==================== block 1
Figure 1. Clock network drawn from the DEF (block 1).
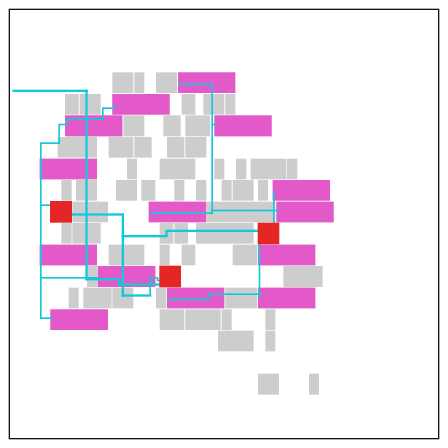

File: config.mk
export PLATFORM = sky130hd
export DESIGN_NAME = ones_frame_accumulator
export DESIGN_NICKNAME = d
export VERILOG_FILES = /design/src/rtl/ones_frame_accumulator.sv
export SDC_FILE = /design/constraint.sdc
export NUM_CORES = 1
export LEC_CHECK = 0
export CORE_MARGIN = 3
export CORE_UTILIZATION = 30
export DETAILED_ROUTE_END_ITERATION = 6
export DONT_BUFFER_PORTS = 1
export GPL_TIMING_DRIVEN = 1
export SLEW_MARGIN = 20
export SYNTH_ARGS = -nofsm -noshare
export SYNTH_HDL_FRONTEND = slang
export SYNTH_SLANG_ARGS = --single-unit
File: constraint.sdc
create_clock -name clk -period 1.8 [get_ports clk]
set_input_delay 0.36 -clock clk [delete_from_list [all_inputs] [get_ports clk]]
set_output_delay 0.36 -clock clk [all_outputs]
set_load 0.01 [all_outputs]
File: src/rtl/ones_frame_accumulator.sv
// ones_frame_accumulator
// Sums 2-bit one's-counter samples {y1,y0} over frames of FRAME_LEN accepted
// samples and holds each frame total behind a valid/ready handshake.
// Optional feature macro: ONES_ACC_THRESH_EN (adds registered thresh_hit = sum>=THRESH).
module ones_frame_accumulator #(
    parameter int FRAME_LEN = 8,
    parameter int SUM_W     = 5,
    parameter int THRESH    = 12
) (
    input  logic             clk,
    input  logic             rst,
    input  logic             in_valid,
    input  logic             y1,
    input  logic             y0,
    output logic             in_ready,
    input  logic             frame_clr,
    output logic [SUM_W-1:0] sum,
    output logic             out_valid,
    input  logic             out_ready
`ifdef ONES_ACC_THRESH_EN
   ,output logic             thresh_hit
`endif
);

    localparam int CNT_W = (FRAME_LEN > 1) ? $clog2(FRAME_LEN) : 1;
    localparam logic [CNT_W-1:0] LAST_CNT = CNT_W'(FRAME_LEN - 1);

    // Reject configurations where the frame total could overflow sum.
    generate
        if (FRAME_LEN < 2) begin : g_bad_len
            $error("ones_frame_accumulator: FRAME_LEN must be >= 2");
        end
        if ((2 ** SUM_W) <= (3 * FRAME_LEN)) begin : g_bad_w
            $error("ones_frame_accumulator: SUM_W too narrow for 3*FRAME_LEN");
        end
    endgenerate

    typedef enum logic {ACCUM = 1'b0, HOLD = 1'b1} state_t;

    state_t           state_q, state_d;
    logic [SUM_W-1:0] acc_q, acc_d;
    logic [CNT_W-1:0] cnt_q, cnt_d;
    logic [SUM_W-1:0] sum_q, sum_d;
    logic             thr_q, thr_d;

    logic [SUM_W-1:0] samp;
    logic [SUM_W-1:0] next_sum;
    logic             accept;

    assign samp     = {{(SUM_W-2){1'b0}}, y1, y0};
    assign next_sum = acc_q + samp;
    assign in_ready = (state_q == ACCUM);
    assign accept   = in_valid & in_ready;

    // State and datapath registers; rst overrides every other input.
    always_ff @(posedge clk) begin
        if (rst) begin
            state_q <= ACCUM;
            acc_q   <= '0;
            cnt_q   <= '0;
            sum_q   <= '0;
            thr_q   <= 1'b0;
        end else begin
            state_q <= state_d;
            acc_q   <= acc_d;
            cnt_q   <= cnt_d;
            sum_q   <= sum_d;
            thr_q   <= thr_d;
        end
    end

    // Next-state and datapath update: accumulate in ACCUM, wait for handoff in HOLD.
    always_comb begin
        state_d = state_q;
        acc_d   = acc_q;
        cnt_d   = cnt_q;
        sum_d   = sum_q;
        thr_d   = thr_q;
        unique case (state_q)
            ACCUM: begin
                if (frame_clr) begin
                    // Abort wins over a same-cycle sample, including the last one.
                    acc_d = '0;
                    cnt_d = '0;
                end else if (accept) begin
                    if (cnt_q == LAST_CNT) begin
                        sum_d   = next_sum;
                        acc_d   = '0;
                        cnt_d   = '0;
                        thr_d   = (32'(next_sum) >= 32'(THRESH));
                        state_d = HOLD;
                    end else begin
                        acc_d = next_sum;
                        cnt_d = cnt_q + CNT_W'(1);
                    end
                end
            end
            HOLD: begin
                // Drop or hand off the result; sum itself is kept for reference.
                if (frame_clr || out_ready) begin
                    thr_d   = 1'b0;
                    state_d = ACCUM;
                end
            end
            default: state_d = ACCUM;
        endcase
    end

    assign sum       = sum_q;
    assign out_valid = (state_q == HOLD);

`ifdef ONES_ACC_THRESH_EN
    assign thresh_hit = thr_q;
`else
    logic unused_thr;
    assign unused_thr = thr_q;
`endif

endmodule

==================== block 2
<file path="config.mk">
export PLATFORM = sky130hd
export DESIGN_NAME = uart_tx_fifo
export DESIGN_NICKNAME = d
export VERILOG_FILES = /design/src/rtl/uart_tx_fifo.sv
export SDC_FILE = /design/constraint.sdc
export NUM_CORES = 1
export LEC_CHECK = 0
export CAP_MARGIN = 10
export CORE_MARGIN = 3
export CORE_UTILIZATION = 58
export DETAILED_ROUTE_END_ITERATION = 8
export PLACE_DENSITY = 0.84
export SLEW_MARGIN = 10
export SYNTH_ARGS = -nofsm -noshare
export SYNTH_HDL_FRONTEND = slang
export SYNTH_SLANG_ARGS = --single-unit
</file>
<file path="constraint.sdc">
create_clock -name clk -period 5.8 [get_ports clk]
set_input_delay 1.16 -clock clk [delete_from_list [all_inputs] [get_ports clk]]
set_output_delay 1.16 -clock clk [all_outputs]
set_load 0.005 [all_outputs]
</file>
<file path="src/rtl/uart_tx_fifo.sv">
// uart_tx_fifo: byte FIFO between the memory-dump sequencer and the UART
// transmitter. It absorbs the sequencer's bursty output so that flash reads
// can overlap with serial transmission. Both sides use a valid/ready handshake.
//
// Parameters:
//   DEPTH_LOG2  log2 of the FIFO depth; depth = 2**DEPTH_LOG2 (legal range 1..10)
//   DATA_W      byte width (8 for UART use)
//
// Ports:
//   clk        system clock (single clock domain)
//   nreset     asynchronous active-low reset; drops all stored bytes
//   flush      synchronous clear; takes priority over push and pop
//   in_valid   upstream byte valid
//   in_ready   FIFO can accept a byte (= !full, pointer-derived)
//   in_data    upstream byte
//   out_valid  a byte is available at the head
//   out_ready  downstream accepts the head byte
//   out_data   head-of-FIFO byte (0 when nothing is available)
//   level      number of stored bytes, 0..2**DEPTH_LOG2
//
// Build option:
//   UART_TX_FIFO_BYPASS_EN  when defined, an empty FIFO falls through: in_data
//                           appears on out_data in the same cycle, and the byte
//                           skips storage when out_ready is also high.
//                           When undefined, a pushed byte needs one clock
//                           before it can be seen at the output.

module uart_tx_fifo #(
    parameter int DEPTH_LOG2 = 4,
    parameter int DATA_W     = 8
) (
    input  logic                  clk,
    input  logic                  nreset,
    input  logic                  flush,
    input  logic                  in_valid,
    output logic                  in_ready,
    input  logic [DATA_W-1:0]     in_data,
    output logic                  out_valid,
    input  logic                  out_ready,
    output logic [DATA_W-1:0]     out_data,
    output logic [DEPTH_LOG2:0]   level
);

    localparam int DEPTH = 1 << DEPTH_LOG2;

    // The extra MSB on each pointer is the wrap bit. It distinguishes full
    // from empty when the low bits are equal.
    logic [DEPTH_LOG2:0]  wr_ptr;
    logic [DEPTH_LOG2:0]  rd_ptr;
    logic [DATA_W-1:0]    mem [DEPTH];
    logic [DATA_W-1:0]    head;
    logic                 empty;
    logic                 full;
    logic                 push;
    logic                 pop;

    assign empty = (wr_ptr == rd_ptr);
    assign full  = (wr_ptr[DEPTH_LOG2] != rd_ptr[DEPTH_LOG2]) &&
                   (wr_ptr[DEPTH_LOG2-1:0] == rd_ptr[DEPTH_LOG2-1:0]);

    // The modulo subtraction gives the right count across a pointer wrap.
    // The difference never exceeds DEPTH, so it fits in DEPTH_LOG2+1 bits.
    assign level    = wr_ptr - rd_ptr;
    assign in_ready = !full;
    assign head     = mem[rd_ptr[DEPTH_LOG2-1:0]];

`ifdef UART_TX_FIFO_BYPASS_EN
    logic bypass;

    // Direct hand-off: the FIFO is empty and both sides are ready, so the
    // byte never touches storage and neither pointer moves.
    assign bypass    = empty && in_valid && out_ready && !flush;
    assign out_valid = !flush && (!empty || in_valid);
    assign out_data  = !empty   ? head    :
                       in_valid ? in_data : '0;
    assign push      = in_valid && in_ready && !flush && !bypass;
    assign pop       = !empty && out_ready && !flush;
`else
    assign out_valid = !empty;
    // out_data reads 0 when empty so that the reset value is well defined
    // even though the storage array itself is not reset.
    assign out_data  = empty ? '0 : head;
    assign push      = in_valid && in_ready && !flush;
    assign pop       = out_valid && out_ready && !flush;
`endif

    always_ff @(posedge clk or negedge nreset) begin
        if (!nreset) begin
            wr_ptr <= '0;
            rd_ptr <= '0;
        end else if (flush) begin
            wr_ptr <= '0;
            rd_ptr <= '0;
        end else begin
            if (push) begin
                wr_ptr <= wr_ptr + 1'b1;
            end
            if (pop) begin
                rd_ptr <= rd_ptr + 1'b1;
            end
        end
    end

    // Storage is deliberately left without a reset. Its contents are only
    // visible through the pointers, and the pointers are reset.
    always_ff @(posedge clk) begin
        if (push) begin
            mem[wr_ptr[DEPTH_LOG2-1:0]] <= in_data;
        end
    end

endmodule

</file>
==================== block 3
--- src/rtl/difficulty_arbiter_pkg.sv ---
// Shared definitions for the difficulty arbiter: FSM state encodings, the
// default confirm window, and the level-index convention (0 = hardest).
package difficulty_arbiter_pkg;

  typedef enum logic [1:0] {
    IDLE    = 2'd0,
    PENDING = 2'd1,
    LOCKED  = 2'd2
  } state_e;

  localparam int unsigned DEFAULT_CONFIRM_TIMEOUT = 50000000;
  localparam int unsigned HARDEST_LEVEL           = 0;

endpackage

--- src/rtl/difficulty_arbiter_rise_detect.sv ---
// Per-bit rising-edge detector. History resets to all-ones so an input held
// through reset is not reported as a press until it is released and re-pressed.
module rise_detect #(
  parameter int WIDTH = 1
) (
  input  logic             clk,
  input  logic             reset,
  input  logic [WIDTH-1:0] in,
  output logic [WIDTH-1:0] rise
);

  logic [WIDTH-1:0] prev_q;
  logic [WIDTH-1:0] prev_d;

  // next history value and edge decode
  always_comb begin
    prev_d = in;
    rise   = in & ~prev_q;
  end

  // input history register
  always_ff @(posedge clk or posedge reset) begin
    if (reset) prev_q <= '1;
    else       prev_q <= prev_d;
  end

endmodule

--- src/rtl/difficulty_arbiter.sv ---
// Difficulty select: edge-detected level buttons stage a pending choice that a
// confirm press commits; the committed level is frozen while a game runs.
module difficulty_arbiter
  import difficulty_arbiter_pkg::*;
#(
  parameter  int NUM_LEVELS      = 3,
  parameter  int DEFAULT_LEVEL   = 2,
  parameter  int CONFIRM_TIMEOUT = DEFAULT_CONFIRM_TIMEOUT,
  localparam int IDX_W           = $clog2(NUM_LEVELS)
) (
  input  logic                  clk,
  input  logic                  reset,
  input  logic [NUM_LEVELS-1:0] btn_debounced,
  input  logic                  confirm_debounced,
  input  logic                  game_active,
  output logic [IDX_W-1:0]      level_idx,
  output logic [NUM_LEVELS-1:0] difficulty,
  output logic [IDX_W-1:0]      pending_idx,
  output logic                  pending_valid,
  output logic                  level_committed,
  output logic                  locked
);

  localparam int CNT_W = $clog2(CONFIRM_TIMEOUT) + 1;
  localparam logic [CNT_W-1:0] CNT_LAST = CNT_W'(CONFIRM_TIMEOUT - 1);
  localparam logic [IDX_W-1:0] DEF_IDX  = IDX_W'(DEFAULT_LEVEL);
  localparam logic [NUM_LEVELS-1:0] ONE_HOT_0 = {{(NUM_LEVELS-1){1'b0}}, 1'b1};

  if (NUM_LEVELS < 2 || DEFAULT_LEVEL >= NUM_LEVELS) begin : g_bad_params
    $error("difficulty_arbiter: illegal NUM_LEVELS/DEFAULT_LEVEL");
  end

  logic [NUM_LEVELS-1:0] btn_rise_s;
  logic                  conf_rise_s;
  logic                  any_rise_s;
  logic [IDX_W-1:0]      winner_s;
  logic                  commit_s;

  state_e                state_q, state_d;
  logic [CNT_W-1:0]      cnt_q, cnt_d;
  logic [IDX_W-1:0]      pend_q, pend_d;
  logic [IDX_W-1:0]      level_q, level_d;
  logic [NUM_LEVELS-1:0] diff_q, diff_d;
  logic                  pvalid_q, pvalid_d;
  logic                  commit_q, commit_d;
  logic                  locked_q, locked_d;

  rise_detect #(.WIDTH(NUM_LEVELS)) u_btn_rise (
    .clk(clk), .reset(reset), .in(btn_debounced), .rise(btn_rise_s)
  );

  rise_detect #(.WIDTH(1)) u_conf_rise (
    .clk(clk), .reset(reset), .in(confirm_debounced), .rise(conf_rise_s)
  );

  // priority encoder: scanning downward lets the lowest (hardest) index win
  always_comb begin
    any_rise_s = |btn_rise_s;
    winner_s   = '0;
    for (int i = NUM_LEVELS - 1; i >= 0; i--) begin
      if (btn_rise_s[i]) winner_s = IDX_W'(i);
      else               winner_s = winner_s;
    end
  end

  // next-state logic, including pending choice and confirm-window counter
  always_comb begin
    state_d  = state_q;
    pend_d   = pend_q;
    cnt_d    = cnt_q;
    commit_s = 1'b0;
    case (state_q)
      IDLE: begin
        if (game_active) begin
          state_d = LOCKED;
        end else if (any_rise_s) begin
          state_d = PENDING;
          pend_d  = winner_s;
          cnt_d   = '0;
        end else begin
          state_d = IDLE;
        end
      end
      PENDING: begin
        if (game_active) begin
          state_d = LOCKED;
          cnt_d   = '0;
        end else if (conf_rise_s) begin
          state_d  = IDLE;
          commit_s = 1'b1;
          cnt_d    = '0;
        end else if (any_rise_s) begin
          pend_d = winner_s;
          cnt_d  = '0;
        end else if (cnt_q == CNT_LAST) begin
          state_d = IDLE;
          cnt_d   = '0;
        end else begin
          cnt_d = cnt_q + CNT_W'(1);
        end
      end
      LOCKED: begin
        if (game_active) state_d = LOCKED;
        else             state_d = IDLE;
      end
      default: begin
        state_d = IDLE;
        cnt_d   = '0;
      end
    endcase
  end

  // registered-output next values
  always_comb begin
    level_d  = commit_s ? pend_q : level_q;
    diff_d   = ONE_HOT_0 << level_d;
    commit_d = commit_s;
    pvalid_d = (state_d == PENDING);
    locked_d = (state_d == LOCKED);
  end

  // state and output registers
  always_ff @(posedge clk or posedge reset) begin
    if (reset) begin
      state_q  <= IDLE;
      cnt_q    <= '0;
      pend_q   <= '0;
      level_q  <= DEF_IDX;
      diff_q   <= ONE_HOT_0 << DEF_IDX;
      pvalid_q <= 1'b0;
      commit_q <= 1'b0;
      locked_q <= 1'b0;
    end else begin
      state_q  <= state_d;
      cnt_q    <= cnt_d;
      pend_q   <= pend_d;
      level_q  <= level_d;
      diff_q   <= diff_d;
      pvalid_q <= pvalid_d;
      commit_q <= commit_d;
      locked_q <= locked_d;
    end
  end

  assign level_idx       = level_q;
  assign difficulty      = diff_q;
  assign pending_idx     = pend_q;
  assign pending_valid   = pvalid_q;
  assign level_committed = commit_q;
  assign locked          = locked_q;

endmodule

--- config.mk ---
export PLATFORM = sky130hd
export DESIGN_NAME = difficulty_arbiter
export DESIGN_NICKNAME = d
export VERILOG_FILES = /design/src/rtl/difficulty_arbiter_pkg.sv /design/src/rtl/difficulty_arbiter_rise_detect.sv /design/src/rtl/difficulty_arbiter.sv
export SDC_FILE = /design/constraint.sdc
export NUM_CORES = 1
export LEC_CHECK = 0
export ABC_AREA = 1
export CORE_MARGIN = 5
export CORE_UTILIZATION = 52
export CTS_CLUSTER_DIAMETER = 50
export DETAILED_ROUTE_END_ITERATION = 16
export PLACE_DENSITY = 0.72
export SYNTH_ARGS = -nofsm -noshare
export SYNTH_HDL_FRONTEND = slang
export SYNTH_HIERARCHICAL = 1
export SYNTH_SLANG_ARGS = --single-unit
export TNS_END_PERCENT = 1
--- constraint.sdc ---
create_clock -name clk -period 1.94 [get_ports clk]
set_input_delay 0.388 -clock clk [delete_from_list [all_inputs] [get_ports clk]]
set_output_delay 0.388 -clock clk [all_outputs]
set_load 0.05 [all_outputs]
==================== block 4
## config.mk

```make
export PLATFORM = sky130hd
export DESIGN_NAME = video_timing
export DESIGN_NICKNAME = d
export VERILOG_FILES = /design/src/rtl/video_timing_pkg.sv /design/src/rtl/video_timing.sv
export SDC_FILE = /design/constraint.sdc
export NUM_CORES = 1
export LEC_CHECK = 0
export CAP_MARGIN = 20
export CORE_AREA = 2 2 194 120
export CTS_CLUSTER_DIAMETER = 60
export CTS_CLUSTER_SIZE = 40
export DETAILED_ROUTE_END_ITERATION = 8
export DIE_AREA = 0 0 196 122
export PLACE_DENSITY = 0.77
export SETUP_SLACK_MARGIN = 0.02
export SLEW_MARGIN = 30
export SYNTH_ARGS = -nofsm -noshare
export SYNTH_HDL_FRONTEND = slang
export SYNTH_SLANG_ARGS = --single-unit
export TNS_END_PERCENT = 20
```

## constraint.sdc

```tcl
create_clock -name clock -period 6.44 [get_ports clock]
set_input_delay 1.932 -clock clock [delete_from_list [all_inputs] [get_ports clock]]
set_output_delay 1.932 -clock clock [all_outputs]
set_load 0.01 [all_outputs]
```

## src/rtl/video_timing_pkg.sv

```systemverilog
// Shared video-modes package: mode timing record, the standard CEA modes and
// total-length helpers used by the timing generator and the mode-select stage.
package video_timing_pkg;

    typedef struct packed {
        logic [11:0] h_visible;
        logic [11:0] h_front_porch;
        logic [11:0] h_sync;
        logic [11:0] h_back_porch;
        logic [10:0] v_visible;
        logic [10:0] v_front_porch;
        logic [10:0] v_sync;
        logic [10:0] v_back_porch;
        logic        h_sync_pol;    // level driven while hsync is active
        logic        v_sync_pol;
    } VideoMode;

    localparam VideoMode VIDEO_MODE_VGA = '{
        h_visible: 12'd640,  h_front_porch: 12'd16,  h_sync: 12'd96, h_back_porch: 12'd48,
        v_visible: 11'd480,  v_front_porch: 11'd10,  v_sync: 11'd2,  v_back_porch: 11'd33,
        h_sync_pol: 1'b0,    v_sync_pol: 1'b0
    };

    localparam VideoMode VIDEO_MODE_720P = '{
        h_visible: 12'd1280, h_front_porch: 12'd110, h_sync: 12'd40, h_back_porch: 12'd220,
        v_visible: 11'd720,  v_front_porch: 11'd5,   v_sync: 11'd5,  v_back_porch: 11'd20,
        h_sync_pol: 1'b1,    v_sync_pol: 1'b1
    };

    localparam VideoMode VIDEO_MODE_1080P = '{
        h_visible: 12'd1920, h_front_porch: 12'd88,  h_sync: 12'd44, h_back_porch: 12'd148,
        v_visible: 11'd1080, v_front_porch: 11'd4,   v_sync: 11'd5,  v_back_porch: 11'd36,
        h_sync_pol: 1'b1,    v_sync_pol: 1'b1
    };

    function automatic logic [11:0] h_total(input VideoMode m);
        return m.h_visible + m.h_front_porch + m.h_sync + m.h_back_porch;
    endfunction

    function automatic logic [10:0] v_total(input VideoMode m);
        return m.v_visible + m.v_front_porch + m.v_sync + m.v_back_porch;
    endfunction

endpackage

```

## src/rtl/video_timing.sv

```systemverilog
// Raster timing generator: free-running pixel/line counters, sync/DE decode
// and frame-boundary mode switching, with every output registered and aligned.
module video_timing
    import video_timing_pkg::*;
#(
    parameter VideoMode RESET_MODE = VIDEO_MODE_1080P
) (
    input  logic        clock,
    input  logic        reset_n,
    input  VideoMode    videoMode,
    output logic        hsync,
    output logic        vsync,
    output logic        de,
    output logic [11:0] counter_x,
    output logic [10:0] counter_y,
    output logic        frame_start,
    output logic        mode_changed
);

    logic [11:0] hcnt_q, hcnt_d;
    logic [10:0] vcnt_q, vcnt_d;
    VideoMode    active_mode_q, active_mode_d;
    logic        mode_pend_q, mode_pend_d;

    logic [11:0] counter_x_q, counter_x_d;
    logic [10:0] counter_y_q, counter_y_d;
    logic        hsync_q, hsync_d;
    logic        vsync_q, vsync_d;
    logic        de_q, de_d;
    logic        frame_start_q, frame_start_d;
    logic        mode_changed_q, mode_changed_d;

    logic [11:0] hs_start, hs_end;
    logic [10:0] vs_start, vs_end;
    logic        h_last, v_last;

    always_comb begin
        // NOTE: every signal gets a default before any branch so no latch is inferred.
        hcnt_d        = hcnt_q + 12'd1;
        vcnt_d        = vcnt_q;
        active_mode_d = active_mode_q;
        mode_pend_d   = 1'b0;

        h_last = (hcnt_q == h_total(active_mode_q) - 12'd1);
        v_last = (vcnt_q == v_total(active_mode_q) - 11'd1);

        if (h_last) begin
            hcnt_d = '0;
            vcnt_d = v_last ? '0 : vcnt_q + 11'd1;
        end

        // Mode is only ever swapped on the last pixel of a frame; the pending flag
        // is therefore high exactly while the counters sit at (0,0).
        if (h_last && v_last) begin
            active_mode_d = videoMode;
            mode_pend_d   = (videoMode != active_mode_q);
        end

        hs_start = active_mode_q.h_visible + active_mode_q.h_front_porch;
        hs_end   = hs_start + active_mode_q.h_sync;
        vs_start = active_mode_q.v_visible + active_mode_q.v_front_porch;
        vs_end   = vs_start + active_mode_q.v_sync;

        // Output stage decodes the current counters, so the counters run one
        // cycle ahead of the position shown on counter_x/counter_y.
        counter_x_d    = hcnt_q;
        counter_y_d    = vcnt_q;
        hsync_d        = ((hcnt_q >= hs_start) && (hcnt_q < hs_end)) ?
                         active_mode_q.h_sync_pol : ~active_mode_q.h_sync_pol;
        vsync_d        = ((vcnt_q >= vs_start) && (vcnt_q < vs_end)) ?
                         active_mode_q.v_sync_pol : ~active_mode_q.v_sync_pol;
        de_d           = (hcnt_q < active_mode_q.h_visible) && (vcnt_q < active_mode_q.v_visible);
        frame_start_d  = (hcnt_q == 12'd0) && (vcnt_q == 11'd0);
        mode_changed_d = mode_pend_q;
    end

    // NOTE: sequential state uses non-blocking assignments so all flops update together.
    always_ff @(posedge clock or negedge reset_n) begin
        if (!reset_n) begin
            hcnt_q         <= '0;
            vcnt_q         <= '0;
            active_mode_q  <= RESET_MODE;
            mode_pend_q    <= 1'b0;
            counter_x_q    <= '0;
            counter_y_q    <= '0;
            hsync_q        <= ~RESET_MODE.h_sync_pol;
            vsync_q        <= ~RESET_MODE.v_sync_pol;
            de_q           <= 1'b0;
            frame_start_q  <= 1'b0;
            mode_changed_q <= 1'b0;
        end else begin
            hcnt_q         <= hcnt_d;
            vcnt_q         <= vcnt_d;
            active_mode_q  <= active_mode_d;
            mode_pend_q    <= mode_pend_d;
            counter_x_q    <= counter_x_d;
            counter_y_q    <= counter_y_d;
            hsync_q        <= hsync_d;
            vsync_q        <= vsync_d;
            de_q           <= de_d;
            frame_start_q  <= frame_start_d;
            mode_changed_q <= mode_changed_d;
        end
    end

    assign counter_x    = counter_x_q;
    assign counter_y    = counter_y_q;
    assign hsync        = hsync_q;
    assign vsync        = vsync_q;
    assign de           = de_q;
    assign frame_start  = frame_start_q;
    assign mode_changed = mode_changed_q;

endmodule

```

==================== block 5
[src/rtl/vga_timing_ctrl.sv]
// Raster sequencer for the VGA output path: steps horizontal/vertical phase
// machines on each pixel_en strobe and decodes sync, data-enable and coordinates.
module vga_timing_ctrl #(
  parameter int unsigned H_ACTIVE = 640,
  parameter int unsigned H_FP     = 16,
  parameter int unsigned H_SYNC   = 96,
  parameter int unsigned H_BP     = 48,
  parameter int unsigned V_ACTIVE = 480,
  parameter int unsigned V_FP     = 10,
  parameter int unsigned V_SYNC   = 2,
  parameter int unsigned V_BP     = 33,
  parameter bit          SYNC_POL = 1'b0,
  parameter int unsigned CNT_W    = 10
) (
  input  logic             clk,
  input  logic             reset,
  input  logic             pixel_en,
  input  logic             run,
  output logic             hsync,
  output logic             vsync,
  output logic             de,
  output logic [CNT_W-1:0] px_x,
  output logic [CNT_W-1:0] px_y,
  output logic             line_start,
  output logic             frame_start,
  output logic [1:0]       h_phase,
  output logic [1:0]       v_phase
);

  localparam int unsigned H_TOTAL = H_ACTIVE + H_FP + H_SYNC + H_BP;
  localparam int unsigned V_TOTAL = V_ACTIVE + V_FP + V_SYNC + V_BP;

  // Last count of each phase; the phase advances when leaving that count.
  localparam logic [CNT_W-1:0] H_END_A = CNT_W'(H_ACTIVE - 1);
  localparam logic [CNT_W-1:0] H_END_F = CNT_W'(H_ACTIVE + H_FP - 1);
  localparam logic [CNT_W-1:0] H_END_S = CNT_W'(H_ACTIVE + H_FP + H_SYNC - 1);
  localparam logic [CNT_W-1:0] H_END_B = CNT_W'(H_TOTAL - 1);
  localparam logic [CNT_W-1:0] V_END_A = CNT_W'(V_ACTIVE - 1);
  localparam logic [CNT_W-1:0] V_END_F = CNT_W'(V_ACTIVE + V_FP - 1);
  localparam logic [CNT_W-1:0] V_END_S = CNT_W'(V_ACTIVE + V_FP + V_SYNC - 1);
  localparam logic [CNT_W-1:0] V_END_B = CNT_W'(V_TOTAL - 1);

  typedef enum logic [1:0] {
    PH_ACTIVE = 2'd0,
    PH_FRONT  = 2'd1,
    PH_SYNC   = 2'd2,
    PH_BACK   = 2'd3
  } phase_t;

  phase_t           h_state, h_state_nxt;
  phase_t           v_state, v_state_nxt;
  logic [CNT_W-1:0] h_cnt, h_cnt_nxt;
  logic [CNT_W-1:0] v_cnt, v_cnt_nxt;
  logic             run_q;
  logic             step;
  logic             h_wrap;

  // pixel_en is a strobe with no back-pressure: every pulse seen while
  // run_q=1 is consumed on that edge and advances the raster by one slot.
  assign step   = run_q & pixel_en;
  assign h_wrap = step & (h_cnt == H_END_B);

  always_ff @(posedge clk) begin
    if (reset) begin
      run_q   <= 1'b0;
      h_cnt   <= '0;
      v_cnt   <= '0;
      h_state <= PH_ACTIVE;
      v_state <= PH_ACTIVE;
    end else begin
      run_q <= run;
      if (!run_q) begin
        h_cnt   <= '0;
        v_cnt   <= '0;
        h_state <= PH_ACTIVE;
        v_state <= PH_ACTIVE;
      end else begin
        h_cnt   <= h_cnt_nxt;
        v_cnt   <= v_cnt_nxt;
        h_state <= h_state_nxt;
        v_state <= v_state_nxt;
      end
    end
  end

  always_comb begin
    h_cnt_nxt   = h_cnt;
    v_cnt_nxt   = v_cnt;
    h_state_nxt = h_state;
    v_state_nxt = v_state;
    if (step) begin
      h_cnt_nxt = h_wrap ? '0 : h_cnt + 1'b1;
      case (h_state)
        PH_ACTIVE: if (h_cnt == H_END_A) h_state_nxt = PH_FRONT;
        PH_FRONT:  if (h_cnt == H_END_F) h_state_nxt = PH_SYNC;
        PH_SYNC:   if (h_cnt == H_END_S) h_state_nxt = PH_BACK;
        PH_BACK:   if (h_cnt == H_END_B) h_state_nxt = PH_ACTIVE;
        default:   h_state_nxt = PH_ACTIVE;
      endcase
    end
    // The vertical axis only moves on the horizontal wrap edge.
    if (h_wrap) begin
      v_cnt_nxt = (v_cnt == V_END_B) ? '0 : v_cnt + 1'b1;
      case (v_state)
        PH_ACTIVE: if (v_cnt == V_END_A) v_state_nxt = PH_FRONT;
        PH_FRONT:  if (v_cnt == V_END_F) v_state_nxt = PH_SYNC;
        PH_SYNC:   if (v_cnt == V_END_S) v_state_nxt = PH_BACK;
        PH_BACK:   if (v_cnt == V_END_B) v_state_nxt = PH_ACTIVE;
        default:   v_state_nxt = PH_ACTIVE;
      endcase
    end
  end

  // Syncs are gated by run_q so a stale SYNC phase never shows while idle.
  assign hsync       = (run_q && h_state == PH_SYNC) ? SYNC_POL : ~SYNC_POL;
  assign vsync       = (run_q && v_state == PH_SYNC) ? SYNC_POL : ~SYNC_POL;
  assign de          = run_q & (h_state == PH_ACTIVE) & (v_state == PH_ACTIVE);
  assign px_x        = h_cnt;
  assign px_y        = v_cnt;
  assign line_start  = step & (h_cnt == '0);
  assign frame_start = line_start & (v_cnt == '0);
  assign h_phase     = h_state;
  assign v_phase     = v_state;

endmodule

[config.mk]
export PLATFORM = sky130hd
export DESIGN_NAME = vga_timing_ctrl
export DESIGN_NICKNAME = d
export VERILOG_FILES = /design/src/rtl/vga_timing_ctrl.sv
export SDC_FILE = /design/constraint.sdc
export NUM_CORES = 1
export LEC_CHECK = 0
export CAP_MARGIN = 20
export CORE_ASPECT_RATIO = 0.75
export CORE_MARGIN = 2
export CORE_UTILIZATION = 50
export CTS_CLUSTER_DIAMETER = 200
export DETAILED_ROUTE_END_ITERATION = 12
export PLACE_DENSITY_LB_ADDON = 0.08
export SLEW_MARGIN = 10
export SYNTH_ARGS = -nofsm -noshare
export SYNTH_HDL_FRONTEND = slang
export SYNTH_SLANG_ARGS = --single-unit
[constraint.sdc]
create_clock -name clk -period 2.6 [get_ports clk]
set_clock_uncertainty 0.15 [all_clocks]
set_input_delay 0.52 -clock clk [delete_from_list [all_inputs] [get_ports clk]]
set_output_delay 0.52 -clock clk [all_outputs]
set_load 0.01 [all_outputs]
Figure 2. Routing congestion (block 5).
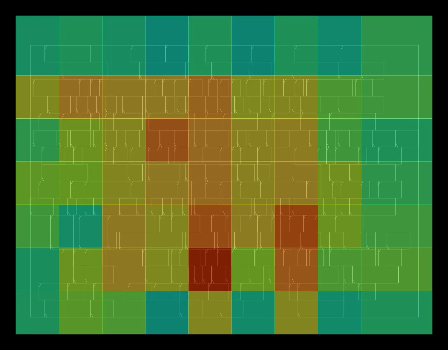
overall routing resource usage: 21.57%
met3 global-route usage: 4.626%
end-of-flow core utilization: 70.83%
GR met1 Demand/Resource: 32.92%
global route hottest layer: met1

Figure 3. Clock network drawn from the DEF (block 5).
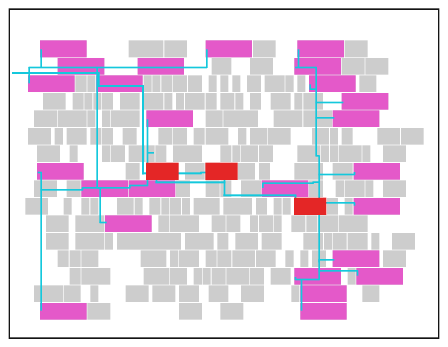
clock-net drivers -> red  # count 3
clock wires -> cyan  # length 278 µm
flip-flops -> magenta  # count 25
flops lie = spread over the die

==> results.json, block 5 <==
{
  "post-cts-setup-buffers": 0,
  "insertedDiodeCount": 0,
  "grt_start_max_net_pins": 14,
  "avgRoutedWirePerCell_um": 13.88,
  "power_combinational_mw": 0.0280,
  "timing.hold.ws_ps": 365.7,
  "ys_async_sr_fraction_pct": 0,
  "floorplan.die.height_um": 50.92,
  "ff_type": "dfxtp_1",
  "edf_count": 0,
  "ir_worst_vdd_v": 0.0002645,
  "grt_setup_unrepaired": "false",
  "required_time_reported_for_the_critical_path_endpoint_ps": 1930,
  "run_status": "finished, final reports clean",
  "power_share_of_the_combinational_group_pct": 4.4,
  "instance_tally_after_logic_synthesis": 174,
  "critPathMaxFanout": 3,
  "stage_log_warnings": 35,
  "mux_share_pct": 0.6820,
  "area_growth_syn_to_layout_pct": 30.44,
  "synth_nets": 191,
  "pwr-share-clk_pct": 35.1,
  "final_hold_viol_count": 0
}
==> block 5: worst max-delay path: stages <==
cell	delay (ps)
clkdlybuf4s50_1	490
and2_1	150
nand3_1	90
nor2_2	170
and4_1	190
dlygate4sd2_1	260
==> block 5: final timing paths <==
path            start           to  slack (ps)  cells past startpoint
min reg2reg   px_x[0]      px_x[0]         370                      2
max reg2reg   px_y[0]   v_phase[0]         310                      6
max          pixel_en  frame_start          60                      6
min           px_x[0]      px_x[0]         370                      2
==> block 5: final cells by class <==
class | count | area, µm²
Fill cell | 230 | 788.3
Sequential cell | 25 | 500.5
Multi-Input combinational cell | 136 | 927.1
Inverter | 9 | 33.78
Tap cell | 36 | 45.04
Timing Repair Buffer | 38 | 362.8
Clock buffer | 4 | 45.04
==> block 5: state kept, by name, summed over array words and instances, names as in the netlist <==
name	count
px_y	10
px_x	10
run_q	1
h_phase	2
v_phase	2
==> block 5: layer usage <==
layer | wire, µm | share of wire [%] | global-route usage (%) | up-vias
met1 | 1754 | 51 | 32.92 | 633
met5 | 0 | 0 | 0 | -
met4 | 13 | 0.38 | 3.741 | 0
met3 | 149 | 4.3 | 4.626 | 2
li1 | - | - | - | 686
met2 | 1525 | 44 | 31.33 | 42
Figure 4. Sequential cells grouped by signal name (block 1).
Other sequential cells in the stronger gray, the rest of the logic in the fainter gray.
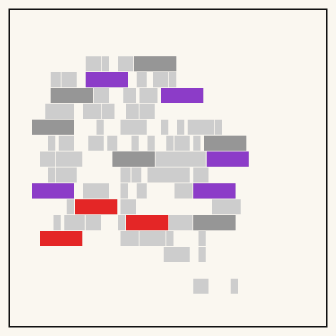
cnt_q -> red  # flops 3
sum -> purple  # flops 5
not colored = 6
end-of-flow core utilization: 36.30%
FF/Latch Area: 280.3 µm²

## Picture notes: Figure 1
clock-net drivers -> red  # count 3
flip-flops -> magenta  # count 14
clock wires -> cyan  # length 200 µm
routed clock nets = 4
clock network power consumption: 0.225 mW
clk latency of the worst-skew pair: 290 ps

==> results.json, block 1 <==
{
  "ys_async_sr_fraction_pct": 0,
  "power_share_of_the_combinational_group_pct": 5.5,
  "met3WireLength_um": 84,
  "post-route-period-util_pct": 89.72,
  "post-cts-setup-buffers": 0,
  "register_share_of_the_cell_area_pct": 37.09,
  "synth.ff_latch_count": 14,
  "insertedDiodeCount": 0,
  "post_synth_instance_area_um2": 693.2,
  "first_pass_grt_wire_length_mm": 2.228,
  "yosys.area.top_type": "dfxtp_1",
  "final_period_minus_worst_setup_slack_ps": 1615,
  "ff2ff_path_depth": 5,
  "ff_type": "dfxtp_1",
  "number_of_well_taps": 27,
  "layout.clock_buffers": 4,
  "most-common-layout-cells": "dfxtp_1, nor2_1, inv_1, ha_1",
  "sw_power_mw": 0.1206,
  "ys_cells": 71,
  "run_status": "finished, final reports clean",
  "top_layer": "met4",
  "worst_r2r_startpoint": "cnt_q[0]"
}
block 1: registers in the layout, indices dropped and copies added (netlist names):
| name | count |
|---|---|
| acc_q | 5 |
| sum | 5 |
| out_valid | 1 |
| cnt_q | 3 |
block 1: metrics by stage:
| step | instances | area, µm² |
|---|---|---|
| after floorplan | 71 | 693.2 |
| after global placement | 97 | 719.4 |
| after detailed placement | 97 | 719.4 |
| after CTS | 101 | 755.7 |
| after global routing | 101 | 755.7 |
| final | 101 | 755.7 |
block 1: power groups by stage:
stage	Sequential [mW]	Clock [mW]	Combinational (mW)
after floorplan	0.322	0	0.0289
after global placement	0.323	0	0.0302
after detailed placement	0.323	0	0.0314
after CTS	0.316	0.235	0.0315
after global routing	0.316	0.250	0.0345
final	0.316	0.225	0.0314
block 1: critical path, stage by stage (launching register included):
cell and delay, ps:
dfxtp_1 360, ha_1 170, ha_1 210, and4bb_1 470
o21ai_0 190, a21oi_2 150
Figure 5. Placement by cell class (block 3).
The bar under the picture is 20 µm long.
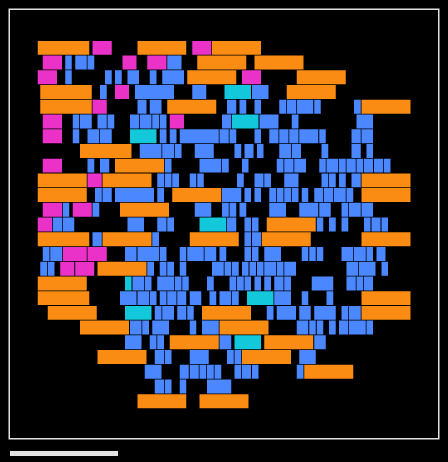
registers -> orange  # cells 43, share of their area 40%
remaining buffers and delay cells -> magenta  # cells 21, share of their area 7.2%
clock drivers and dummy loads -> cyan  # cells 8, share of their area 3.7%
remaining logic cells -> blue  # cells 254, share of their area 49%

==> results.json, block 3 <==
{
  "ant_nets": 0,
  "max_freq_mhz": 538.0,
  "avgViaCountPerCell": 5.332,
  "area_growth_syn_to_layout_pct": 12.61,
  "post-cts-setup-buffers": 0,
  "final-seq-area_um2": 1084,
  "ys_types": 31,
  "topCombFamilyByArea": "simple AND/OR/NAND/NOR gates",
  "crit_path_start_kind": "flip-flop",
  "met3_global_route_usage_pct": 4.195,
  "worstPathBufferInverterCount": 1,
  "yosys.area_share.xor_xnor_pct": 3.177,
  "port_buffers": 16,
  "required_time_reported_for_the_critical_path_endpoint_ps": 1550,
  "layout_setup_ws_ps": 81.18,
  "run_status": "finished, final reports clean",
  "insertedDiodeCount": 0,
  "via_count": 2026,
  "met1Wirelength_mm": 2.235,
  "most-common-layout-cells": "nand2_1, dfrtp_1, nor2_1, inv_1",
  "cts_max_level": 2,
  "clkLatencyLatePin_ps": 300,
  "final_cell_count_no_fill": 380,
  "logic_area_um2": 1220,
  "grt_setup_unrepaired": "false",
  "drc": 0,
  "final_layout_size_suffix_gt1_share_pct": 20.86,
  "max_slew_margin_pct": 65.19,
  "comb_cells": 220
}
block 3: power breakdown:
group          switching (mW)  total [mW]  internal (mW)  leakage [nW]
sequential             0.0260       0.983          0.957         0.569
clock                   0.309       0.635          0.325        0.0515
combinational           0.253       0.365          0.113         0.488
block 3: worst max path at each step:
stage / from / to / slack (ps) / cells past startpoint
global route: pending_idx[0] / pending_idx[0] / 20 / 1
global placement: game_active / cnt_q[16] / 20 / 8
CTS: pending_idx[1] / pending_idx[1] / 20 / 1
detailed placement: btn_debounced[0] / cnt_q[2] / -40 / 10
finish: pending_idx[0] / pending_idx[0] / 80 / 1
floorplan: cnt_q[0] / cnt_q[13] / 470 / 9
block 3: worst reg2reg max path, delay by kind of cell (launching register included):
kind / cells / cell delay (ps)
simple gates: 5 / 670
flops: 1 / 410
fa+ha+maj: 1 / 250
buf+inv: 1 / 130
compound gates: 1 / 140
block 3: timing repair:
item	in CTS	in global routing
hold buffers	0	0
gates resized	0	1
endpoints found under the setup margin	0	1
block 3: registers in the layout (all words and copies together) (netlist names):
register and count:
pending_valid 1, u_btn_rise/prev_q 3, level_committed 1, locked 1
pending_idx 2, state_q 2, cnt_q 27, difficulty 3
level_idx 2, u_conf_rise/prev_q 1
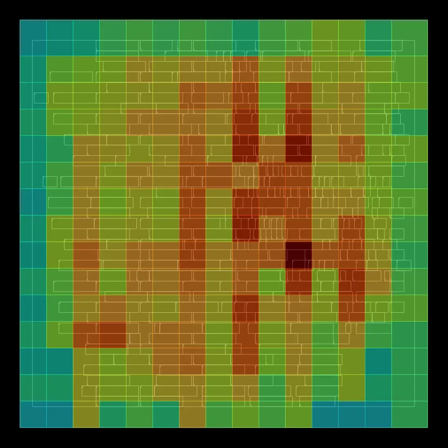
Figure 6: block 2, routing congestion.
overall routing resource usage: 22.91%
global route hottest layer: met2
end-of-flow core utilization: 71.28%
global routing met2 resource utilization: 35.43%

==> results.json, block 2 <==
{
  "run_status": "finished, final reports clean",
  "max_slew_margin_pct": 38.83,
  "yosys.cell_count.top_type": "edfxtp_1",
  "post-dp-hpwl_mm": 7.092,
  "final_period_minus_worst_setup_slack_ps": 5048,
  "clkLatencyLatePin_ps": 520,
  "grt_pass1_vias": 3117,
  "intPower_mw": 1.898,
  "fin_worst_skew_ps": 6.234,
  "drc": 0,
  "design_power_total_mw": 2.479,
  "cts.sink_count": 138,
  "edf_count": 128,
  "first_pass_grt_wire_length_mm": 18.31,
  "instance_tally_after_logic_synthesis": 312,
  "avgRoutedWirePerCell_um": 23.56,
  "routed_wirelength_mm": 11.52,
  "globalplace.congestion": 0.9622,
  "worst-slew-pin-transition_ps": 914.2,
  "path_delay_family": "buffers and inverters",
  "rows": 35,
  "ys_types": 37,
  "overflow_left_after_global_routing": 0,
  "synth.ff_latch_count": 138,
  "clk_pin_slew_worst_paths_ps": 60
}
==> block 2: state kept, by name, indices dropped and copies added, names as in the netlist <==
register	flops
mem	128
rd_ptr	5
wr_ptr	5
==> block 2: per-stage QoR <==
stage | setup WS (ps) | instances
finish | 751.5 | 489
global route | 460.4 | 489
CTS | 732.0 | 489
detailed placement | 1287 | 457
global placement | 1468 | 457
floorplan | 2598 | 312
==> block 2: layout make-up <==
class	instances	area (µm²)	area share, %
flip-flops and latches	138	4095	60.73
repair buffers	32	307.8	4.565
inverters	8	30.03	0.4454
well taps	129	161.4	2.394
multi-input cells	150	1584	23.49
clock buffers	18	417.9	6.198
clock inverters	14	146.4	2.171
==> block 2: power by group through the flow <==
stage	sequential (mW)	combinational [mW]	clock, mW
final	1.12	0.344	1.01
after global routing	1.12	0.373	1.08
after CTS	1.12	0.346	1.03
after detailed placement	1.14	0.341	0
after global placement	1.14	0.332	0
after floorplan	1.12	0.226	0
==> block 2: metal layers <==
metal	up-vias	share of wire, %	global-route usage (%)	wire length, µm
met5	-	0	0	0
met2	154	49	35.43	5669
met3	27	7.5	6.375	862
met4	0	2.9	9.898	329
li1	1328	-	-	-
met1	1488	40	31.01	4657
Figure 7. Clock network drawn from the DEF (block 4).
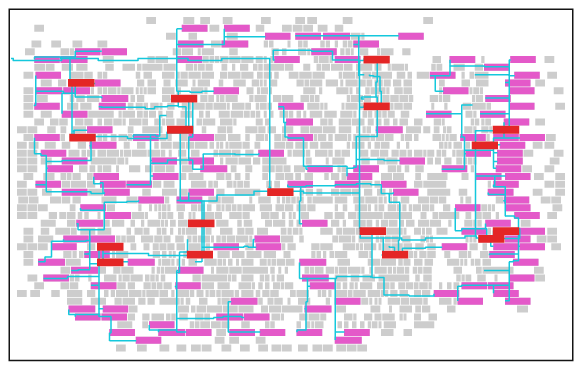
flip-flops -> magenta  # count 146
clock wires -> cyan  # length 2150 µm
clock-net drivers -> red  # count 17
routed clock nets = 18
flops lie = spread over the die

==> results.json, block 4 <==
{
  "syn_area_per_cell_um2": 9.578,
  "setup_total_negative_slack_ps": 0,
  "critical_path_depth": 26,
  "top_layer": "met4",
  "instance_tally_after_logic_synthesis": 1203,
  "synth-compound-area-share_pct": 13.37,
  "ys_cells": 1203,
  "grt.busiest_layer": "met1",
  "clkLatencyLatePin_ps": 440,
  "run_status": "finished, final reports clean",
  "cellLeakagePower_nw": 6.614,
  "met3WireLength_mm": 3.677,
  "cts_max_level": 4,
  "final_hold_viol_count": 0,
  "postLayoutCellArea_um2": 14030,
  "post_synth_instance_area_um2": 11520,
  "placement_stage_cell_area_um2": 13180,
  "ys_async_sr_fraction_pct": 100.0,
  "synth.yosys.chip_area_um2": 11520,
  "design_power_total_mw": 2.102,
  "synthDominantCellAreaShare_pct": 26.50,
  "avgRoutedWirePerCell_um": 20.20,
  "cp-end-kind": "flip-flop",
  "yosys.area_share.xor_xnor_pct": 14.08,
  "number_of_antenna_violations_at_the_first_check_in_global_routing": 0,
  "ys_top_cells_by_count": "ha_1, inv_1, xnor2_1, dfrtp_1, o21ai_0",
  "hold_path.class": "reg2reg",
  "first_pass_grt_wire_length_mm": 50.23,
  "buffers_excl_clock": 150
}
block 4: flip-flops by register name (all words and copies together) (netlist names):
signal,cells
active_mode_q,94
counter_x,12
counter_x_d,12
counter_y,11
counter_y_d,11
de,1
frame_start,1
hsync,1
mode_changed,1
mode_changed_d,1
vsync,1
block 4: worst paths after layout:
path                                   startpoint                end  slack [ps]
worst min register to register     mode_changed_d       mode_changed         350
min in group asynchronous                 reset_n     counter_x_d[1]        1430
worst max-delay path            active_mode_q[70]  active_mode_q[29]         140
max in group asynchronous                 reset_n  active_mode_q[14]        3830
worst max register to register  active_mode_q[70]  active_mode_q[29]         140
worst min-delay path               mode_changed_d       mode_changed         350
block 4: repair_timing:
action | in CTS | in global routing
endpoints found under the hold margin | 0 | 0
gates cloned | 0 | 5
gates resized | 3 | 19
pin swaps | 0 | 6
endpoints found under the setup margin | 51 | 107
setup buffers | 0 | 3
hold buffers | 0 | 0
block 4: where the power goes:
group / switching (mW) / total (mW) / internal [mW] / leakage, nW
sequential: 0 / 0.918 / 0.918 / 1.77
combinational: 0.0681 / 0.139 / 0.0708 / 4.55
clock: 0.421 / 1.05 / 0.624 / 0.291
total: 0.489 / 2.10 / 1.61 / 6.61

==> notes/layouts.md <==
Pictures saved along the way, in no particular order.

Supply network.
Pins as bars on the die edge. Tap cells in gray.
shot_01.png
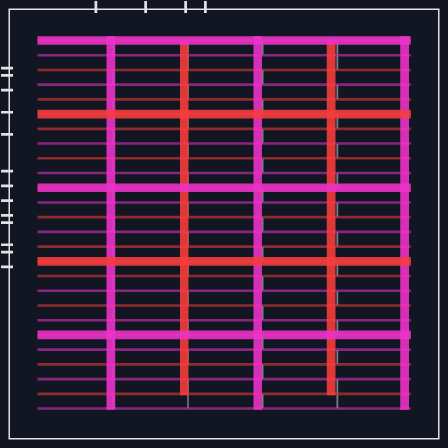
shot_02.png
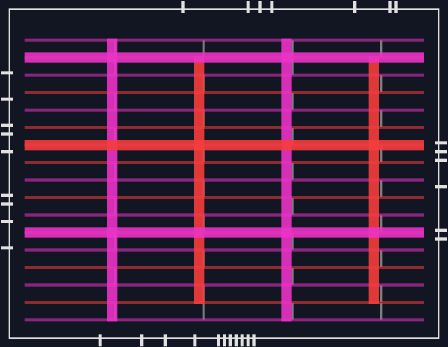
shot_03.png
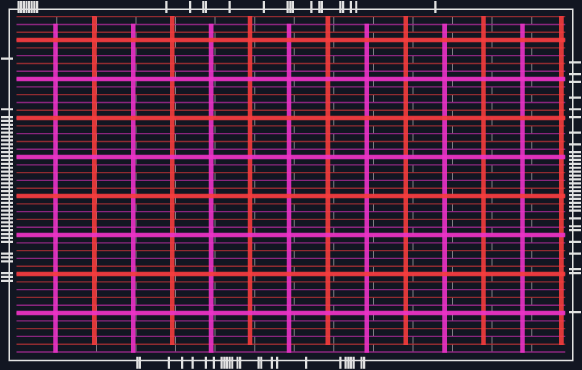
shot_04.png
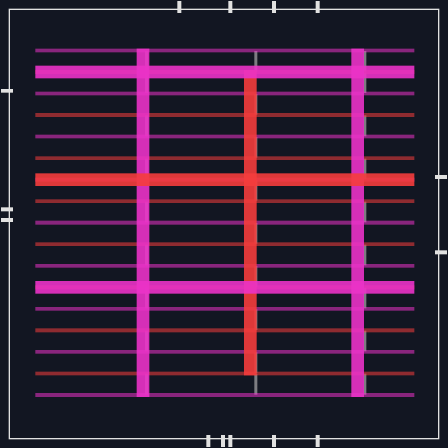
shot_05.png
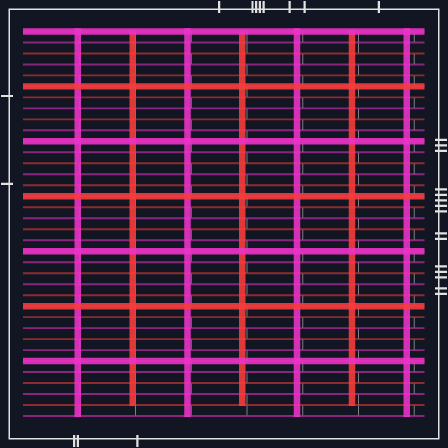
The one with the smallest die is shot_04.png.
shot_03.png is block 4.
shot_01.png is block 3.
shot_02.png is block 5.
shot_04.png is block 1.
shot_05.png is block 2.

Key to shot_03.png:
VSS -> magenta
VDD -> red
tap cells = 292
met5 straps = 8
rows = 43
met4 straps = 14
met1 rails = 44


==================== block 6
Figure 8. Placement by cell class (block 6).
The bar under the picture is 20 µm long.
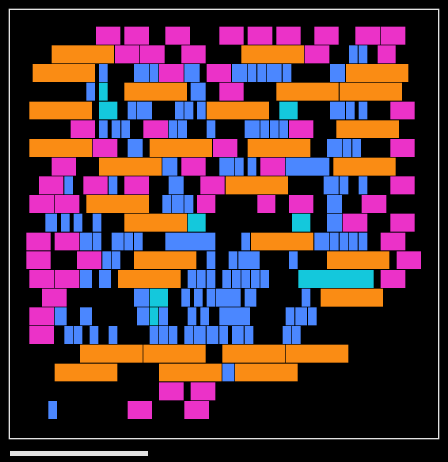

==> config.mk <==
export PLATFORM = sky130hd
export DESIGN_NAME = imem_fetch_responder
export DESIGN_NICKNAME = d
export VERILOG_FILES = /design/src/rtl/imem_fetch_responder_pkg.sv /design/src/rtl/imem_wait_counter.sv /design/src/rtl/imem_fetch_responder.sv
export SDC_FILE = /design/constraint.sdc
export NUM_CORES = 1
export LEC_CHECK = 0
export ABC_AREA = 1
export CAP_MARGIN = 0
export CORE_MARGIN = 2
export CORE_UTILIZATION = 40
export DETAILED_ROUTE_END_ITERATION = 8
export HOLD_SLACK_MARGIN = 0.1
export PLACE_DENSITY = 0.78
export SLEW_MARGIN = 5
export SYNTH_ARGS = -nofsm -noshare
export SYNTH_HDL_FRONTEND = slang
export SYNTH_HIERARCHICAL = 1
export SYNTH_SLANG_ARGS = --single-unit
export TNS_END_PERCENT = 100
==> constraint.sdc <==
create_clock -name clk -period 2.6 [get_ports clk]
set_input_delay 0.52 -clock clk [delete_from_list [all_inputs] [get_ports clk]]
set_output_delay 0.52 -clock clk [all_outputs]
set_load 0.01 [all_outputs]
==> src/rtl/imem_fetch_responder_pkg.sv <==
// Shared types and widths for the instruction-fetch responder.
package imem_fetch_responder_pkg;
  localparam int unsigned PC_W       = 8;
  localparam int unsigned DEF_ADDR_W = PC_W;
  localparam int unsigned DEF_DATA_W = 16;
  localparam int unsigned CNT_W      = 4;

  typedef enum logic [1:0] {
    IDLE   = 2'b00,
    ACCESS = 2'b01,
    DONE   = 2'b10
  } state_t;
endpackage

==> src/rtl/imem_wait_counter.sv <==
// Loadable 4-bit down-counter that stops at zero; counts memory wait states.
module imem_wait_counter
  import imem_fetch_responder_pkg::*;
(
  input  logic             clk,
  input  logic             reset,
  input  logic             load,
  input  logic [CNT_W-1:0] load_val,
  output logic             zero
);
  logic [CNT_W-1:0] cnt;

  always_ff @(posedge clk or negedge reset) begin
    if (!reset)          cnt <= '0;
    else if (load)       cnt <= load_val;
    else if (cnt != '0)  cnt <= cnt - 1'b1;
  end

  assign zero = (cnt == '0);
endmodule

==> src/rtl/imem_fetch_responder.sv <==
// Instruction-fetch responder: multi-cycle read of a synchronous instruction memory.
// Optional last-address hit shortcut enabled by defining IMEM_LASTHIT_EN.
module imem_fetch_responder
  import imem_fetch_responder_pkg::*;
#(
  parameter int unsigned ADDR_W      = DEF_ADDR_W,
  parameter int unsigned DATA_W      = DEF_DATA_W,
  parameter int unsigned WAIT_STATES = 2,
  parameter int unsigned DEPTH       = 256
) (
  input  logic              clk,
  input  logic              reset,
  input  logic              req,
  input  logic [ADDR_W-1:0] addr,
  output logic              ack,
  output logic [DATA_W-1:0] rdata,
  output logic              err,
  output logic              busy,
  output logic [ADDR_W-1:0] mem_addr,
  output logic              mem_rd,
  input  logic [DATA_W-1:0] mem_rdata
);
  localparam logic [ADDR_W:0]    DEPTH_L = (ADDR_W+1)'(DEPTH);
  localparam logic [CNT_W-1:0]   WS_L    = CNT_W'(WAIT_STATES);

  state_t            state, state_nx;
  logic [ADDR_W-1:0] addr_q;
  logic              in_range;
  logic              accept;
  logic              capture;
  logic              hit;
  logic              cnt_zero;

  assign in_range = ({1'b0, addr_q} < DEPTH_L);
  assign mem_addr = addr_q;

  imem_wait_counter u_wait (
    .clk      (clk),
    .reset    (reset),
    .load     (accept),
    .load_val (WS_L),
    .zero     (cnt_zero)
  );

  always_ff @(posedge clk or negedge reset) begin
    if (!reset) state <= IDLE;
    else        state <= state_nx;
  end

  always_comb begin
    state_nx = state;
    ack      = 1'b0;
    mem_rd   = 1'b0;
    accept   = 1'b0;
    capture  = 1'b0;
    busy     = (state != IDLE);
    case (state)
      IDLE: begin
        if (req) begin
          accept   = 1'b1;
          state_nx = hit ? DONE : ACCESS;
        end
      end
      ACCESS: begin
        mem_rd = in_range;
        if (cnt_zero) begin
          capture  = 1'b1;
          state_nx = DONE;
        end
      end
      DONE: begin
        ack      = 1'b1;
        state_nx = IDLE;
      end
      default: state_nx = IDLE;
    endcase
  end

  always_ff @(posedge clk or negedge reset) begin
    if (!reset) begin
      addr_q <= '0;
      rdata  <= '0;
      err    <= 1'b0;
    end else begin
      if (accept) addr_q <= addr;
      if (capture) begin
        rdata <= in_range ? mem_rdata : '0;
        err   <= ~in_range;
      end
    end
  end

`ifdef IMEM_LASTHIT_EN
  logic [ADDR_W-1:0] tag_q;
  logic              tag_valid;

  // A hit implies the last capture succeeded, so rdata/err already hold the answer.
  assign hit = tag_valid && (addr == tag_q);

  always_ff @(posedge clk or negedge reset) begin
    if (!reset) begin
      tag_q     <= '0;
      tag_valid <= 1'b0;
    end else if (capture) begin
      tag_q     <= addr_q;
      tag_valid <= in_range;
    end
  end
`else
  assign hit = 1'b0;
`endif
endmodule

==================== block 7
`src/rtl/seq_step_ctrl.sv`:
```
// Step-enable pacer for the LED sequencer: a speed-scaled divider produces one-cycle
// step pulses, with debounced run/pause and single-step pushbuttons.
module seq_step_ctrl #(
  parameter int DIV_BASE   = 50_000_000,
  parameter int DIV_WIDTH  = 26,
  parameter int DEB_CYCLES = 1_000_000,
  parameter int CNT_WIDTH  = 8
) (
  input  logic                 clk,
  input  logic                 rst,
  input  logic                 key_run,
  input  logic                 key_step,
  input  logic [1:0]           sw_speed,
  output logic                 step_en,
  output logic                 running,
  output logic [CNT_WIDTH-1:0] step_count
);

  localparam int                   DEB_W      = $clog2(DEB_CYCLES);
  localparam logic [DEB_W-1:0]     DEB_LAST   = DEB_W'(DEB_CYCLES - 1);
  localparam logic [DEB_W-1:0]     DEB_ONE    = DEB_W'(1);
  localparam logic [DIV_WIDTH-1:0] DIV_BASE_V = DIV_WIDTH'(DIV_BASE);
  localparam logic [DIV_WIDTH-1:0] DIV_ONE    = DIV_WIDTH'(1);
  localparam logic [CNT_WIDTH-1:0] CNT_ONE    = CNT_WIDTH'(1);

  typedef enum logic {
    ST_PAUSE = 1'b0,
    ST_RUN   = 1'b1
  } state_t;

  logic [1:0] key_raw;
  logic [1:0] press;   // bit 0 = run key, bit 1 = step key

  assign key_raw = {key_step, key_run};

  // Per key: 2-FF synchronizer, stability counter, falling-edge press pulse.
  generate
    for (genvar gi = 0; gi < 2; gi++) begin : g_key
      logic             meta_q;
      logic             sync_q;
      logic             deb_q;
      logic             deb_dly_q;
      logic             press_q;
      logic [DEB_W-1:0] cnt_q;
      logic [DEB_W-1:0] cnt_d;
      logic             deb_d;

      always_comb begin
        cnt_d = '0;
        deb_d = deb_q;
        if (sync_q != deb_q) begin
          if (cnt_q == DEB_LAST) begin
            deb_d = sync_q;
          end else begin
            cnt_d = cnt_q + DEB_ONE;
          end
        end
      end

      always_ff @(posedge clk) begin
        if (!rst) begin
          meta_q    <= 1'b1;
          sync_q    <= 1'b1;
          deb_q     <= 1'b1;
          deb_dly_q <= 1'b1;
          press_q   <= 1'b0;
          cnt_q     <= '0;
        end else begin
          meta_q    <= key_raw[gi];
          sync_q    <= meta_q;
          deb_q     <= deb_d;
          cnt_q     <= cnt_d;
          deb_dly_q <= deb_q;
          press_q   <= deb_dly_q & ~deb_q;
        end
      end

      assign press[gi] = press_q;
    end
  endgenerate

  logic [1:0]           spd_meta_q;
  logic [1:0]           spd_sync_q;
  logic [DIV_WIDTH-1:0] limit_m1;
  logic [DIV_WIDTH-1:0] div_q;
  logic [CNT_WIDTH-1:0] count_q;
  logic                 step_en_q;
  state_t               state_q;

  assign limit_m1 = (DIV_BASE_V >> spd_sync_q) - DIV_ONE;

  // ">=" rather than "==" so a speed increase never strands the count above the limit.
  always_ff @(posedge clk) begin
    if (!rst) begin
      spd_meta_q <= 2'b00;
      spd_sync_q <= 2'b00;
      state_q    <= ST_RUN;
      div_q      <= '0;
      count_q    <= '0;
      step_en_q  <= 1'b0;
    end else begin
      spd_meta_q <= sw_speed;
      spd_sync_q <= spd_meta_q;
      step_en_q  <= 1'b0;
      case (state_q)
        ST_RUN: begin
          if (press[0]) begin
            state_q <= ST_PAUSE;
            div_q   <= '0;
          end else if (div_q >= limit_m1) begin
            step_en_q <= 1'b1;
            div_q     <= '0;
            count_q   <= count_q + CNT_ONE;
          end else begin
            div_q <= div_q + DIV_ONE;
          end
        end
        ST_PAUSE: begin
          div_q <= '0;
          if (press[0]) begin
            state_q <= ST_RUN;
          end else if (press[1]) begin
            step_en_q <= 1'b1;
            count_q   <= count_q + CNT_ONE;
          end
        end
        default: begin
          state_q <= ST_RUN;
          div_q   <= '0;
        end
      endcase
    end
  end

  assign step_en    = step_en_q;
  assign running    = (state_q == ST_RUN);
  assign step_count = count_q;

endmodule

```
`config.mk`:
```
export PLATFORM = sky130hd
export DESIGN_NAME = seq_step_ctrl
export DESIGN_NICKNAME = d
export VERILOG_FILES = /design/src/rtl/seq_step_ctrl.sv
export SDC_FILE = /design/constraint.sdc
export NUM_CORES = 1
export LEC_CHECK = 0
export ABC_CLOCK_PERIOD_IN_PS = 3500
export CAP_MARGIN = 40
export CELL_PAD_IN_SITES_DETAIL_PLACEMENT = 0
export CELL_PAD_IN_SITES_GLOBAL_PLACEMENT = 1
export CORE_AREA = 2 2 101 103
export DETAILED_ROUTE_END_ITERATION = 8
export DIE_AREA = 0 0 103 105
export GPL_TIMING_DRIVEN = 0
export PLACE_DENSITY_LB_ADDON = 0.1
export REMOVE_ABC_BUFFERS = 1
export SLEW_MARGIN = 0
export SYNTH_ARGS = -nofsm -noshare
export SYNTH_HDL_FRONTEND = slang
export SYNTH_SLANG_ARGS = --single-unit
```
`constraint.sdc`:
```
create_clock -name clk -period 3.5 [get_ports clk]
set_clock_uncertainty 0.15 [all_clocks]
set_input_delay 1.05 -clock clk [delete_from_list [all_inputs] [get_ports clk]]
set_output_delay 1.05 -clock clk [all_outputs]
set_load 0.05 [all_outputs]
```

==> screenshots <==
Routing congestion.
image #1
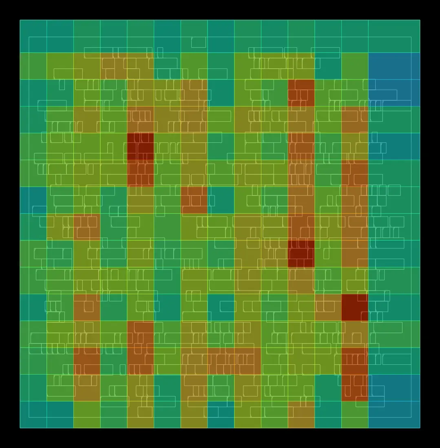
image #2
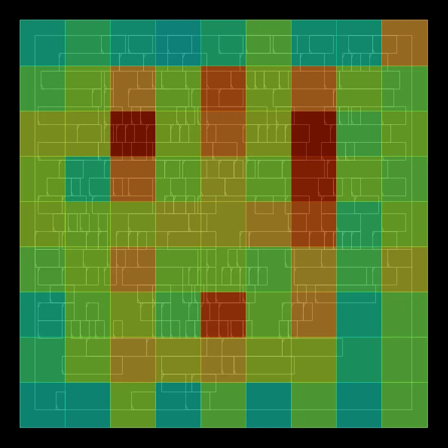
Block 6 is image #2.
Block 7 is image #1.
- highest utilization: image #2

Figure 9. Supply network (block 6).
Pins as bars on the die edge. Tap cells in gray.
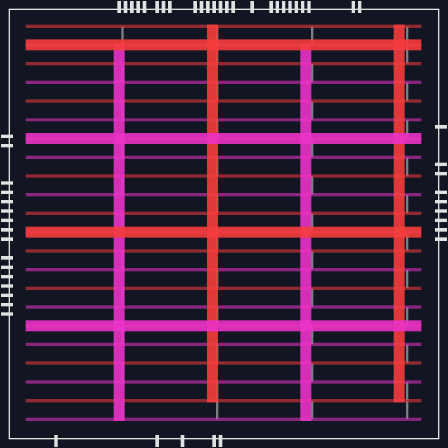
VSS -> magenta
VDD -> red
met1 rails = 22
tap cells = 46
met5 straps = 4
met4 straps = 4
core region area: 3284 µm²
vertical die dimension: 62.21 µm

Figure 10. Clock network drawn from the DEF (block 6).
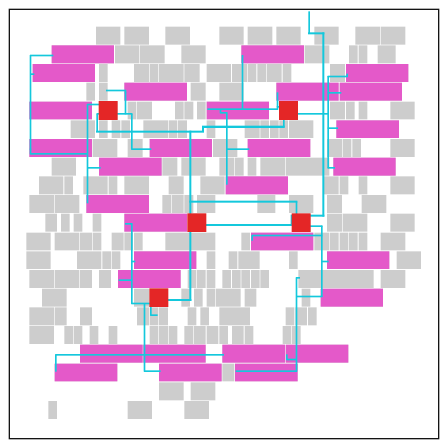
flip-flops -> magenta  # count 30
clock wires -> cyan  # length 374 µm
clock-net drivers -> red  # count 5
routed clock nets = 6
flops lie = spread over the die
clk latency of the worst-skew pair: 320 ps
clock group share of total power: 14.9%

Notes on Figure 8 above:
registers -> orange  # cells 30, share of their area 39%
clock drivers and dummy loads -> cyan  # cells 8, share of their area 3.9%
remaining buffers and delay cells -> magenta  # cells 56, share of their area 29%
remaining logic cells -> blue  # cells 118, share of their area 29%
count of standard-cell rows: 21
register share of the cell area: 37.62%

==> results.json, block 6 <==
{
  "non_clock_inverter_count": 11,
  "die_area_um2": 3869,
  "via_count": 1189,
  "number_of_antenna_violations_at_the_first_check_in_global_routing": 0,
  "final-seq-area_um2": 750.7,
  "swShare_pct": 37.66,
  "max_freq_mhz": 452.7,
  "run_status": "finished, final reports clean",
  "worstPathBufferInverterCount": 2,
  "ir_worst_vdd_v": 0.0005296,
  "instance_tally_after_logic_synthesis": 153,
  "clockRootBuffer": "clkbuf_4",
  "die_width_um": 62.21,
  "arrival_ps": 1690,
  "top_layer": "met4",
  "layout.area.top_class": "registers",
  "synth_seq_share_pct": 55.40,
  "final_period_minus_worst_setup_slack_ps": 2209
}
-- block 6: cells in the final DEF, fill, tap and decap left out --
cell type and instances:
buf_4 3, bufinv_16 1, clkbuf_1 2, clkbuf_4 5
clkdlybuf4s50_1 53, conb_1 5, dfrtp_1 30, ha_1 1
inv_1 10, inv_4 1, nand2_1 62, nand2_2 1
nand3_1 9, nand3_2 1, nand3_4 1, nand4_1 16
nor2_1 2, nor2_2 1, nor2_8 1, o21ai_0 6
xnor2_1 1
-- block 6: flip-flops by register name, summed over array words and instances, names as in the netlist --
register and cells:
mem_addr 8, rdata 16, state 2, u_wait/cnt 4
-- block 6: cells in the mapped netlist --
cell type  instances  area, µm²
dfrtp_1           30      750.7
nor2_2             1      6.260
buf_4              3      22.52
conb_1             2      7.510
nand2_2            1      6.260
nand3_2            1      10.01
buf_2              3      15.01
ha_1               1      12.51
nand3_1            9      45.04
nand3_4            1      17.52
buf_8              1      15.01
nand2_1           62      232.7
xnor2_1            1      8.760
clkbuf_1           1      3.750
inv_1             10      37.54
inv_4              1      6.260
nor2_8             1      20.02
nand4_1           16      100.1
nor2_1             2      7.510
o21ai_0            6      30.03
Figure 11. Clock network drawn from the DEF (block 7).
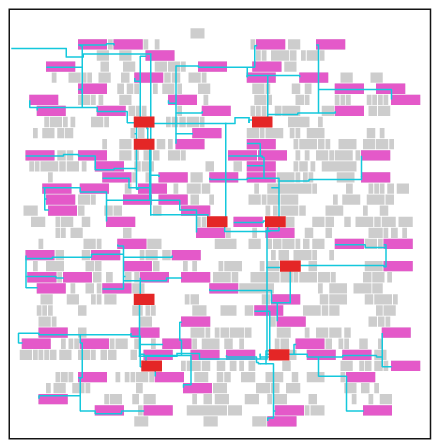
flip-flops -> magenta  # count 90
clock-net drivers -> red  # count 9
clock wires -> cyan  # length 1160 µm
flops lie = spread over the die
routed clock nets = 10
clk latency of the worst-skew pair: 360 ps
clock network power consumption: 0.692 mW
clock group share of total power: 38.8%

==> results.json, block 7 <==
{
  "run_status": "finished, final reports clean",
  "preCtsSetupSlack_ps": -243.5,
  "area_growth_syn_to_layout_pct": 12.37,
  "critical_path.max_stage_delay_ps": 500,
  "yosys_simple_share_pct": 26.99,
  "swShare_pct": 22.62,
  "largest_reg_flops": 40,
  "cp-end-kind": "flip-flop",
  "met3_global_route_usage_pct": 3.612,
  "final_period_minus_worst_setup_slack_ps": 3258,
  "detail_route.iter0.violations": 86,
  "crit_path_start_kind": "flip-flop",
  "top_layer": "met4",
  "top_cells_by_area": "dfxtp_1, nor2_1, ha_1, xor2_1, xnor2_1",
  "path_delay_family": "AND-OR/OR-AND gates",
  "overflow_left_after_global_routing": 0
}
## block 7: worst max path at each step
stage / end / slack [ps] / depth (start not counted) / start
after CTS: div_q[5] / 70 / 11 / spd_sync_q[0]
after floorplan: div_q[10] / 600 / 11 / spd_sync_q[0]
after global routing: step_count[7] / 30 / 12 / spd_sync_q[0]
after global placement: g_key[0].cnt_q[4] / -200 / 3 / rst
final: step_en / 240 / 10 / spd_sync_q[1]
after detailed placement: div_q[23] / -240 / 11 / spd_sync_q[0]
## block 7: layout make-up
| cell class | count | area share, % |
|---|---|---|
| multi-input cells | 370 | 49.35 |
| flip-flops and latches | 90 | 37.56 |
| repair buffers | 18 | 4.278 |
| well taps | 133 | 3.469 |
| clock buffers | 10 | 2.660 |
| inverters | 20 | 1.565 |
| clock inverters | 5 | 1.122 |
## block 7: power by group through the flow
| stage | registers, mW | logic (mW) | clock network, mW |
|---|---|---|---|
| floorplan | 1.06 | 0.0298 | 0 |
| global placement | 1.06 | 0.0484 | 0 |
| detailed placement | 1.06 | 0.0525 | 0 |
| CTS | 1.04 | 0.0550 | 0.706 |
| global route | 1.04 | 0.0620 | 0.753 |
| finish | 1.04 | 0.0536 | 0.692 |

==================== block 8
Figure 12. Supply network (block 8).
Pins as bars on the die edge. Tap cells in gray.
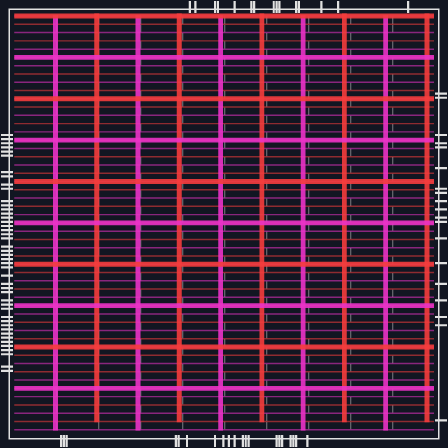

File: src/rtl/emd_sift_sub.sv
// Sifting subtract stage: h = x - (upper + lower) / 2 with saturation,
// plus a per-frame sum of |mean| used to decide when sifting can stop.
module emd_sift_sub #(
    parameter int unsigned     W         = 16,
    parameter int unsigned     FRAME_LEN = 1024,
    parameter int unsigned     CNT_W     = 10,
    parameter int unsigned     ACC_W     = 27,
    parameter logic [ACC_W-1:0] THRESH   = ACC_W'(65536)
) (
    input  logic                CLK,
    input  logic                RST_N,
    input  logic                START,
    input  logic                IN_VALID,
    input  logic signed [W-1:0] XD,
    input  logic signed [W-1:0] UPPER,
    input  logic signed [W-1:0] LOWER,
    output logic signed [W-1:0] H,
    output logic                H_VALID,
    output logic [ACC_W-1:0]    MEAN_SUM,
    output logic                FRAME_DONE,
    output logic                SIFT_STOP,
    output logic                BUSY
);

    typedef enum logic [1:0] {
        ST_IDLE = 2'd0,
        ST_RUN  = 2'd1,
        ST_EVAL = 2'd2
    } state_t;

    state_t state;

    // Stage 1 registers
    logic                s1_v;
    logic signed [W:0]   s1_sum;
    logic signed [W-1:0] s1_xd;

    // Stage 2 registers
    logic                s2_v;
    logic signed [W+1:0] s2_diff;
    logic [W-1:0]        s2_amean;

    // Frame accumulation
    logic [ACC_W-1:0]    acc;
    logic [CNT_W-1:0]    cnt;

    // Stage 2 / stage 3 combinational terms
    logic signed [W:0]   mean_c;
    logic signed [W+1:0] diff_c;
    logic [W-1:0]        amean_c;
    logic [W-1:0]        h_sat_c;
    logic [ACC_W:0]      acc_sum_c;
    logic [ACC_W-1:0]    acc_nxt_c;

    // Mean (floor of sum/2), difference and magnitude feeding stage 2
    always_comb begin
        mean_c  = s1_sum >>> 1;
        diff_c  = {{2{s1_xd[W-1]}}, s1_xd} - {mean_c[W], mean_c};
        amean_c = mean_c[W] ? W'(-mean_c) : W'(mean_c);
    end

    // Clamp the W+2 bit difference into the W-bit signed output range
    always_comb begin
        h_sat_c = s2_diff[W-1:0];
        if ((s2_diff[W+1] != s2_diff[W]) || (s2_diff[W] != s2_diff[W-1])) begin
            h_sat_c = s2_diff[W+1] ? {1'b1, {(W-1){1'b0}}} : {1'b0, {(W-1){1'b1}}};
        end
    end

    // Saturating add of the current |mean| into the frame accumulator
    always_comb begin
        acc_sum_c = {1'b0, acc} + (ACC_W+1)'(s2_amean);
        acc_nxt_c = acc_sum_c[ACC_W] ? {ACC_W{1'b1}} : acc_sum_c[ACC_W-1:0];
    end

    // Three-stage datapath pipeline; runs regardless of FSM state
    always_ff @(posedge CLK or negedge RST_N) begin
        if (!RST_N) begin
            s1_v     <= 1'b0;
            s1_sum   <= '0;
            s1_xd    <= '0;
            s2_v     <= 1'b0;
            s2_diff  <= '0;
            s2_amean <= '0;
            H        <= '0;
            H_VALID  <= 1'b0;
        end else begin
            s1_v     <= IN_VALID;
            s1_sum   <= {UPPER[W-1], UPPER} + {LOWER[W-1], LOWER};
            s1_xd    <= XD;
            s2_v     <= s1_v;
            s2_diff  <= diff_c;
            s2_amean <= amean_c;
            H        <= h_sat_c;
            H_VALID  <= s2_v;
        end
    end

    // Frame control: accumulate |mean| over FRAME_LEN samples, then evaluate once
    always_ff @(posedge CLK or negedge RST_N) begin
        if (!RST_N) begin
            state      <= ST_IDLE;
            acc        <= '0;
            cnt        <= '0;
            MEAN_SUM   <= '0;
            SIFT_STOP  <= 1'b0;
            FRAME_DONE <= 1'b0;
            BUSY       <= 1'b0;
        end else begin
            FRAME_DONE <= 1'b0;
            case (state)
                ST_IDLE: begin
                    if (START) begin
                        state <= ST_RUN;
                        acc   <= '0;
                        cnt   <= '0;
                        BUSY  <= 1'b1;
                    end
                end
                ST_RUN: begin
                    if (s2_v) begin
                        acc <= acc_nxt_c;
                        cnt <= cnt + CNT_W'(1);
                        if (cnt == CNT_W'(FRAME_LEN - 1)) begin
                            state      <= ST_EVAL;
                            FRAME_DONE <= 1'b1;
                        end
                    end
                end
                ST_EVAL: begin
                    MEAN_SUM  <= acc;
                    SIFT_STOP <= (acc <= THRESH);
                    state     <= ST_IDLE;
                    BUSY      <= 1'b0;
                end
                default: begin
                    state <= ST_IDLE;
                    BUSY  <= 1'b0;
                end
            endcase
        end
    end

endmodule

File: config.mk
export PLATFORM = sky130hd
export DESIGN_NAME = emd_sift_sub
export DESIGN_NICKNAME = d
export VERILOG_FILES = /design/src/rtl/emd_sift_sub.sv
export SDC_FILE = /design/constraint.sdc
export NUM_CORES = 1
export LEC_CHECK = 0
export CAP_MARGIN = 40
export CORE_UTILIZATION = 40
export CTS_CLUSTER_DIAMETER = 30
export CTS_CLUSTER_SIZE = 40
export DETAILED_ROUTE_END_ITERATION = 8
export PLACE_DENSITY = 0.65
export SLEW_MARGIN = 10
export SYNTH_ARGS = -nofsm -noshare
export SYNTH_HDL_FRONTEND = slang
export SYNTH_SLANG_ARGS = --single-unit
export TNS_END_PERCENT = 20
File: constraint.sdc
create_clock -name CLK -period 4.74 [get_ports CLK]
set_input_delay 1.422 -clock CLK [delete_from_list [all_inputs] [get_ports CLK]]
set_output_delay 1.422 -clock CLK [all_outputs]
set_load 0.005 [all_outputs]
==================== block 9
===== src/rtl/hs32_fetch.sv =====
// hs32_fetch: sequential instruction fetch with a small prefetch FIFO.
// Feeds hs32_decode over instd/ackd/reqd and honours execute redirects via flush/newpc.
module hs32_fetch #(
    parameter logic [31:0] RESET_PC   = 32'h0000_0000,
    parameter int          FIFO_DEPTH = 2
) (
    input  logic        clk,
    input  logic        reset_n,
    output logic [31:0] mem_addr,
    output logic        mem_req,
    input  logic        mem_ack,
    input  logic [31:0] mem_data,
    output logic [31:0] instd,
    output logic [31:0] instpc,
    output logic        ackd,
    input  logic        reqd,
    input  logic        flush,
    input  logic [31:0] newpc
);

    localparam int PTR_W = (FIFO_DEPTH > 1) ? $clog2(FIFO_DEPTH) : 1;
    localparam int CNT_W = PTR_W + 1;
    localparam logic [CNT_W-1:0] DEPTH_C = CNT_W'(FIFO_DEPTH);

    typedef enum logic [1:0] {
        ST_IDLE    = 2'd0,
        ST_BUSY    = 2'd1,
        ST_DISCARD = 2'd2
    } state_e;

    state_e             state_q, state_d;
    logic [31:0]        pc_q, pc_d;
    logic [31:0]        addr_q, addr_d;
    logic               req_q, req_d;
    logic [PTR_W-1:0]   wr_ptr_q, wr_ptr_d;
    logic [PTR_W-1:0]   rd_ptr_q, rd_ptr_d;
    logic [CNT_W-1:0]   count_q, count_d;
    logic [31:0]        instd_q, instd_d;
    logic [31:0]        instpc_q, instpc_d;
    logic               ackd_q, ackd_d;

    logic [31:0]        fifo_data_q [FIFO_DEPTH];
    logic [31:0]        fifo_pc_q   [FIFO_DEPTH];

    logic               push, pop;
    logic [31:0]        pc_inc;
    logic [31:0]        newpc_aligned;

    // A flush cancels both the returning word and any pop in the same cycle.
    assign push          = (state_q == ST_BUSY) && mem_ack && !flush;
    assign pop           = reqd && (count_q != '0) && !flush;
    assign pc_inc        = pc_q + 32'd4;
    assign newpc_aligned = newpc & ~32'h0000_0003;

    // FIFO bookkeeping and the registered view of the next head entry.
    always_comb begin
        // NOTE: every combinational output gets a default first, so no path can infer a latch.
        wr_ptr_d = wr_ptr_q;
        rd_ptr_d = rd_ptr_q;
        count_d  = count_q;
        instd_d  = instd_q;
        instpc_d = instpc_q;
        if (flush) begin
            rd_ptr_d = wr_ptr_q;
            count_d  = '0;
        end else begin
            if (push) wr_ptr_d = wr_ptr_q + PTR_W'(1);
            if (pop)  rd_ptr_d = rd_ptr_q + PTR_W'(1);
            case ({push, pop})
                2'b10:   count_d = count_q + CNT_W'(1);
                2'b01:   count_d = count_q - CNT_W'(1);
                default: count_d = count_q;
            endcase
            if (count_d != '0) begin
                if (push && (wr_ptr_q == rd_ptr_d)) begin
                    instd_d  = mem_data;
                    instpc_d = pc_q;
                end else begin
                    instd_d  = fifo_data_q[rd_ptr_d];
                    instpc_d = fifo_pc_q[rd_ptr_d];
                end
            end
        end
        ackd_d = (count_d != '0);
    end

    // Next-state logic.
    always_comb begin
        state_d = state_q;
        case (state_q)
            ST_IDLE: begin
                if (!flush && (count_q < DEPTH_C)) state_d = ST_BUSY;
            end
            ST_BUSY: begin
                if (mem_ack) state_d = (!flush && (count_d < DEPTH_C)) ? ST_BUSY : ST_IDLE;
                else if (flush) state_d = ST_DISCARD;
            end
            ST_DISCARD: begin
                if (mem_ack) state_d = ST_IDLE;
            end
            default: state_d = ST_IDLE;
        endcase
    end

    // Output logic: request and address for the cycle after this edge.
    always_comb begin
        req_d  = (state_d != ST_IDLE);
        addr_d = addr_q;
        if ((state_q == ST_IDLE) && (state_d == ST_BUSY)) addr_d = pc_q;
        else if ((state_q == ST_BUSY) && (state_d == ST_BUSY) && mem_ack) addr_d = pc_inc;
    end

    always_comb begin
        pc_d = pc_q;
        if (flush)     pc_d = newpc_aligned;
        else if (push) pc_d = pc_inc;
    end

    always_ff @(posedge clk or negedge reset_n) begin
        // NOTE: sequential state uses non-blocking assignments so every register samples pre-edge values.
        if (!reset_n) begin
            state_q  <= ST_IDLE;
            pc_q     <= RESET_PC;
            addr_q   <= RESET_PC;
            req_q    <= 1'b0;
            wr_ptr_q <= '0;
            rd_ptr_q <= '0;
            count_q  <= '0;
            instd_q  <= '0;
            instpc_q <= '0;
            ackd_q   <= 1'b0;
        end else begin
            state_q  <= state_d;
            pc_q     <= pc_d;
            addr_q   <= addr_d;
            req_q    <= req_d;
            wr_ptr_q <= wr_ptr_d;
            rd_ptr_q <= rd_ptr_d;
            count_q  <= count_d;
            instd_q  <= instd_d;
            instpc_q <= instpc_d;
            ackd_q   <= ackd_d;
        end
    end

    // NOTE: the storage array has no reset; entries are only read after being written, tracked by count_q.
    always_ff @(posedge clk) begin
        if (push) begin
            fifo_data_q[wr_ptr_q] <= mem_data;
            fifo_pc_q[wr_ptr_q]   <= pc_q;
        end
    end

    assign mem_addr = addr_q;
    assign mem_req  = req_q;
    assign instd    = instd_q;
    assign instpc   = instpc_q;
    assign ackd     = ackd_q;

endmodule


===== config.mk =====
export PLATFORM = sky130hd
export DESIGN_NAME = hs32_fetch
export DESIGN_NICKNAME = d
export VERILOG_FILES = /design/src/rtl/hs32_fetch.sv
export SDC_FILE = /design/constraint.sdc
export NUM_CORES = 1
export LEC_CHECK = 0
export CAP_MARGIN = 20
export CORE_UTILIZATION = 40
export DETAILED_ROUTE_END_ITERATION = 10
export GPL_TIMING_DRIVEN = 1
export PLACE_DENSITY = 0.6
export SKIP_CTS_REPAIR_TIMING = 1
export SLEW_MARGIN = 20
export SYNTH_ARGS = -nofsm -noshare
export SYNTH_HDL_FRONTEND = slang
export SYNTH_SLANG_ARGS = --single-unit

===== constraint.sdc =====
create_clock -name clk -period 6.2 [get_ports clk]
set_input_delay 1.24 -clock clk [delete_from_list [all_inputs] [get_ports clk]]
set_output_delay 1.24 -clock clk [all_outputs]
set_load 0.01 [all_outputs]


==> gallery <==
Placement by cell class.
The bar under the picture is 50 µm long.
Plate I
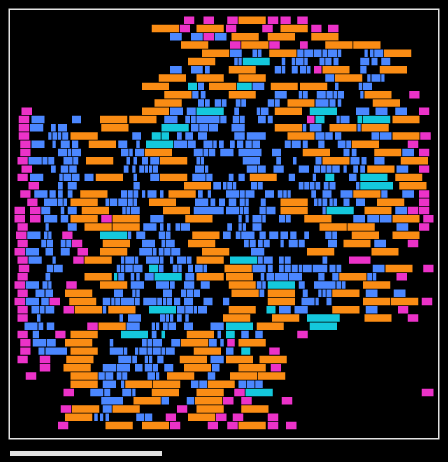
Plate II
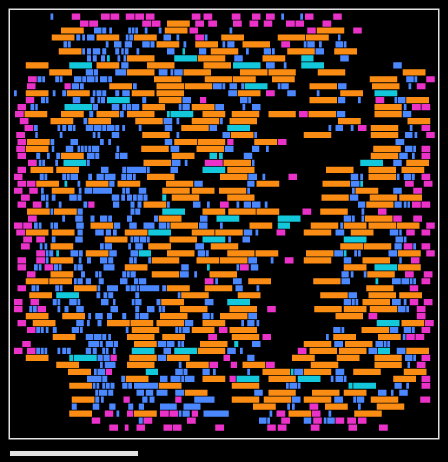
Of these, most sequential cells: Plate II
Plate II -> block 9
Plate I -> block 8

Key to Plate I:
remaining logic cells -> blue  # cells 539, share of their area 41%
remaining buffers and delay cells -> magenta  # cells 103, share of their area 11%
clock drivers and dummy loads -> cyan  # cells 32, share of their area 6.4%
registers -> orange  # cells 153, share of their area 41%

Figure 13. Clock network drawn from the DEF (block 9).
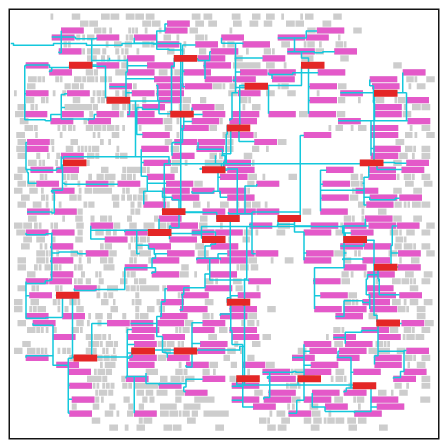
clock-net drivers -> red  # count 27
flip-flops -> magenta  # count 254
clock wires -> cyan  # length 3080 µm
routed clock nets = 28
flops lie = spread over the die
clock network power consumption: 1.58 mW
clk latency of the worst-skew pair: 530 ps
clock group share of total power: 29.4%
Clock Skew: 12.48 ps

Figure 14. Sequential cells grouped by signal name (block 9).
Other sequential cells in the stronger gray, the rest of the logic in the fainter gray.
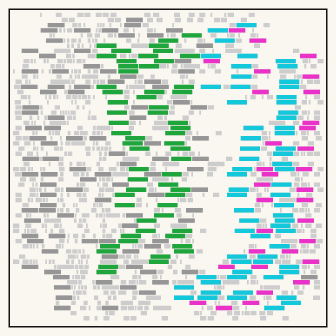
fifo_pc_q -> green  # flops 60, where a column down the middle
fifo_data_q -> cyan  # flops 64, where a column on the right
instd -> magenta  # flops 32
not colored = 98

==> results.json, block 9 <==
{
  "comb_cells": 516,
  "cellLeakagePower_nw": 5.260,
  "critPathMaxFanout": 33,
  "cts_tree": "yes",
  "syn_area_per_cell_um2": 12.20,
  "cts_max_level": 1,
  "drv_cap": 0,
  "post-dp-hpwl_mm": 16.27,
  "floorplan.die.height_um": 167.1,
  "core_region_area_um2": 26880,
  "power.sequential.total_mw": 2.30,
  "run_status": "finished, final reports clean",
  "numSequentialCells": 254,
  "pwr_top": "sequential cells",
  "layout.area.top_class": "registers",
  "worst-slew-pin-transition_ps": 1080
}
## block 9: kinds of logic (layout without fill, tap and decap cells)
kind of cell	count (synthesis)	count (layout)	synth area share [%]
flip-flops	254	254	63.96
AND/OR/NAND/NOR	244	244	11.07
AND-OR/OR-AND	146	146	9.131
buffers and inverters	127	289	5.012
multiplexers	64	64	5.873
XOR/XNOR	56	56	4.692
adder cells (fa/ha/maj)	2	2	0.2294
other	1	4	0.03438
## block 9: state kept, by name, summed over array words and instances (netlist names)
signal / cells
ackd: 1
count_q: 2
fifo_data_q: 64
fifo_pc_q: 60
instd: 32
instpc: 30
mem_addr: 30
mem_req: 1
pc_q: 30
rd_ptr_q: 1
state_q: 2
wr_ptr_q: 1
## block 9: critical path, cell delays in order
cell	delay, ps
clkdlybuf4s50_1	540
nand3b_1	110
or2_0	450
ha_1	590
nor2b_1	150
a221oi_4	320
o21a_2	720
buf_12	290
a221oi_1	110
## block 9: metrics by stage
step,worst slack [ps],area [µm²]
finish,2024,13700
global route,1827,13700
CTS,2022,13700
detailed placement,1459,12820
global placement,1525,12820
floorplan,1422,10920
Figure 15. Clock network drawn from the DEF (block 8).
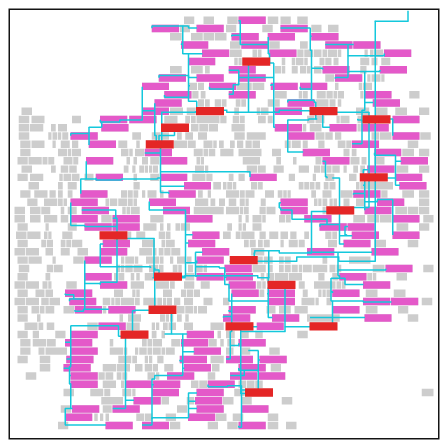
flip-flops -> magenta  # count 153
clock-net drivers -> red  # count 17
clock wires -> cyan  # length 1880 µm
routed clock nets = 18
flops lie = spread over the die

Figure 16. Routing congestion (block 8).
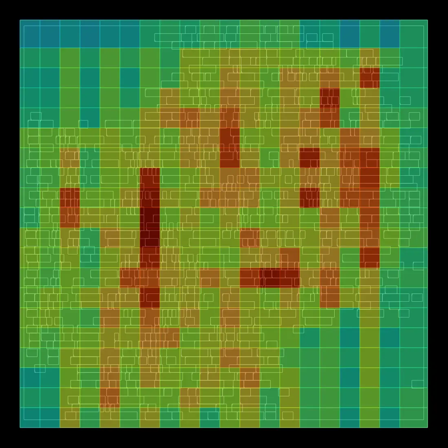
routed wirelength normalized by instance count: 14.41 µm
global routing met2 resource utilization: 26.45%
end-of-flow core utilization: 50.81%
GR met1 Demand/Resource: 22.66%
global route hottest layer: met2

## Picture notes: Figure 12
VSS -> magenta
VDD -> red
met4 straps = 10
met5 straps = 10
vertical die dimension: 140.7 µm
VDD IR-drop max: 0.0002603 V
core region area: 18770 µm²
Die Wd: 140.7 µm

==> results.json, block 8 <==
{
  "run_status": "finished, final reports clean",
  "arrival_ps": 3850,
  "ff_type": "dfrtp_1",
  "globalplace.congestion": 0.8362,
  "fp_util_pct": 41.01,
  "post-cts-setup-buffers": 0,
  "met2_length_mm": 7.044,
  "design_power_total_mw": 5.211,
  "post-route-period-util_pct": 73.86,
  "placed_cells": 1029,
  "fin_worst_skew_ps": 19.00,
  "final_cell_count_no_fill": 1061,
  "register_share_of_the_cell_area_pct": 40.15,
  "layout_setup_ws_ps": 1239,
  "worst_r2r_startpoint": "acc[6]",
  "synth_nets": 815,
  "cts_tree": "yes",
  "path_cells": "clkdlybuf4s50_1, ha_1, a21oi_1, a21boi_0, o31a_1, o21ai_0, o211ai_1, a31o_2, a21oi_1, xnor2_1",
  "synth.yosys.chip_area_um2": 7696,
  "drc": 0,
  "critPathKind": "in2reg",
  "avgViaCountPerCell": 5.161,
  "cts.hold.buffers_added": 0,
  "final_layout_size_suffix_gt1_share_pct": 10.28,
  "postLayoutCellArea_um2": 9535
}
==> block 8: synthesized netlist by cell type (all sizes together), types with 4 or more instances <==
library cell | number | area share (%)
a211oi | 5 | 0.55
a21o | 21 | 2.0
a21oi | 47 | 3.2
a31oi | 16 | 1.3
and2 | 8 | 0.70
and3 | 7 | 0.65
clkbuf | 14 | 0.70
dfrtp | 153 | 50
ha | 51 | 8.3
inv | 35 | 1.7
mux2 | 26 | 3.8
nand2 | 37 | 1.8
nand2b | 4 | 0.33
nand3 | 19 | 1.2
nand4 | 10 | 0.81
nor2 | 54 | 2.6
nor2b | 8 | 0.75
nor3 | 17 | 1.2
nor4 | 9 | 0.73
o211ai | 5 | 0.49
o21a | 12 | 1.2
o21ai | 35 | 2.3
o31ai | 5 | 0.49
or3 | 8 | 0.65
xnor2 | 34 | 3.9
xor2 | 22 | 2.5
==> block 8: report_power, final <==
part           internal [mW]  switching [mW]  total, mW
sequential              1.66           0.266       1.92
combinational          0.952            1.00       1.96
clock                  0.796           0.538       1.33
total                   3.40            1.81       5.21

==================== block 10
Figure 17. Supply network (block 10).
Pins as bars on the die edge. Tap cells in gray.
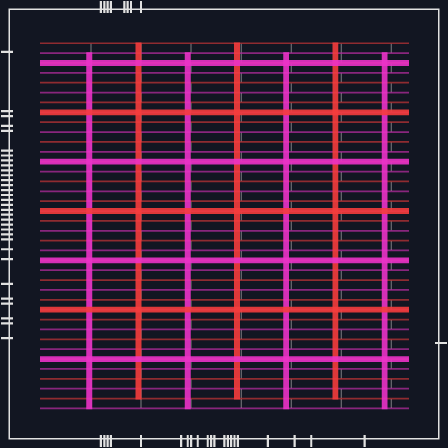

`config.mk`:
```
export PLATFORM = sky130hd
export DESIGN_NAME = cordic_rotator_flat
export DESIGN_NICKNAME = d
export VERILOG_FILES = /design/src/rtl/cordic_rotator_pkg.sv /design/src/rtl/cordic_rotator_if.sv /design/src/rtl/cordic_kn_scale.sv /design/src/rtl/cordic_rotator.sv /design/src/flat_wrapper.sv
export SDC_FILE = /design/constraint.sdc
export NUM_CORES = 1
export LEC_CHECK = 0
export ABC_AREA = 1
export CAP_MARGIN = 30
export CORE_MARGIN = 8
export CORE_UTILIZATION = 60
export CTS_BUF_LIST = sky130_fd_sc_hd__clkbuf_2 sky130_fd_sc_hd__clkbuf_4 sky130_fd_sc_hd__clkbuf_8
export DETAILED_ROUTE_END_ITERATION = 10
export GPL_TIMING_DRIVEN = 0
export PLACE_DENSITY = 0.83
export RECOVER_POWER = 50
export SLEW_MARGIN = 20
export SYNTH_ARGS = -nofsm -noshare
export SYNTH_HDL_FRONTEND = slang
export SYNTH_SLANG_ARGS = --single-unit
```
`constraint.sdc`:
```
create_clock -name i_clk -period 4 [get_ports i_clk]
set_clock_uncertainty 0.05 [all_clocks]
set_input_delay 0.6 -clock i_clk [delete_from_list [all_inputs] [get_ports i_clk]]
set_output_delay 0.6 -clock i_clk [all_outputs]
set_load 0.01 [all_outputs]
```
`src/rtl/cordic_rotator_pkg.sv`:
```
// Shared constants and FSM state type for the CORDIC direction-replay rotator.
package cordic_rotator_pkg;

  localparam int unsigned CR_WIDTH    = 12;
  localparam int unsigned CR_NUM_ITER = 6;
  localparam int unsigned CR_ONE      = 256;  // 1.0 in S3.8

  typedef enum logic [1:0] {
    ST_IDLE = 2'd0,
    ST_ITER = 2'd1,
    ST_OUT  = 2'd2
  } state_t;

endpackage

```
`src/rtl/cordic_rotator_if.sv`:
```
// Pair/direction handshake bundle between a producer and the CORDIC rotator.
interface cordic_rotator_if
  import cordic_rotator_pkg::*;
#(
  parameter int unsigned WIDTH    = CR_WIDTH,
  parameter int unsigned NUM_ITER = CR_NUM_ITER
);

  logic                    i_dir_load;
  logic [NUM_ITER:0]       i_dir;
  logic                    i_valid;
  logic signed [WIDTH-1:0] i_x;
  logic signed [WIDTH-1:0] i_y;
  logic                    o_ready;
  logic                    o_valid;
  logic signed [WIDTH-1:0] o_x;
  logic signed [WIDTH-1:0] o_y;
  logic                    i_ready;

  modport master (
    output i_dir_load, i_dir, i_valid, i_x, i_y, i_ready,
    input  o_ready, o_valid, o_x, o_y
  );

  modport slave (
    input  i_dir_load, i_dir, i_valid, i_x, i_y, i_ready,
    output o_ready, o_valid, o_x, o_y
  );

endinterface

```
`src/rtl/cordic_kn_scale.sv`:
```
// Combinational CORDIC gain compensation; CORDIC_ROTATOR_FINE_KN_EN selects the
// five-term ~0.6055 constant, otherwise the two-term 0.625 constant is used.
module cordic_kn_scale
  import cordic_rotator_pkg::*;
#(
  parameter int unsigned WIDTH = CR_WIDTH
) (
  input  logic signed [WIDTH-1:0] v,
  output logic signed [WIDTH-1:0] scaled_c
);

  always_comb begin
`ifdef CORDIC_ROTATOR_FINE_KN_EN
    scaled_c = (v >>> 1) + (v >>> 4) + (v >>> 5) + (v >>> 7) + (v >>> 8);
`else
    scaled_c = (v >>> 1) + (v >>> 3);
`endif
  end

endmodule

```
`src/rtl/cordic_rotator.sv`:
```
// Replays a stored CORDIC direction word onto input pairs, one pair at a time.
// Gain constant is selected by CORDIC_ROTATOR_FINE_KN_EN (see cordic_kn_scale).
module cordic_rotator
  import cordic_rotator_pkg::*;
#(
  parameter int unsigned WIDTH    = CR_WIDTH,
  parameter int unsigned NUM_ITER = CR_NUM_ITER
) (
  input  logic             i_clk,
  input  logic             i_rst,
  cordic_rotator_if.slave  bus
);

  localparam int unsigned CNT_W = (NUM_ITER > 1) ? $clog2(NUM_ITER) : 1;

  state_t                  state_q;
  logic [CNT_W-1:0]        count_q;
  logic                    last_q;
  logic [NUM_ITER:0]       dir_q;
  logic signed [WIDTH-1:0] x_q;
  logic signed [WIDTH-1:0] y_q;
  logic signed [WIDTH-1:0] ox_q;
  logic signed [WIDTH-1:0] oy_q;
  logic                    ready_q;
  logic                    valid_q;

  logic [NUM_ITER:0]       dir_eff_c;
  logic signed [WIDTH-1:0] x_shift_c;
  logic signed [WIDTH-1:0] y_shift_c;
  logic signed [WIDTH-1:0] x_kn_c;
  logic signed [WIDTH-1:0] y_kn_c;

  assign bus.o_ready = ready_q;
  assign bus.o_valid = valid_q;
  assign bus.o_x     = ox_q;
  assign bus.o_y     = oy_q;

  // A load in the same cycle as the pair governs that pair.
  always_comb begin
    dir_eff_c = bus.i_dir_load ? bus.i_dir : dir_q;
    x_shift_c = x_q >>> count_q;
    y_shift_c = y_q >>> count_q;
  end

  cordic_kn_scale #(.WIDTH(WIDTH)) u_kn_x (.v(x_q), .scaled_c(x_kn_c));
  cordic_kn_scale #(.WIDTH(WIDTH)) u_kn_y (.v(y_q), .scaled_c(y_kn_c));

  // last_q marks that the final micro-rotation is done and the scaled pair is due.
  always_ff @(posedge i_clk) begin
    if (i_rst) begin
      state_q <= ST_IDLE;
      count_q <= '0;
      last_q  <= 1'b0;
      dir_q   <= '0;
      x_q     <= '0;
      y_q     <= '0;
      ox_q    <= '0;
      oy_q    <= '0;
      ready_q <= 1'b1;
      valid_q <= 1'b0;
    end else begin
      case (state_q)
        ST_IDLE: begin
          if (bus.i_dir_load) begin
            dir_q <= bus.i_dir;
          end
          if (bus.i_valid) begin
            x_q     <= dir_eff_c[NUM_ITER] ? -bus.i_x : bus.i_x;
            y_q     <= dir_eff_c[NUM_ITER] ? -bus.i_y : bus.i_y;
            count_q <= '0;
            last_q  <= 1'b0;
            ready_q <= 1'b0;
            state_q <= ST_ITER;
          end
        end
        ST_ITER: begin
          if (last_q) begin
            ox_q    <= x_kn_c;
            oy_q    <= y_kn_c;
            valid_q <= 1'b1;
            state_q <= ST_OUT;
          end else begin
            if (dir_q[count_q]) begin
              x_q <= x_q - y_shift_c;
              y_q <= y_q + x_shift_c;
            end else begin
              x_q <= x_q + y_shift_c;
              y_q <= y_q - x_shift_c;
            end
            if (count_q == CNT_W'(NUM_ITER - 1)) begin
              last_q <= 1'b1;
            end else begin
              count_q <= count_q + CNT_W'(1);
            end
          end
        end
        ST_OUT: begin
          if (bus.i_ready) begin
            valid_q <= 1'b0;
            ready_q <= 1'b1;
            state_q <= ST_IDLE;
          end
        end
        default: begin
          state_q <= ST_IDLE;
          ready_q <= 1'b1;
          valid_q <= 1'b0;
        end
      endcase
    end
  end

endmodule
```
`src/flat_wrapper.sv`:
```
// flat-port wrapper written by rule: the top's interface ports become plain ports
module cordic_rotator_flat import cordic_rotator_pkg::*;
#(
  parameter int unsigned WIDTH    = CR_WIDTH,
  parameter int unsigned NUM_ITER = CR_NUM_ITER
)
  (i_clk, i_rst, bus_i_dir_load, bus_i_dir, bus_i_valid, bus_i_x, bus_i_y, bus_i_ready, bus_o_ready, bus_o_valid, bus_o_x, bus_o_y);
  cordic_rotator_if #(.WIDTH(WIDTH), .NUM_ITER(NUM_ITER)) bus_i ();
  input  logic i_clk;
  input  logic i_rst;
  input wire logic [$bits(bus_i.i_dir_load)-1:0] bus_i_dir_load;
  input wire logic [$bits(bus_i.i_dir)-1:0] bus_i_dir;
  input wire logic [$bits(bus_i.i_valid)-1:0] bus_i_valid;
  input wire logic [$bits(bus_i.i_x)-1:0] bus_i_x;
  input wire logic [$bits(bus_i.i_y)-1:0] bus_i_y;
  input wire logic [$bits(bus_i.i_ready)-1:0] bus_i_ready;
  output wire logic [$bits(bus_i.o_ready)-1:0] bus_o_ready;
  output wire logic [$bits(bus_i.o_valid)-1:0] bus_o_valid;
  output wire logic [$bits(bus_i.o_x)-1:0] bus_o_x;
  output wire logic [$bits(bus_i.o_y)-1:0] bus_o_y;
  assign bus_i.i_dir_load = bus_i_dir_load;
  assign bus_i.i_dir = bus_i_dir;
  assign bus_i.i_valid = bus_i_valid;
  assign bus_i.i_x = bus_i_x;
  assign bus_i.i_y = bus_i_y;
  assign bus_i.i_ready = bus_i_ready;
  assign bus_o_ready = bus_i.o_ready;
  assign bus_o_valid = bus_i.o_valid;
  assign bus_o_x = bus_i.o_x;
  assign bus_o_y = bus_i.o_y;
  cordic_rotator #(.WIDTH(WIDTH), .NUM_ITER(NUM_ITER)) u_core (.i_clk(i_clk), .i_rst(i_rst), .bus(bus_i));
endmodule
```
==================== block 11
### src/rtl/seg7_scan_ctrl.sv
// seg7_scan_ctrl: time-multiplexed scan controller for an N-digit
// common-anode 7-segment display.
//
// One BCD digit at a time goes to a shared segment decoder.
// The matching anode is enabled (active low).
// A blanking gap is inserted before each digit slot.
// New values are double-buffered and take effect only at frame boundaries.
//
// Optional build macro SEG7_LZ_BLANK_EN enables leading-zero suppression.
// A digit k > 0 stays dark when it and every more-significant digit are 0.
// Digit 0 is always lit.
//
// state | meaning
// BLANK | all anodes off; gap before the next digit slot (idle while en = 0)
// SHOW  | anode of digit idx on; bcd_out carries that digit
module seg7_scan_ctrl #(
  parameter int NUM_DIGITS   = 4,
  parameter int REFRESH_DIV  = 1000,
  parameter int BLANK_CYCLES = 2
) (
  input  logic                    clk,
  input  logic                    rst_n,
  input  logic                    en,
  input  logic                    load,
  input  logic [4*NUM_DIGITS-1:0] digits_in,
  output logic [3:0]              bcd_out,
  output logic [NUM_DIGITS-1:0]   an_n,
  output logic                    frame_done,
  output logic                    pending
);

  localparam int DW      = 4 * NUM_DIGITS;
  localparam int IDX_W   = (NUM_DIGITS > 1) ? $clog2(NUM_DIGITS) : 1;
  localparam int CNT_MAX = (REFRESH_DIV > BLANK_CYCLES) ? REFRESH_DIV : BLANK_CYCLES;
  localparam int CNT_W   = $clog2(CNT_MAX + 1);

  localparam logic [CNT_W-1:0] BLANK_TC = CNT_W'(BLANK_CYCLES);
  localparam logic [CNT_W-1:0] SHOW_TC  = CNT_W'(REFRESH_DIV);
  localparam logic [IDX_W-1:0] LAST_IDX = IDX_W'(NUM_DIGITS - 1);

  typedef enum logic {ST_BLANK, ST_SHOW} state_t;

  state_t               state_q, state_d;
  logic [IDX_W-1:0]     idx_q, idx_d;
  logic [CNT_W-1:0]     cnt_q, cnt_d;
  logic [DW-1:0]        active_q, active_d;
  logic [DW-1:0]        shadow_q, shadow_d;
  logic                 pending_q, pending_d;
  logic                 frame_done_q, frame_done_d;
  logic [NUM_DIGITS-1:0] an_n_q, an_n_d;
  logic [3:0]           bcd_q, bcd_d;
  logic                 frame_end;
  logic [NUM_DIGITS-1:0] dark_mask;

`ifdef SEG7_LZ_BLANK_EN
  // Mark digits (other than digit 0) that are leading zeros of the next active value.
  always_comb begin
    logic acc;
    acc       = 1'b1;
    dark_mask = '0;
    for (int k = NUM_DIGITS - 1; k >= 0; k--) begin
      acc = acc & (active_d[4*k +: 4] == 4'h0);
      dark_mask[k] = acc && (k > 0);
    end
  end
`else
  assign dark_mask = '0;
`endif

  // Scan sequencing and buffer management.
  // The slot counter counts up and ends its slot on a terminal-count match.
  // Entering a slot sets the counter to 1, so an idle BLANK (counter 0) takes one extra edge.
  always_comb begin
    state_d      = state_q;
    idx_d        = idx_q;
    cnt_d        = cnt_q;
    active_d     = active_q;
    shadow_d     = shadow_q;
    pending_d    = pending_q;
    frame_done_d = 1'b0;
    frame_end    = 1'b0;

    if (!en) begin
      state_d = ST_BLANK;
      idx_d   = '0;
      cnt_d   = '0;
      if (pending_q) begin
        active_d  = shadow_q;
        pending_d = 1'b0;
      end
      if (load) begin
        active_d = digits_in;
        shadow_d = digits_in;
      end
    end else begin
      case (state_q)
        ST_BLANK: begin
          if (cnt_q == BLANK_TC) begin
            state_d = ST_SHOW;
            cnt_d   = CNT_W'(1);
          end else begin
            cnt_d = cnt_q + 1'b1;
          end
        end
        ST_SHOW: begin
          if (cnt_q == SHOW_TC) begin
            state_d = (BLANK_CYCLES == 0) ? ST_SHOW : ST_BLANK;
            cnt_d   = CNT_W'(1);
            if (idx_q == LAST_IDX) begin
              idx_d        = '0;
              frame_end    = 1'b1;
              frame_done_d = 1'b1;
            end else begin
              idx_d = idx_q + 1'b1;
            end
          end else begin
            cnt_d = cnt_q + 1'b1;
          end
        end
        default: state_d = ST_BLANK;
      endcase

      if (frame_end && pending_q) begin
        active_d  = shadow_q;
        pending_d = 1'b0;
      end

      // A load landing on the commit edge bypasses the shadow and shows next frame.
      if (load) begin
        shadow_d = digits_in;
        if (frame_end) begin
          active_d = digits_in;
        end else begin
          pending_d = 1'b1;
        end
      end
    end
  end

  // Registered outputs follow the next state so they line up with the state register.
  always_comb begin
    an_n_d = '1;
    if (state_d == ST_SHOW) begin
      for (int k = 0; k < NUM_DIGITS; k++) begin
        if ((idx_d == IDX_W'(k)) && !dark_mask[k]) begin
          an_n_d[k] = 1'b0;
        end
      end
    end
    bcd_d = active_d[{idx_d, 2'b00} +: 4];
  end

  // State, buffers and output registers.
  always_ff @(posedge clk or negedge rst_n) begin
    if (!rst_n) begin
      state_q      <= ST_BLANK;
      idx_q        <= '0;
      cnt_q        <= '0;
      active_q     <= '0;
      shadow_q     <= '0;
      pending_q    <= 1'b0;
      frame_done_q <= 1'b0;
      an_n_q       <= '1;
      bcd_q        <= 4'h0;
    end else begin
      state_q      <= state_d;
      idx_q        <= idx_d;
      cnt_q        <= cnt_d;
      active_q     <= active_d;
      shadow_q     <= shadow_d;
      pending_q    <= pending_d;
      frame_done_q <= frame_done_d;
      an_n_q       <= an_n_d;
      bcd_q        <= bcd_d;
    end
  end

  assign an_n       = an_n_q;
  assign bcd_out    = bcd_q;
  assign frame_done = frame_done_q;
  assign pending    = pending_q;

endmodule
### config.mk
export PLATFORM = sky130hd
export DESIGN_NAME = seg7_scan_ctrl
export DESIGN_NICKNAME = d
export VERILOG_FILES = /design/src/rtl/seg7_scan_ctrl.sv
export SDC_FILE = /design/constraint.sdc
export NUM_CORES = 1
export LEC_CHECK = 0
export ABC_CLOCK_PERIOD_IN_PS = 2400
export CORE_UTILIZATION = 57
export DETAILED_ROUTE_END_ITERATION = 6
export PLACE_DENSITY = 0.77
export SLEW_MARGIN = 10
export SYNTH_ARGS = -nofsm -noshare
export SYNTH_HDL_FRONTEND = slang
export SYNTH_SLANG_ARGS = --single-unit
### constraint.sdc
create_clock -name clk -period 2.4 [get_ports clk]
set_input_delay 0.36 -clock clk [delete_from_list [all_inputs] [get_ports clk]]
set_output_delay 0.36 -clock clk [all_outputs]
set_load 0.02 [all_outputs]
==================== block 12
[src/rtl/seq_det_pkg.sv]
// -----------------------------------------------------------------------------
// seq_det_pkg
// Shared definitions for the parametrised serial sequence detector:
//   - default pattern length and match-counter width
//   - default pattern constant (zero-extended or truncated to W at the top)
//   - fill-state encoding used by the window-fill FSM
// No ports; imported by seq_detector_param and seq_match_counter.
// -----------------------------------------------------------------------------
package seq_det_pkg;

    localparam int unsigned SEQ_DEF_W     = 4;
    localparam int unsigned SEQ_DEF_CNT_W = 8;

    localparam logic [3:0] SEQ_DEF_PATTERN = 4'b1010;

    // EMPTY   : no bits of the current window held
    // FILLING : some, but fewer than W-1, bits held
    // ARMED   : W-1 bits held, the next accepted bit can complete a match
    typedef enum logic [1:0] {
        EMPTY   = 2'd0,
        FILLING = 2'd1,
        ARMED   = 2'd2
    } fill_state_t;

endpackage : seq_det_pkg

[src/rtl/seq_match_counter.sv]
// -----------------------------------------------------------------------------
// seq_match_counter
// Saturating event counter. A clear has priority, but an increment in the
// same cycle still counts, so clear+increment leaves the count at 1.
//
// Ports:
//   clk    in  1      rising-edge clock
//   reset  in  1      asynchronous active-low reset
//   clr    in  1      synchronous clear
//   inc    in  1      count one event
//   count  out CNT_W  current count, saturates at all-ones
//   sat    out 1      registered flag: count is all-ones
// -----------------------------------------------------------------------------
module seq_match_counter
    import seq_det_pkg::*;
#(
    parameter int unsigned CNT_W = SEQ_DEF_CNT_W
) (
    input  logic             clk,
    input  logic             reset,
    input  logic             clr,
    input  logic             inc,
    output logic [CNT_W-1:0] count,
    output logic             sat
);

    localparam logic [CNT_W-1:0] CNT_MAX = '1;

    logic [CNT_W-1:0] count_p1;
    logic [CNT_W-1:0] count_d;
    logic             sat_p1;

    function automatic logic [CNT_W-1:0] sat_inc(input logic [CNT_W-1:0] v);
        return (v == CNT_MAX) ? v : v + CNT_W'(1);
    endfunction

    always_comb begin
        count_d = count_p1;
        if (clr) begin
            count_d = inc ? CNT_W'(1) : '0;
        end else if (inc) begin
            count_d = sat_inc(count_p1);
        end
    end

    // ---- stage p1: count register and all-ones flag ----
    always_ff @(posedge clk or negedge reset) begin
        if (!reset) begin
            count_p1 <= '0;
            sat_p1   <= 1'b0;
        end else begin
            count_p1 <= count_d;
            sat_p1   <= (count_d == CNT_MAX);
        end
    end

    assign count = count_p1;
    assign sat   = sat_p1;

endmodule : seq_match_counter

[src/rtl/seq_detector_param.sv]
// -----------------------------------------------------------------------------
// seq_detector_param
// Serial sequence detector with a runtime-programmable W-bit pattern.
// Watches a qualified bit stream and pulses z one cycle after the accepted
// bit that completes a match of the last W accepted bits. Supports
// overlapping and non-overlapping detection and counts matches.
//
// Ports:
//   clk          in  1      rising-edge clock
//   reset        in  1      asynchronous active-low reset
//   x            in  1      serial data bit
//   x_valid      in  1      x is accepted on this edge
//   cfg_load     in  1      load pattern/overlap and restart detection
//   cfg_pattern  in  W      new pattern, bit W-1 is the earliest in time
//   cfg_overlap  in  1      1 = overlapping, 0 = non-overlapping
//   clr_count    in  1      synchronous clear of the match counter
//   z            out 1      registered one-cycle match pulse
//   match_count  out CNT_W  saturating match count
//   count_sat    out 1      match_count is all-ones
//   armed        out 1      W-1 bits held, next accepted bit may match
// -----------------------------------------------------------------------------
module seq_detector_param
    import seq_det_pkg::*;
#(
    parameter int unsigned  W           = SEQ_DEF_W,
    parameter logic [W-1:0] DEF_PATTERN = W'(SEQ_DEF_PATTERN),
    parameter int unsigned  CNT_W       = SEQ_DEF_CNT_W
) (
    input  logic             clk,
    input  logic             reset,
    input  logic             x,
    input  logic             x_valid,
    input  logic             cfg_load,
    input  logic [W-1:0]     cfg_pattern,
    input  logic             cfg_overlap,
    input  logic             clr_count,
    output logic             z,
    output logic [CNT_W-1:0] match_count,
    output logic             count_sat,
    output logic             armed
);

    // fill never exceeds W-1, so clog2(W) bits always suffice (W >= 2)
    localparam int unsigned       FILL_W   = $clog2(W);
    localparam logic [FILL_W-1:0] FILL_MAX = FILL_W'(W - 1);

    logic [W-2:0]      hist_p1,    hist_d;
    logic [FILL_W-1:0] fill_p1,    fill_d;
    fill_state_t       state_p1,   state_d;
    logic [W-1:0]      pattern_p1, pattern_d;
    logic              overlap_p1, overlap_d;
    logic              z_p1;
    logic              armed_p1;

    logic              vld_p0;
    logic [W-1:0]      window_p0;
    logic              match_p0;

    // ---- stage p0: qualify the incoming bit and compare the window ----
    // A configuration load discards any bit presented in the same cycle.
    assign vld_p0    = x_valid & ~cfg_load;
    assign window_p0 = {hist_p1, x};
    assign match_p0  = vld_p0 && (fill_p1 == FILL_MAX) && (window_p0 == pattern_p1);

    always_comb begin
        hist_d    = hist_p1;
        fill_d    = fill_p1;
        state_d   = state_p1;
        pattern_d = pattern_p1;
        overlap_d = overlap_p1;

        if (cfg_load) begin
            hist_d    = '0;
            fill_d    = '0;
            state_d   = EMPTY;
            pattern_d = cfg_pattern;
            overlap_d = cfg_overlap;
        end else if (vld_p0) begin
            hist_d = window_p0[W-2:0];
            unique case (state_p1)
                EMPTY, FILLING: begin
                    fill_d  = fill_p1 + FILL_W'(1);
                    state_d = (fill_d == FILL_MAX) ? ARMED : FILLING;
                end
                ARMED: begin
                    // Non-overlap discards the matched window entirely; in
                    // overlap mode the newest W-1 bits stay usable.
                    if (match_p0 && !overlap_p1) begin
                        fill_d  = '0;
                        state_d = EMPTY;
                    end
                end
                default: begin
                    fill_d  = '0;
                    state_d = EMPTY;
                end
            endcase
        end
    end

    // ---- stage p1: window state, configuration and output registers ----
    always_ff @(posedge clk or negedge reset) begin
        if (!reset) begin
            hist_p1    <= '0;
            fill_p1    <= '0;
            state_p1   <= EMPTY;
            pattern_p1 <= DEF_PATTERN;
            overlap_p1 <= 1'b1;
            z_p1       <= 1'b0;
            armed_p1   <= 1'b0;
        end else begin
            hist_p1    <= hist_d;
            fill_p1    <= fill_d;
            state_p1   <= state_d;
            pattern_p1 <= pattern_d;
            overlap_p1 <= overlap_d;
            z_p1       <= match_p0;
            armed_p1   <= (state_d == ARMED);
        end
    end

    seq_match_counter #(
        .CNT_W (CNT_W)
    ) u_match_counter (
        .clk   (clk),
        .reset (reset),
        .clr   (clr_count),
        .inc   (match_p0),
        .count (match_count),
        .sat   (count_sat)
    );

    assign z     = z_p1;
    assign armed = armed_p1;

endmodule : seq_detector_param

[config.mk]
export PLATFORM = sky130hd
export DESIGN_NAME = seq_detector_param
export DESIGN_NICKNAME = d
export VERILOG_FILES = /design/src/rtl/seq_det_pkg.sv /design/src/rtl/seq_match_counter.sv /design/src/rtl/seq_detector_param.sv
export SDC_FILE = /design/constraint.sdc
export NUM_CORES = 1
export LEC_CHECK = 0
export ABC_CLOCK_PERIOD_IN_PS = 1800
export CORE_MARGIN = 2
export CORE_UTILIZATION = 40
export CTS_CLUSTER_SIZE = 24
export DETAILED_ROUTE_END_ITERATION = 12
export PLACE_DENSITY = 0.66
export SYNTH_ARGS = -nofsm -noshare
export SYNTH_HDL_FRONTEND = slang
export SYNTH_SLANG_ARGS = --single-unit
[constraint.sdc]
create_clock -name clk -period 1.8 [get_ports clk]
set_input_delay 0.18 -clock clk [delete_from_list [all_inputs] [get_ports clk]]
set_output_delay 0.18 -clock clk [all_outputs]
set_load 0.02 [all_outputs]
Figure 18. Routing congestion (block 12).
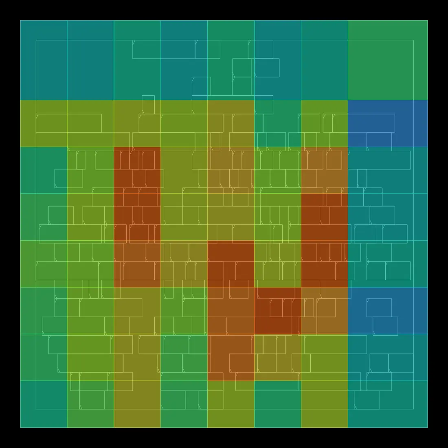
end-of-flow core utilization: 56.49%
GR met1 Demand/Resource: 18.22%

Figure 19. Supply network (block 12).
Pins as bars on the die edge. Tap cells in gray.
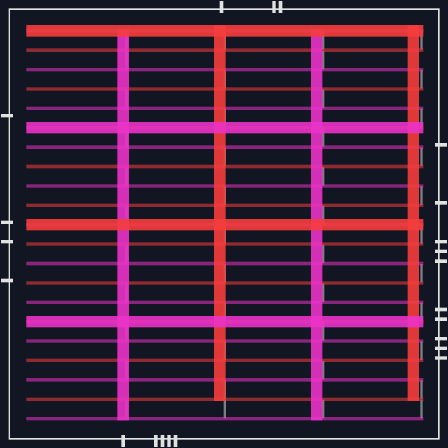
VDD -> red
VSS -> magenta
tap cells = 44
met5 straps = 4
met4 straps = 4
signal pins = 22

==> results.json, block 12 <==
{
  "run_status": "finished with violations",
  "violated_checks": "negative setup slack",
  "cts_tree": "yes",
  "post-route-period-util_pct": 105.3,
  "grt_usage_pct": 16.35,
  "numCtsBuffers": 3,
  "boundaryPins": 22,
  "p_clk_mw": 0.252,
  "layout_setup_ws_ps": -96.05,
  "die_area_um2": 3605,
  "placed_cells": 202,
  "grt_pass1_vias": 1079,
  "detail_route.iter0.violations": 41,
  "first_pass_grt_wire_length_mm": 4.422,
  "cellLeakagePower_nw": 0.7596,
  "setup_viol": 3,
  "worst_reg2reg_setup_slack_ps": -100,
  "syn_area_per_cell_um2": 10.38,
  "largest_reg_flops": 8
}
[block 12: worst reg2reg max path, stage by stage, from the launching register on]
cell     delay, ps
dfstp_2        570
xor2_1          80
or3_4          410
nor4b_4        270
mux2_4         330
nand4_1        100
nor2_1          40
[block 12: per-layer routing]
layer	part of all wire, %	vias to the layer above	global-route usage [%]
met5	0	-	0
met4	1.5	0	7.619
met3	4.4	4	1.948
met2	51	37	30.43
met1	43	483	18.22
li1	-	516	-
[block 12: cell type report]
cell class	instances	area (µm²)
repair buffers	44	382.9
flip-flops and latches	23	579.3
multi-input cells	87	640.6
clock inverters	1	7.507
clock buffers	3	22.52
well taps	44	55.05
inverters	6	22.52
fillers	270	1318
[block 12: worst min path at each step]
stage | start | to | slack [ps] | cells after the start
2_1_floorplan | reset | armed | -120 | 0
3_3_place_gp | state_p1[0] | state_p1[0] | 510 | 2
3_5_place_dp | state_p1[0] | state_p1[0] | 510 | 2
4_1_cts | reset | z | 200 | 2
5_1_grt | reset | u_match_counter.count[6] | 200 | 2
6_report | reset | u_match_counter.count[6] | 200 | 2
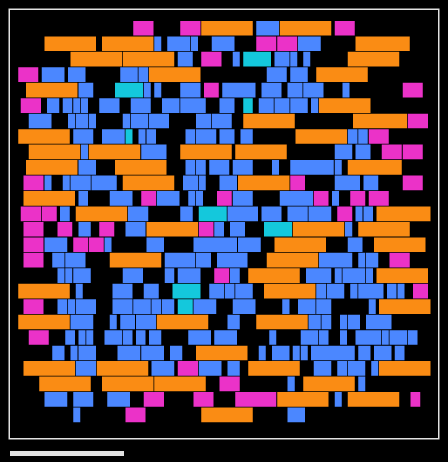
Figure 20: block 11, placement by cell class.
The bar under the picture is 20 µm long.
registers -> orange  # cells 55, share of their area 40%
clock drivers and dummy loads -> cyan  # cells 8, share of their area 2.4%
remaining logic cells -> blue  # cells 208, share of their area 46%
remaining buffers and delay cells -> magenta  # cells 45, share of their area 12%

==> results.json, block 11 <==
{
  "post_synth_instance_area_um2": 3062,
  "power_combinational_mw": 0.420,
  "run_status": "finished, final reports clean",
  "top_cells_by_area": "dfrtp_1, mux2_2, mux2i_1, dfstp_2, nor2_1",
  "detailedRoute.firstPassIterationCount": 4,
  "ir_worst_vdd_v": 0.0003591,
  "swShare_pct": 28.71,
  "logic_area_um2": 1545,
  "ys_async_sr_fraction_pct": 100.0,
  "setup_total_negative_slack_ps": 0,
  "routed_wirelength_mm": 6.440,
  "placed_cells": 378,
  "mux_share_pct": 15.37,
  "rows": 26,
  "final_cell_count_no_fill": 386,
  "synth.ff_latch_count": 55
}
## block 11: path summary, 6_finish.rpt
check,from,to,slack [ps],cells past startpoint
max in group asynchronous,rst_n,active_q[7],1800,2
hold / removal,rst_n,cnt_q[4],30,1
setup reg to reg,cnt_q[1],bcd_out[1],120,8
hold reg to reg,active_q[14],active_q[14],510,1
min in group clk,active_q[14],active_q[14],510,1
setup / recovery,cnt_q[1],bcd_out[1],120,8
## block 11: flip-flops by register name, indices dropped and copies added (netlist names)
name        cells
cnt_q          10
state_q         1
frame_done      1
an_n            4
active_q       16
shadow_q       16
idx_q           2
bcd_out         4
pending         1
## block 11: repair_timing
action	4_1_cts	5_1_grt
endpoints found under the setup margin	0	4
endpoints found under the hold margin	0	0
gates resized	0	2
## block 11: final cells by class
type / instances / area share [%]
multi-input combinational: 196 / 43.38
sequential: 55 / 38.78
timing repair buffer: 45 / 11.73
tap: 70 / 2.459
clock buffer: 6 / 2.037
inverter: 12 / 1.264
clock inverter: 2 / 0.3512
## block 11: per-layer routing
metal	wire, µm	vias to the layer above
met5	0	-
met4	70	0
met3	306	7
met2	3334	62
met1	2729	1148
li1	-	1096
Figure 21. Placement by cell class (block 10).
The bar under the picture is 20 µm long.
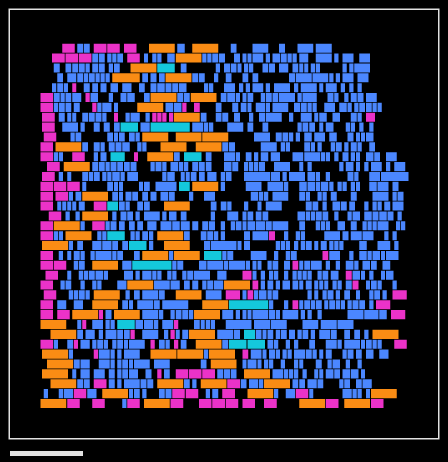
clock drivers and dummy loads -> cyan  # cells 16, share of their area 3.5%
remaining logic cells -> blue  # cells 883, share of their area 67%
remaining buffers and delay cells -> magenta  # cells 97, share of their area 11%
registers -> orange  # cells 63, share of their area 18%
count of standard-cell rows: 37
register share of the cell area: 17.39%
end-of-flow core utilization: 70.97%
core region area: 10230 µm²

Figure 22. Sequential cells grouped by signal name (block 10).
Other sequential cells in the stronger gray, the rest of the logic in the fainter gray.
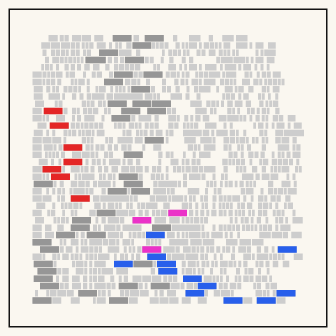
u_core.count_q -> magenta  # flops 3
u_core.bus.o_x -> blue  # flops 12
u_core.dir_q -> red  # flops 7, where left middle
not colored = 41

## Picture notes: Figure 17
VDD -> red
VSS -> magenta
met1 rails = 38
signal pins = 62
met4 straps = 7
met5 straps = 7
Die Wd: 118.0 µm
VDD IR-drop max: 0.0002808 V

==> results.json, block 10 <==
{
  "crit_path_end": "u_core.x_q[11]",
  "met2_length_mm": 8.203,
  "layout_setup_ws_ps": 338.4,
  "routed_wirelength_mm": 20.06,
  "met1_usage_pct": 38.11,
  "final_hold_viol_count": 0,
  "run_status": "finished, final reports clean",
  "yosys.cell_count.top_type": "nand2_1",
  "drv_cap": 0,
  "worst_path_max_delay_cell": "dfxtp_1",
  "critPathMaxFanout": 10,
  "power_per_cell_area_nw_per_um2": 499.5,
  "number_of_buffers_between_clock_root_and_the_deepest_sink": 2,
  "fp_util_pct": 60.98,
  "syn_area_per_cell_um2": 6.353,
  "top_layer": "met4",
  "preCtsSetupSlack_ps": 434.2,
  "ys_types": 47,
  "worst_reg2reg_setup_slack_ps": 340,
  "post-cts-setup-buffers": 0,
  "max_freq_mhz": 273.1
}
-- block 10: logic make-up after synthesis --
family	after synthesis	synth area share, %
and+or+nand+nor	436	30.59
AOI/OAI and AO/OA	250	23.35
buffers and inverters	144	9.567
DFF	63	20.22
adders and majority gates	55	11.51
xor gates and xnor gates	34	4.773
-- block 10: per-stage QoR --
step	utilization (%)	area [µm²]
after floorplan	-	6238
after global placement	68.61	7019
after detailed placement	68.61	7019
after CTS	71.07	7271
after global routing	70.97	7261
final	70.97	7261
-- block 10: layout make-up --
class | count | area, µm²
inverters | 108 | 407.9
clock buffers | 9 | 123.9
clock inverters | 7 | 127.6
repair buffers | 61 | 610.6
flip-flops and latches | 63 | 1262
fillers | 938 | 2970
well taps | 136 | 170.2
multi-input cells | 775 | 4373
plain buffers | 36 | 185.2
-- block 10: registers in the layout (all words and copies together) (netlist names) --
signal / cells
u_core.dir_q: 7
u_core.x_q: 12
u_core.y_q: 12
u_core.state_q: 2
u_core.bus.o_valid: 1
u_core.bus.o_x: 12
u_core.count_q: 3
u_core.bus.o_y: 12
u_core.bus.o_ready: 1
u_core.last_q: 1


==> notes/layouts.md <==
Pictures saved along the way, in no particular order.

Supply network.
Pins as bars on the die edge. Tap cells in gray.
(a)
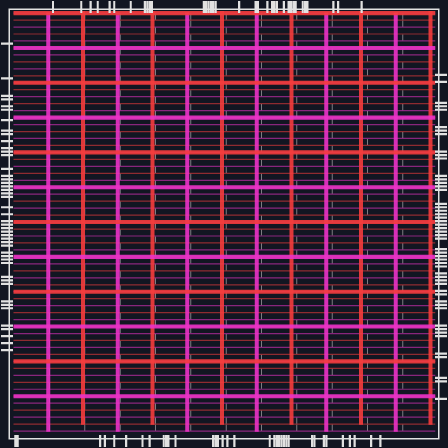
(b)
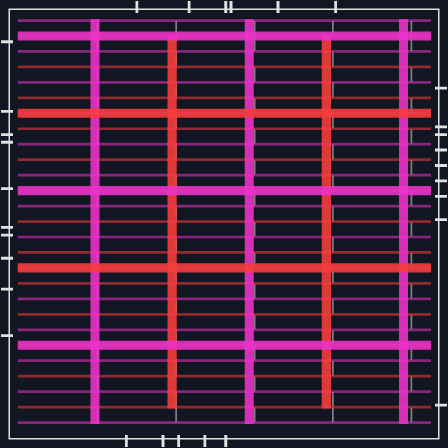
(c)
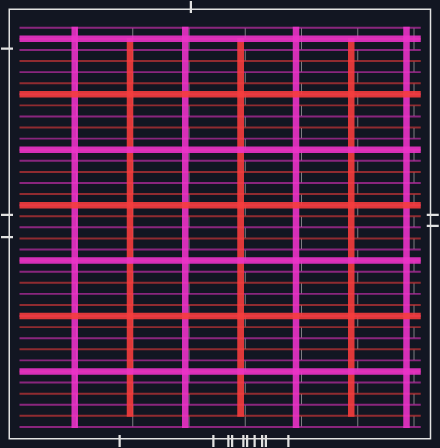
Block 7 is (c).
Block 9 is (a).
Block 11 is (b).
- largest die: (a)


## Gallery

Placement by cell class.
panel A
The bar under the picture is 20 µm long.
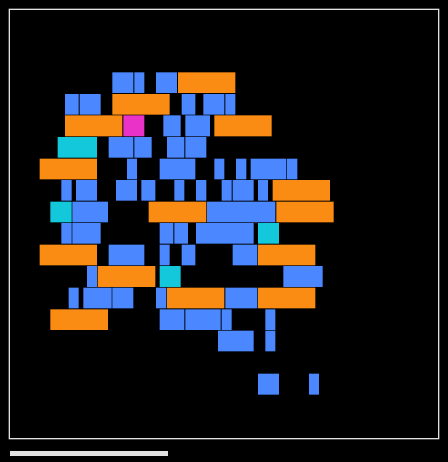
panel B
The bar under the picture is 20 µm long.
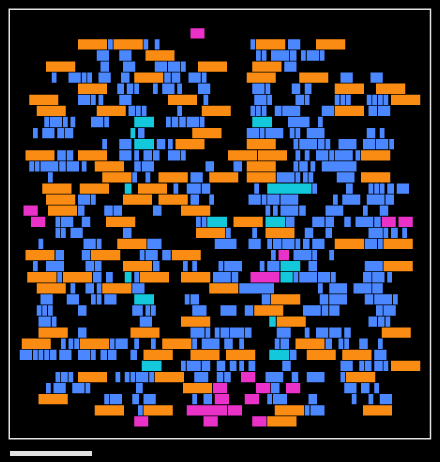
panel C
The bar under the picture is 20 µm long.
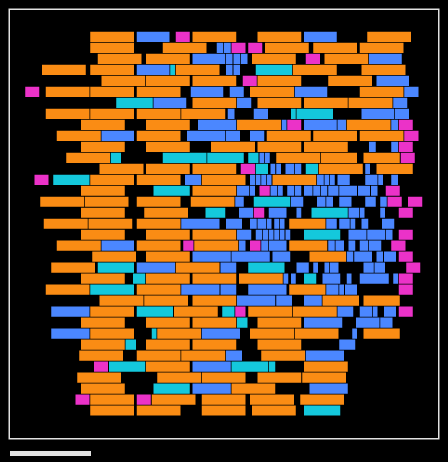
panel D
The bar under the picture is 20 µm long.
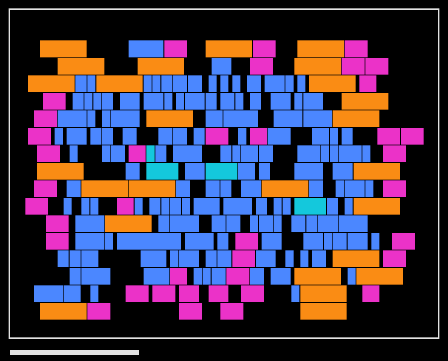
panel E
The bar under the picture is 20 µm long.
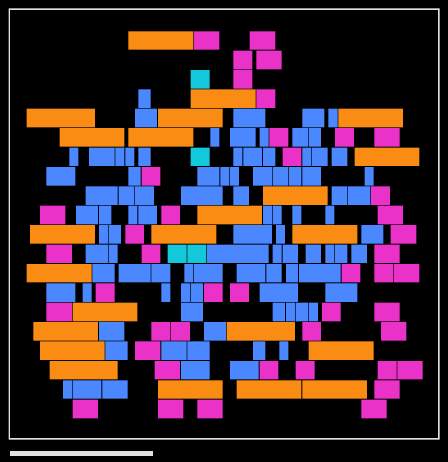
panel F
The bar under the picture is 50 µm long.
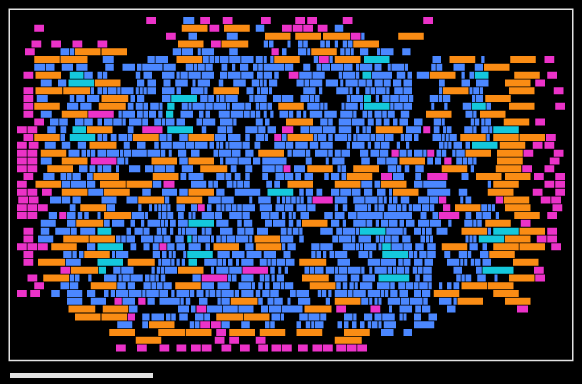
For block 4, see panel F.
For block 5, see panel D.
For block 1, see panel A.
For block 7, see panel B.
For block 2, see panel C.
For block 12, see panel E.

Key to panel A:
registers -> orange  # cells 14, share of their area 39%
clock drivers and dummy loads -> cyan  # cells 4, share of their area 5.0%
remaining buffers and delay cells -> magenta  # cells 1, share of their area 1.0%
remaining logic cells -> blue  # cells 55, share of their area 55%

Power is estimated from default activity; no workload was simulated.
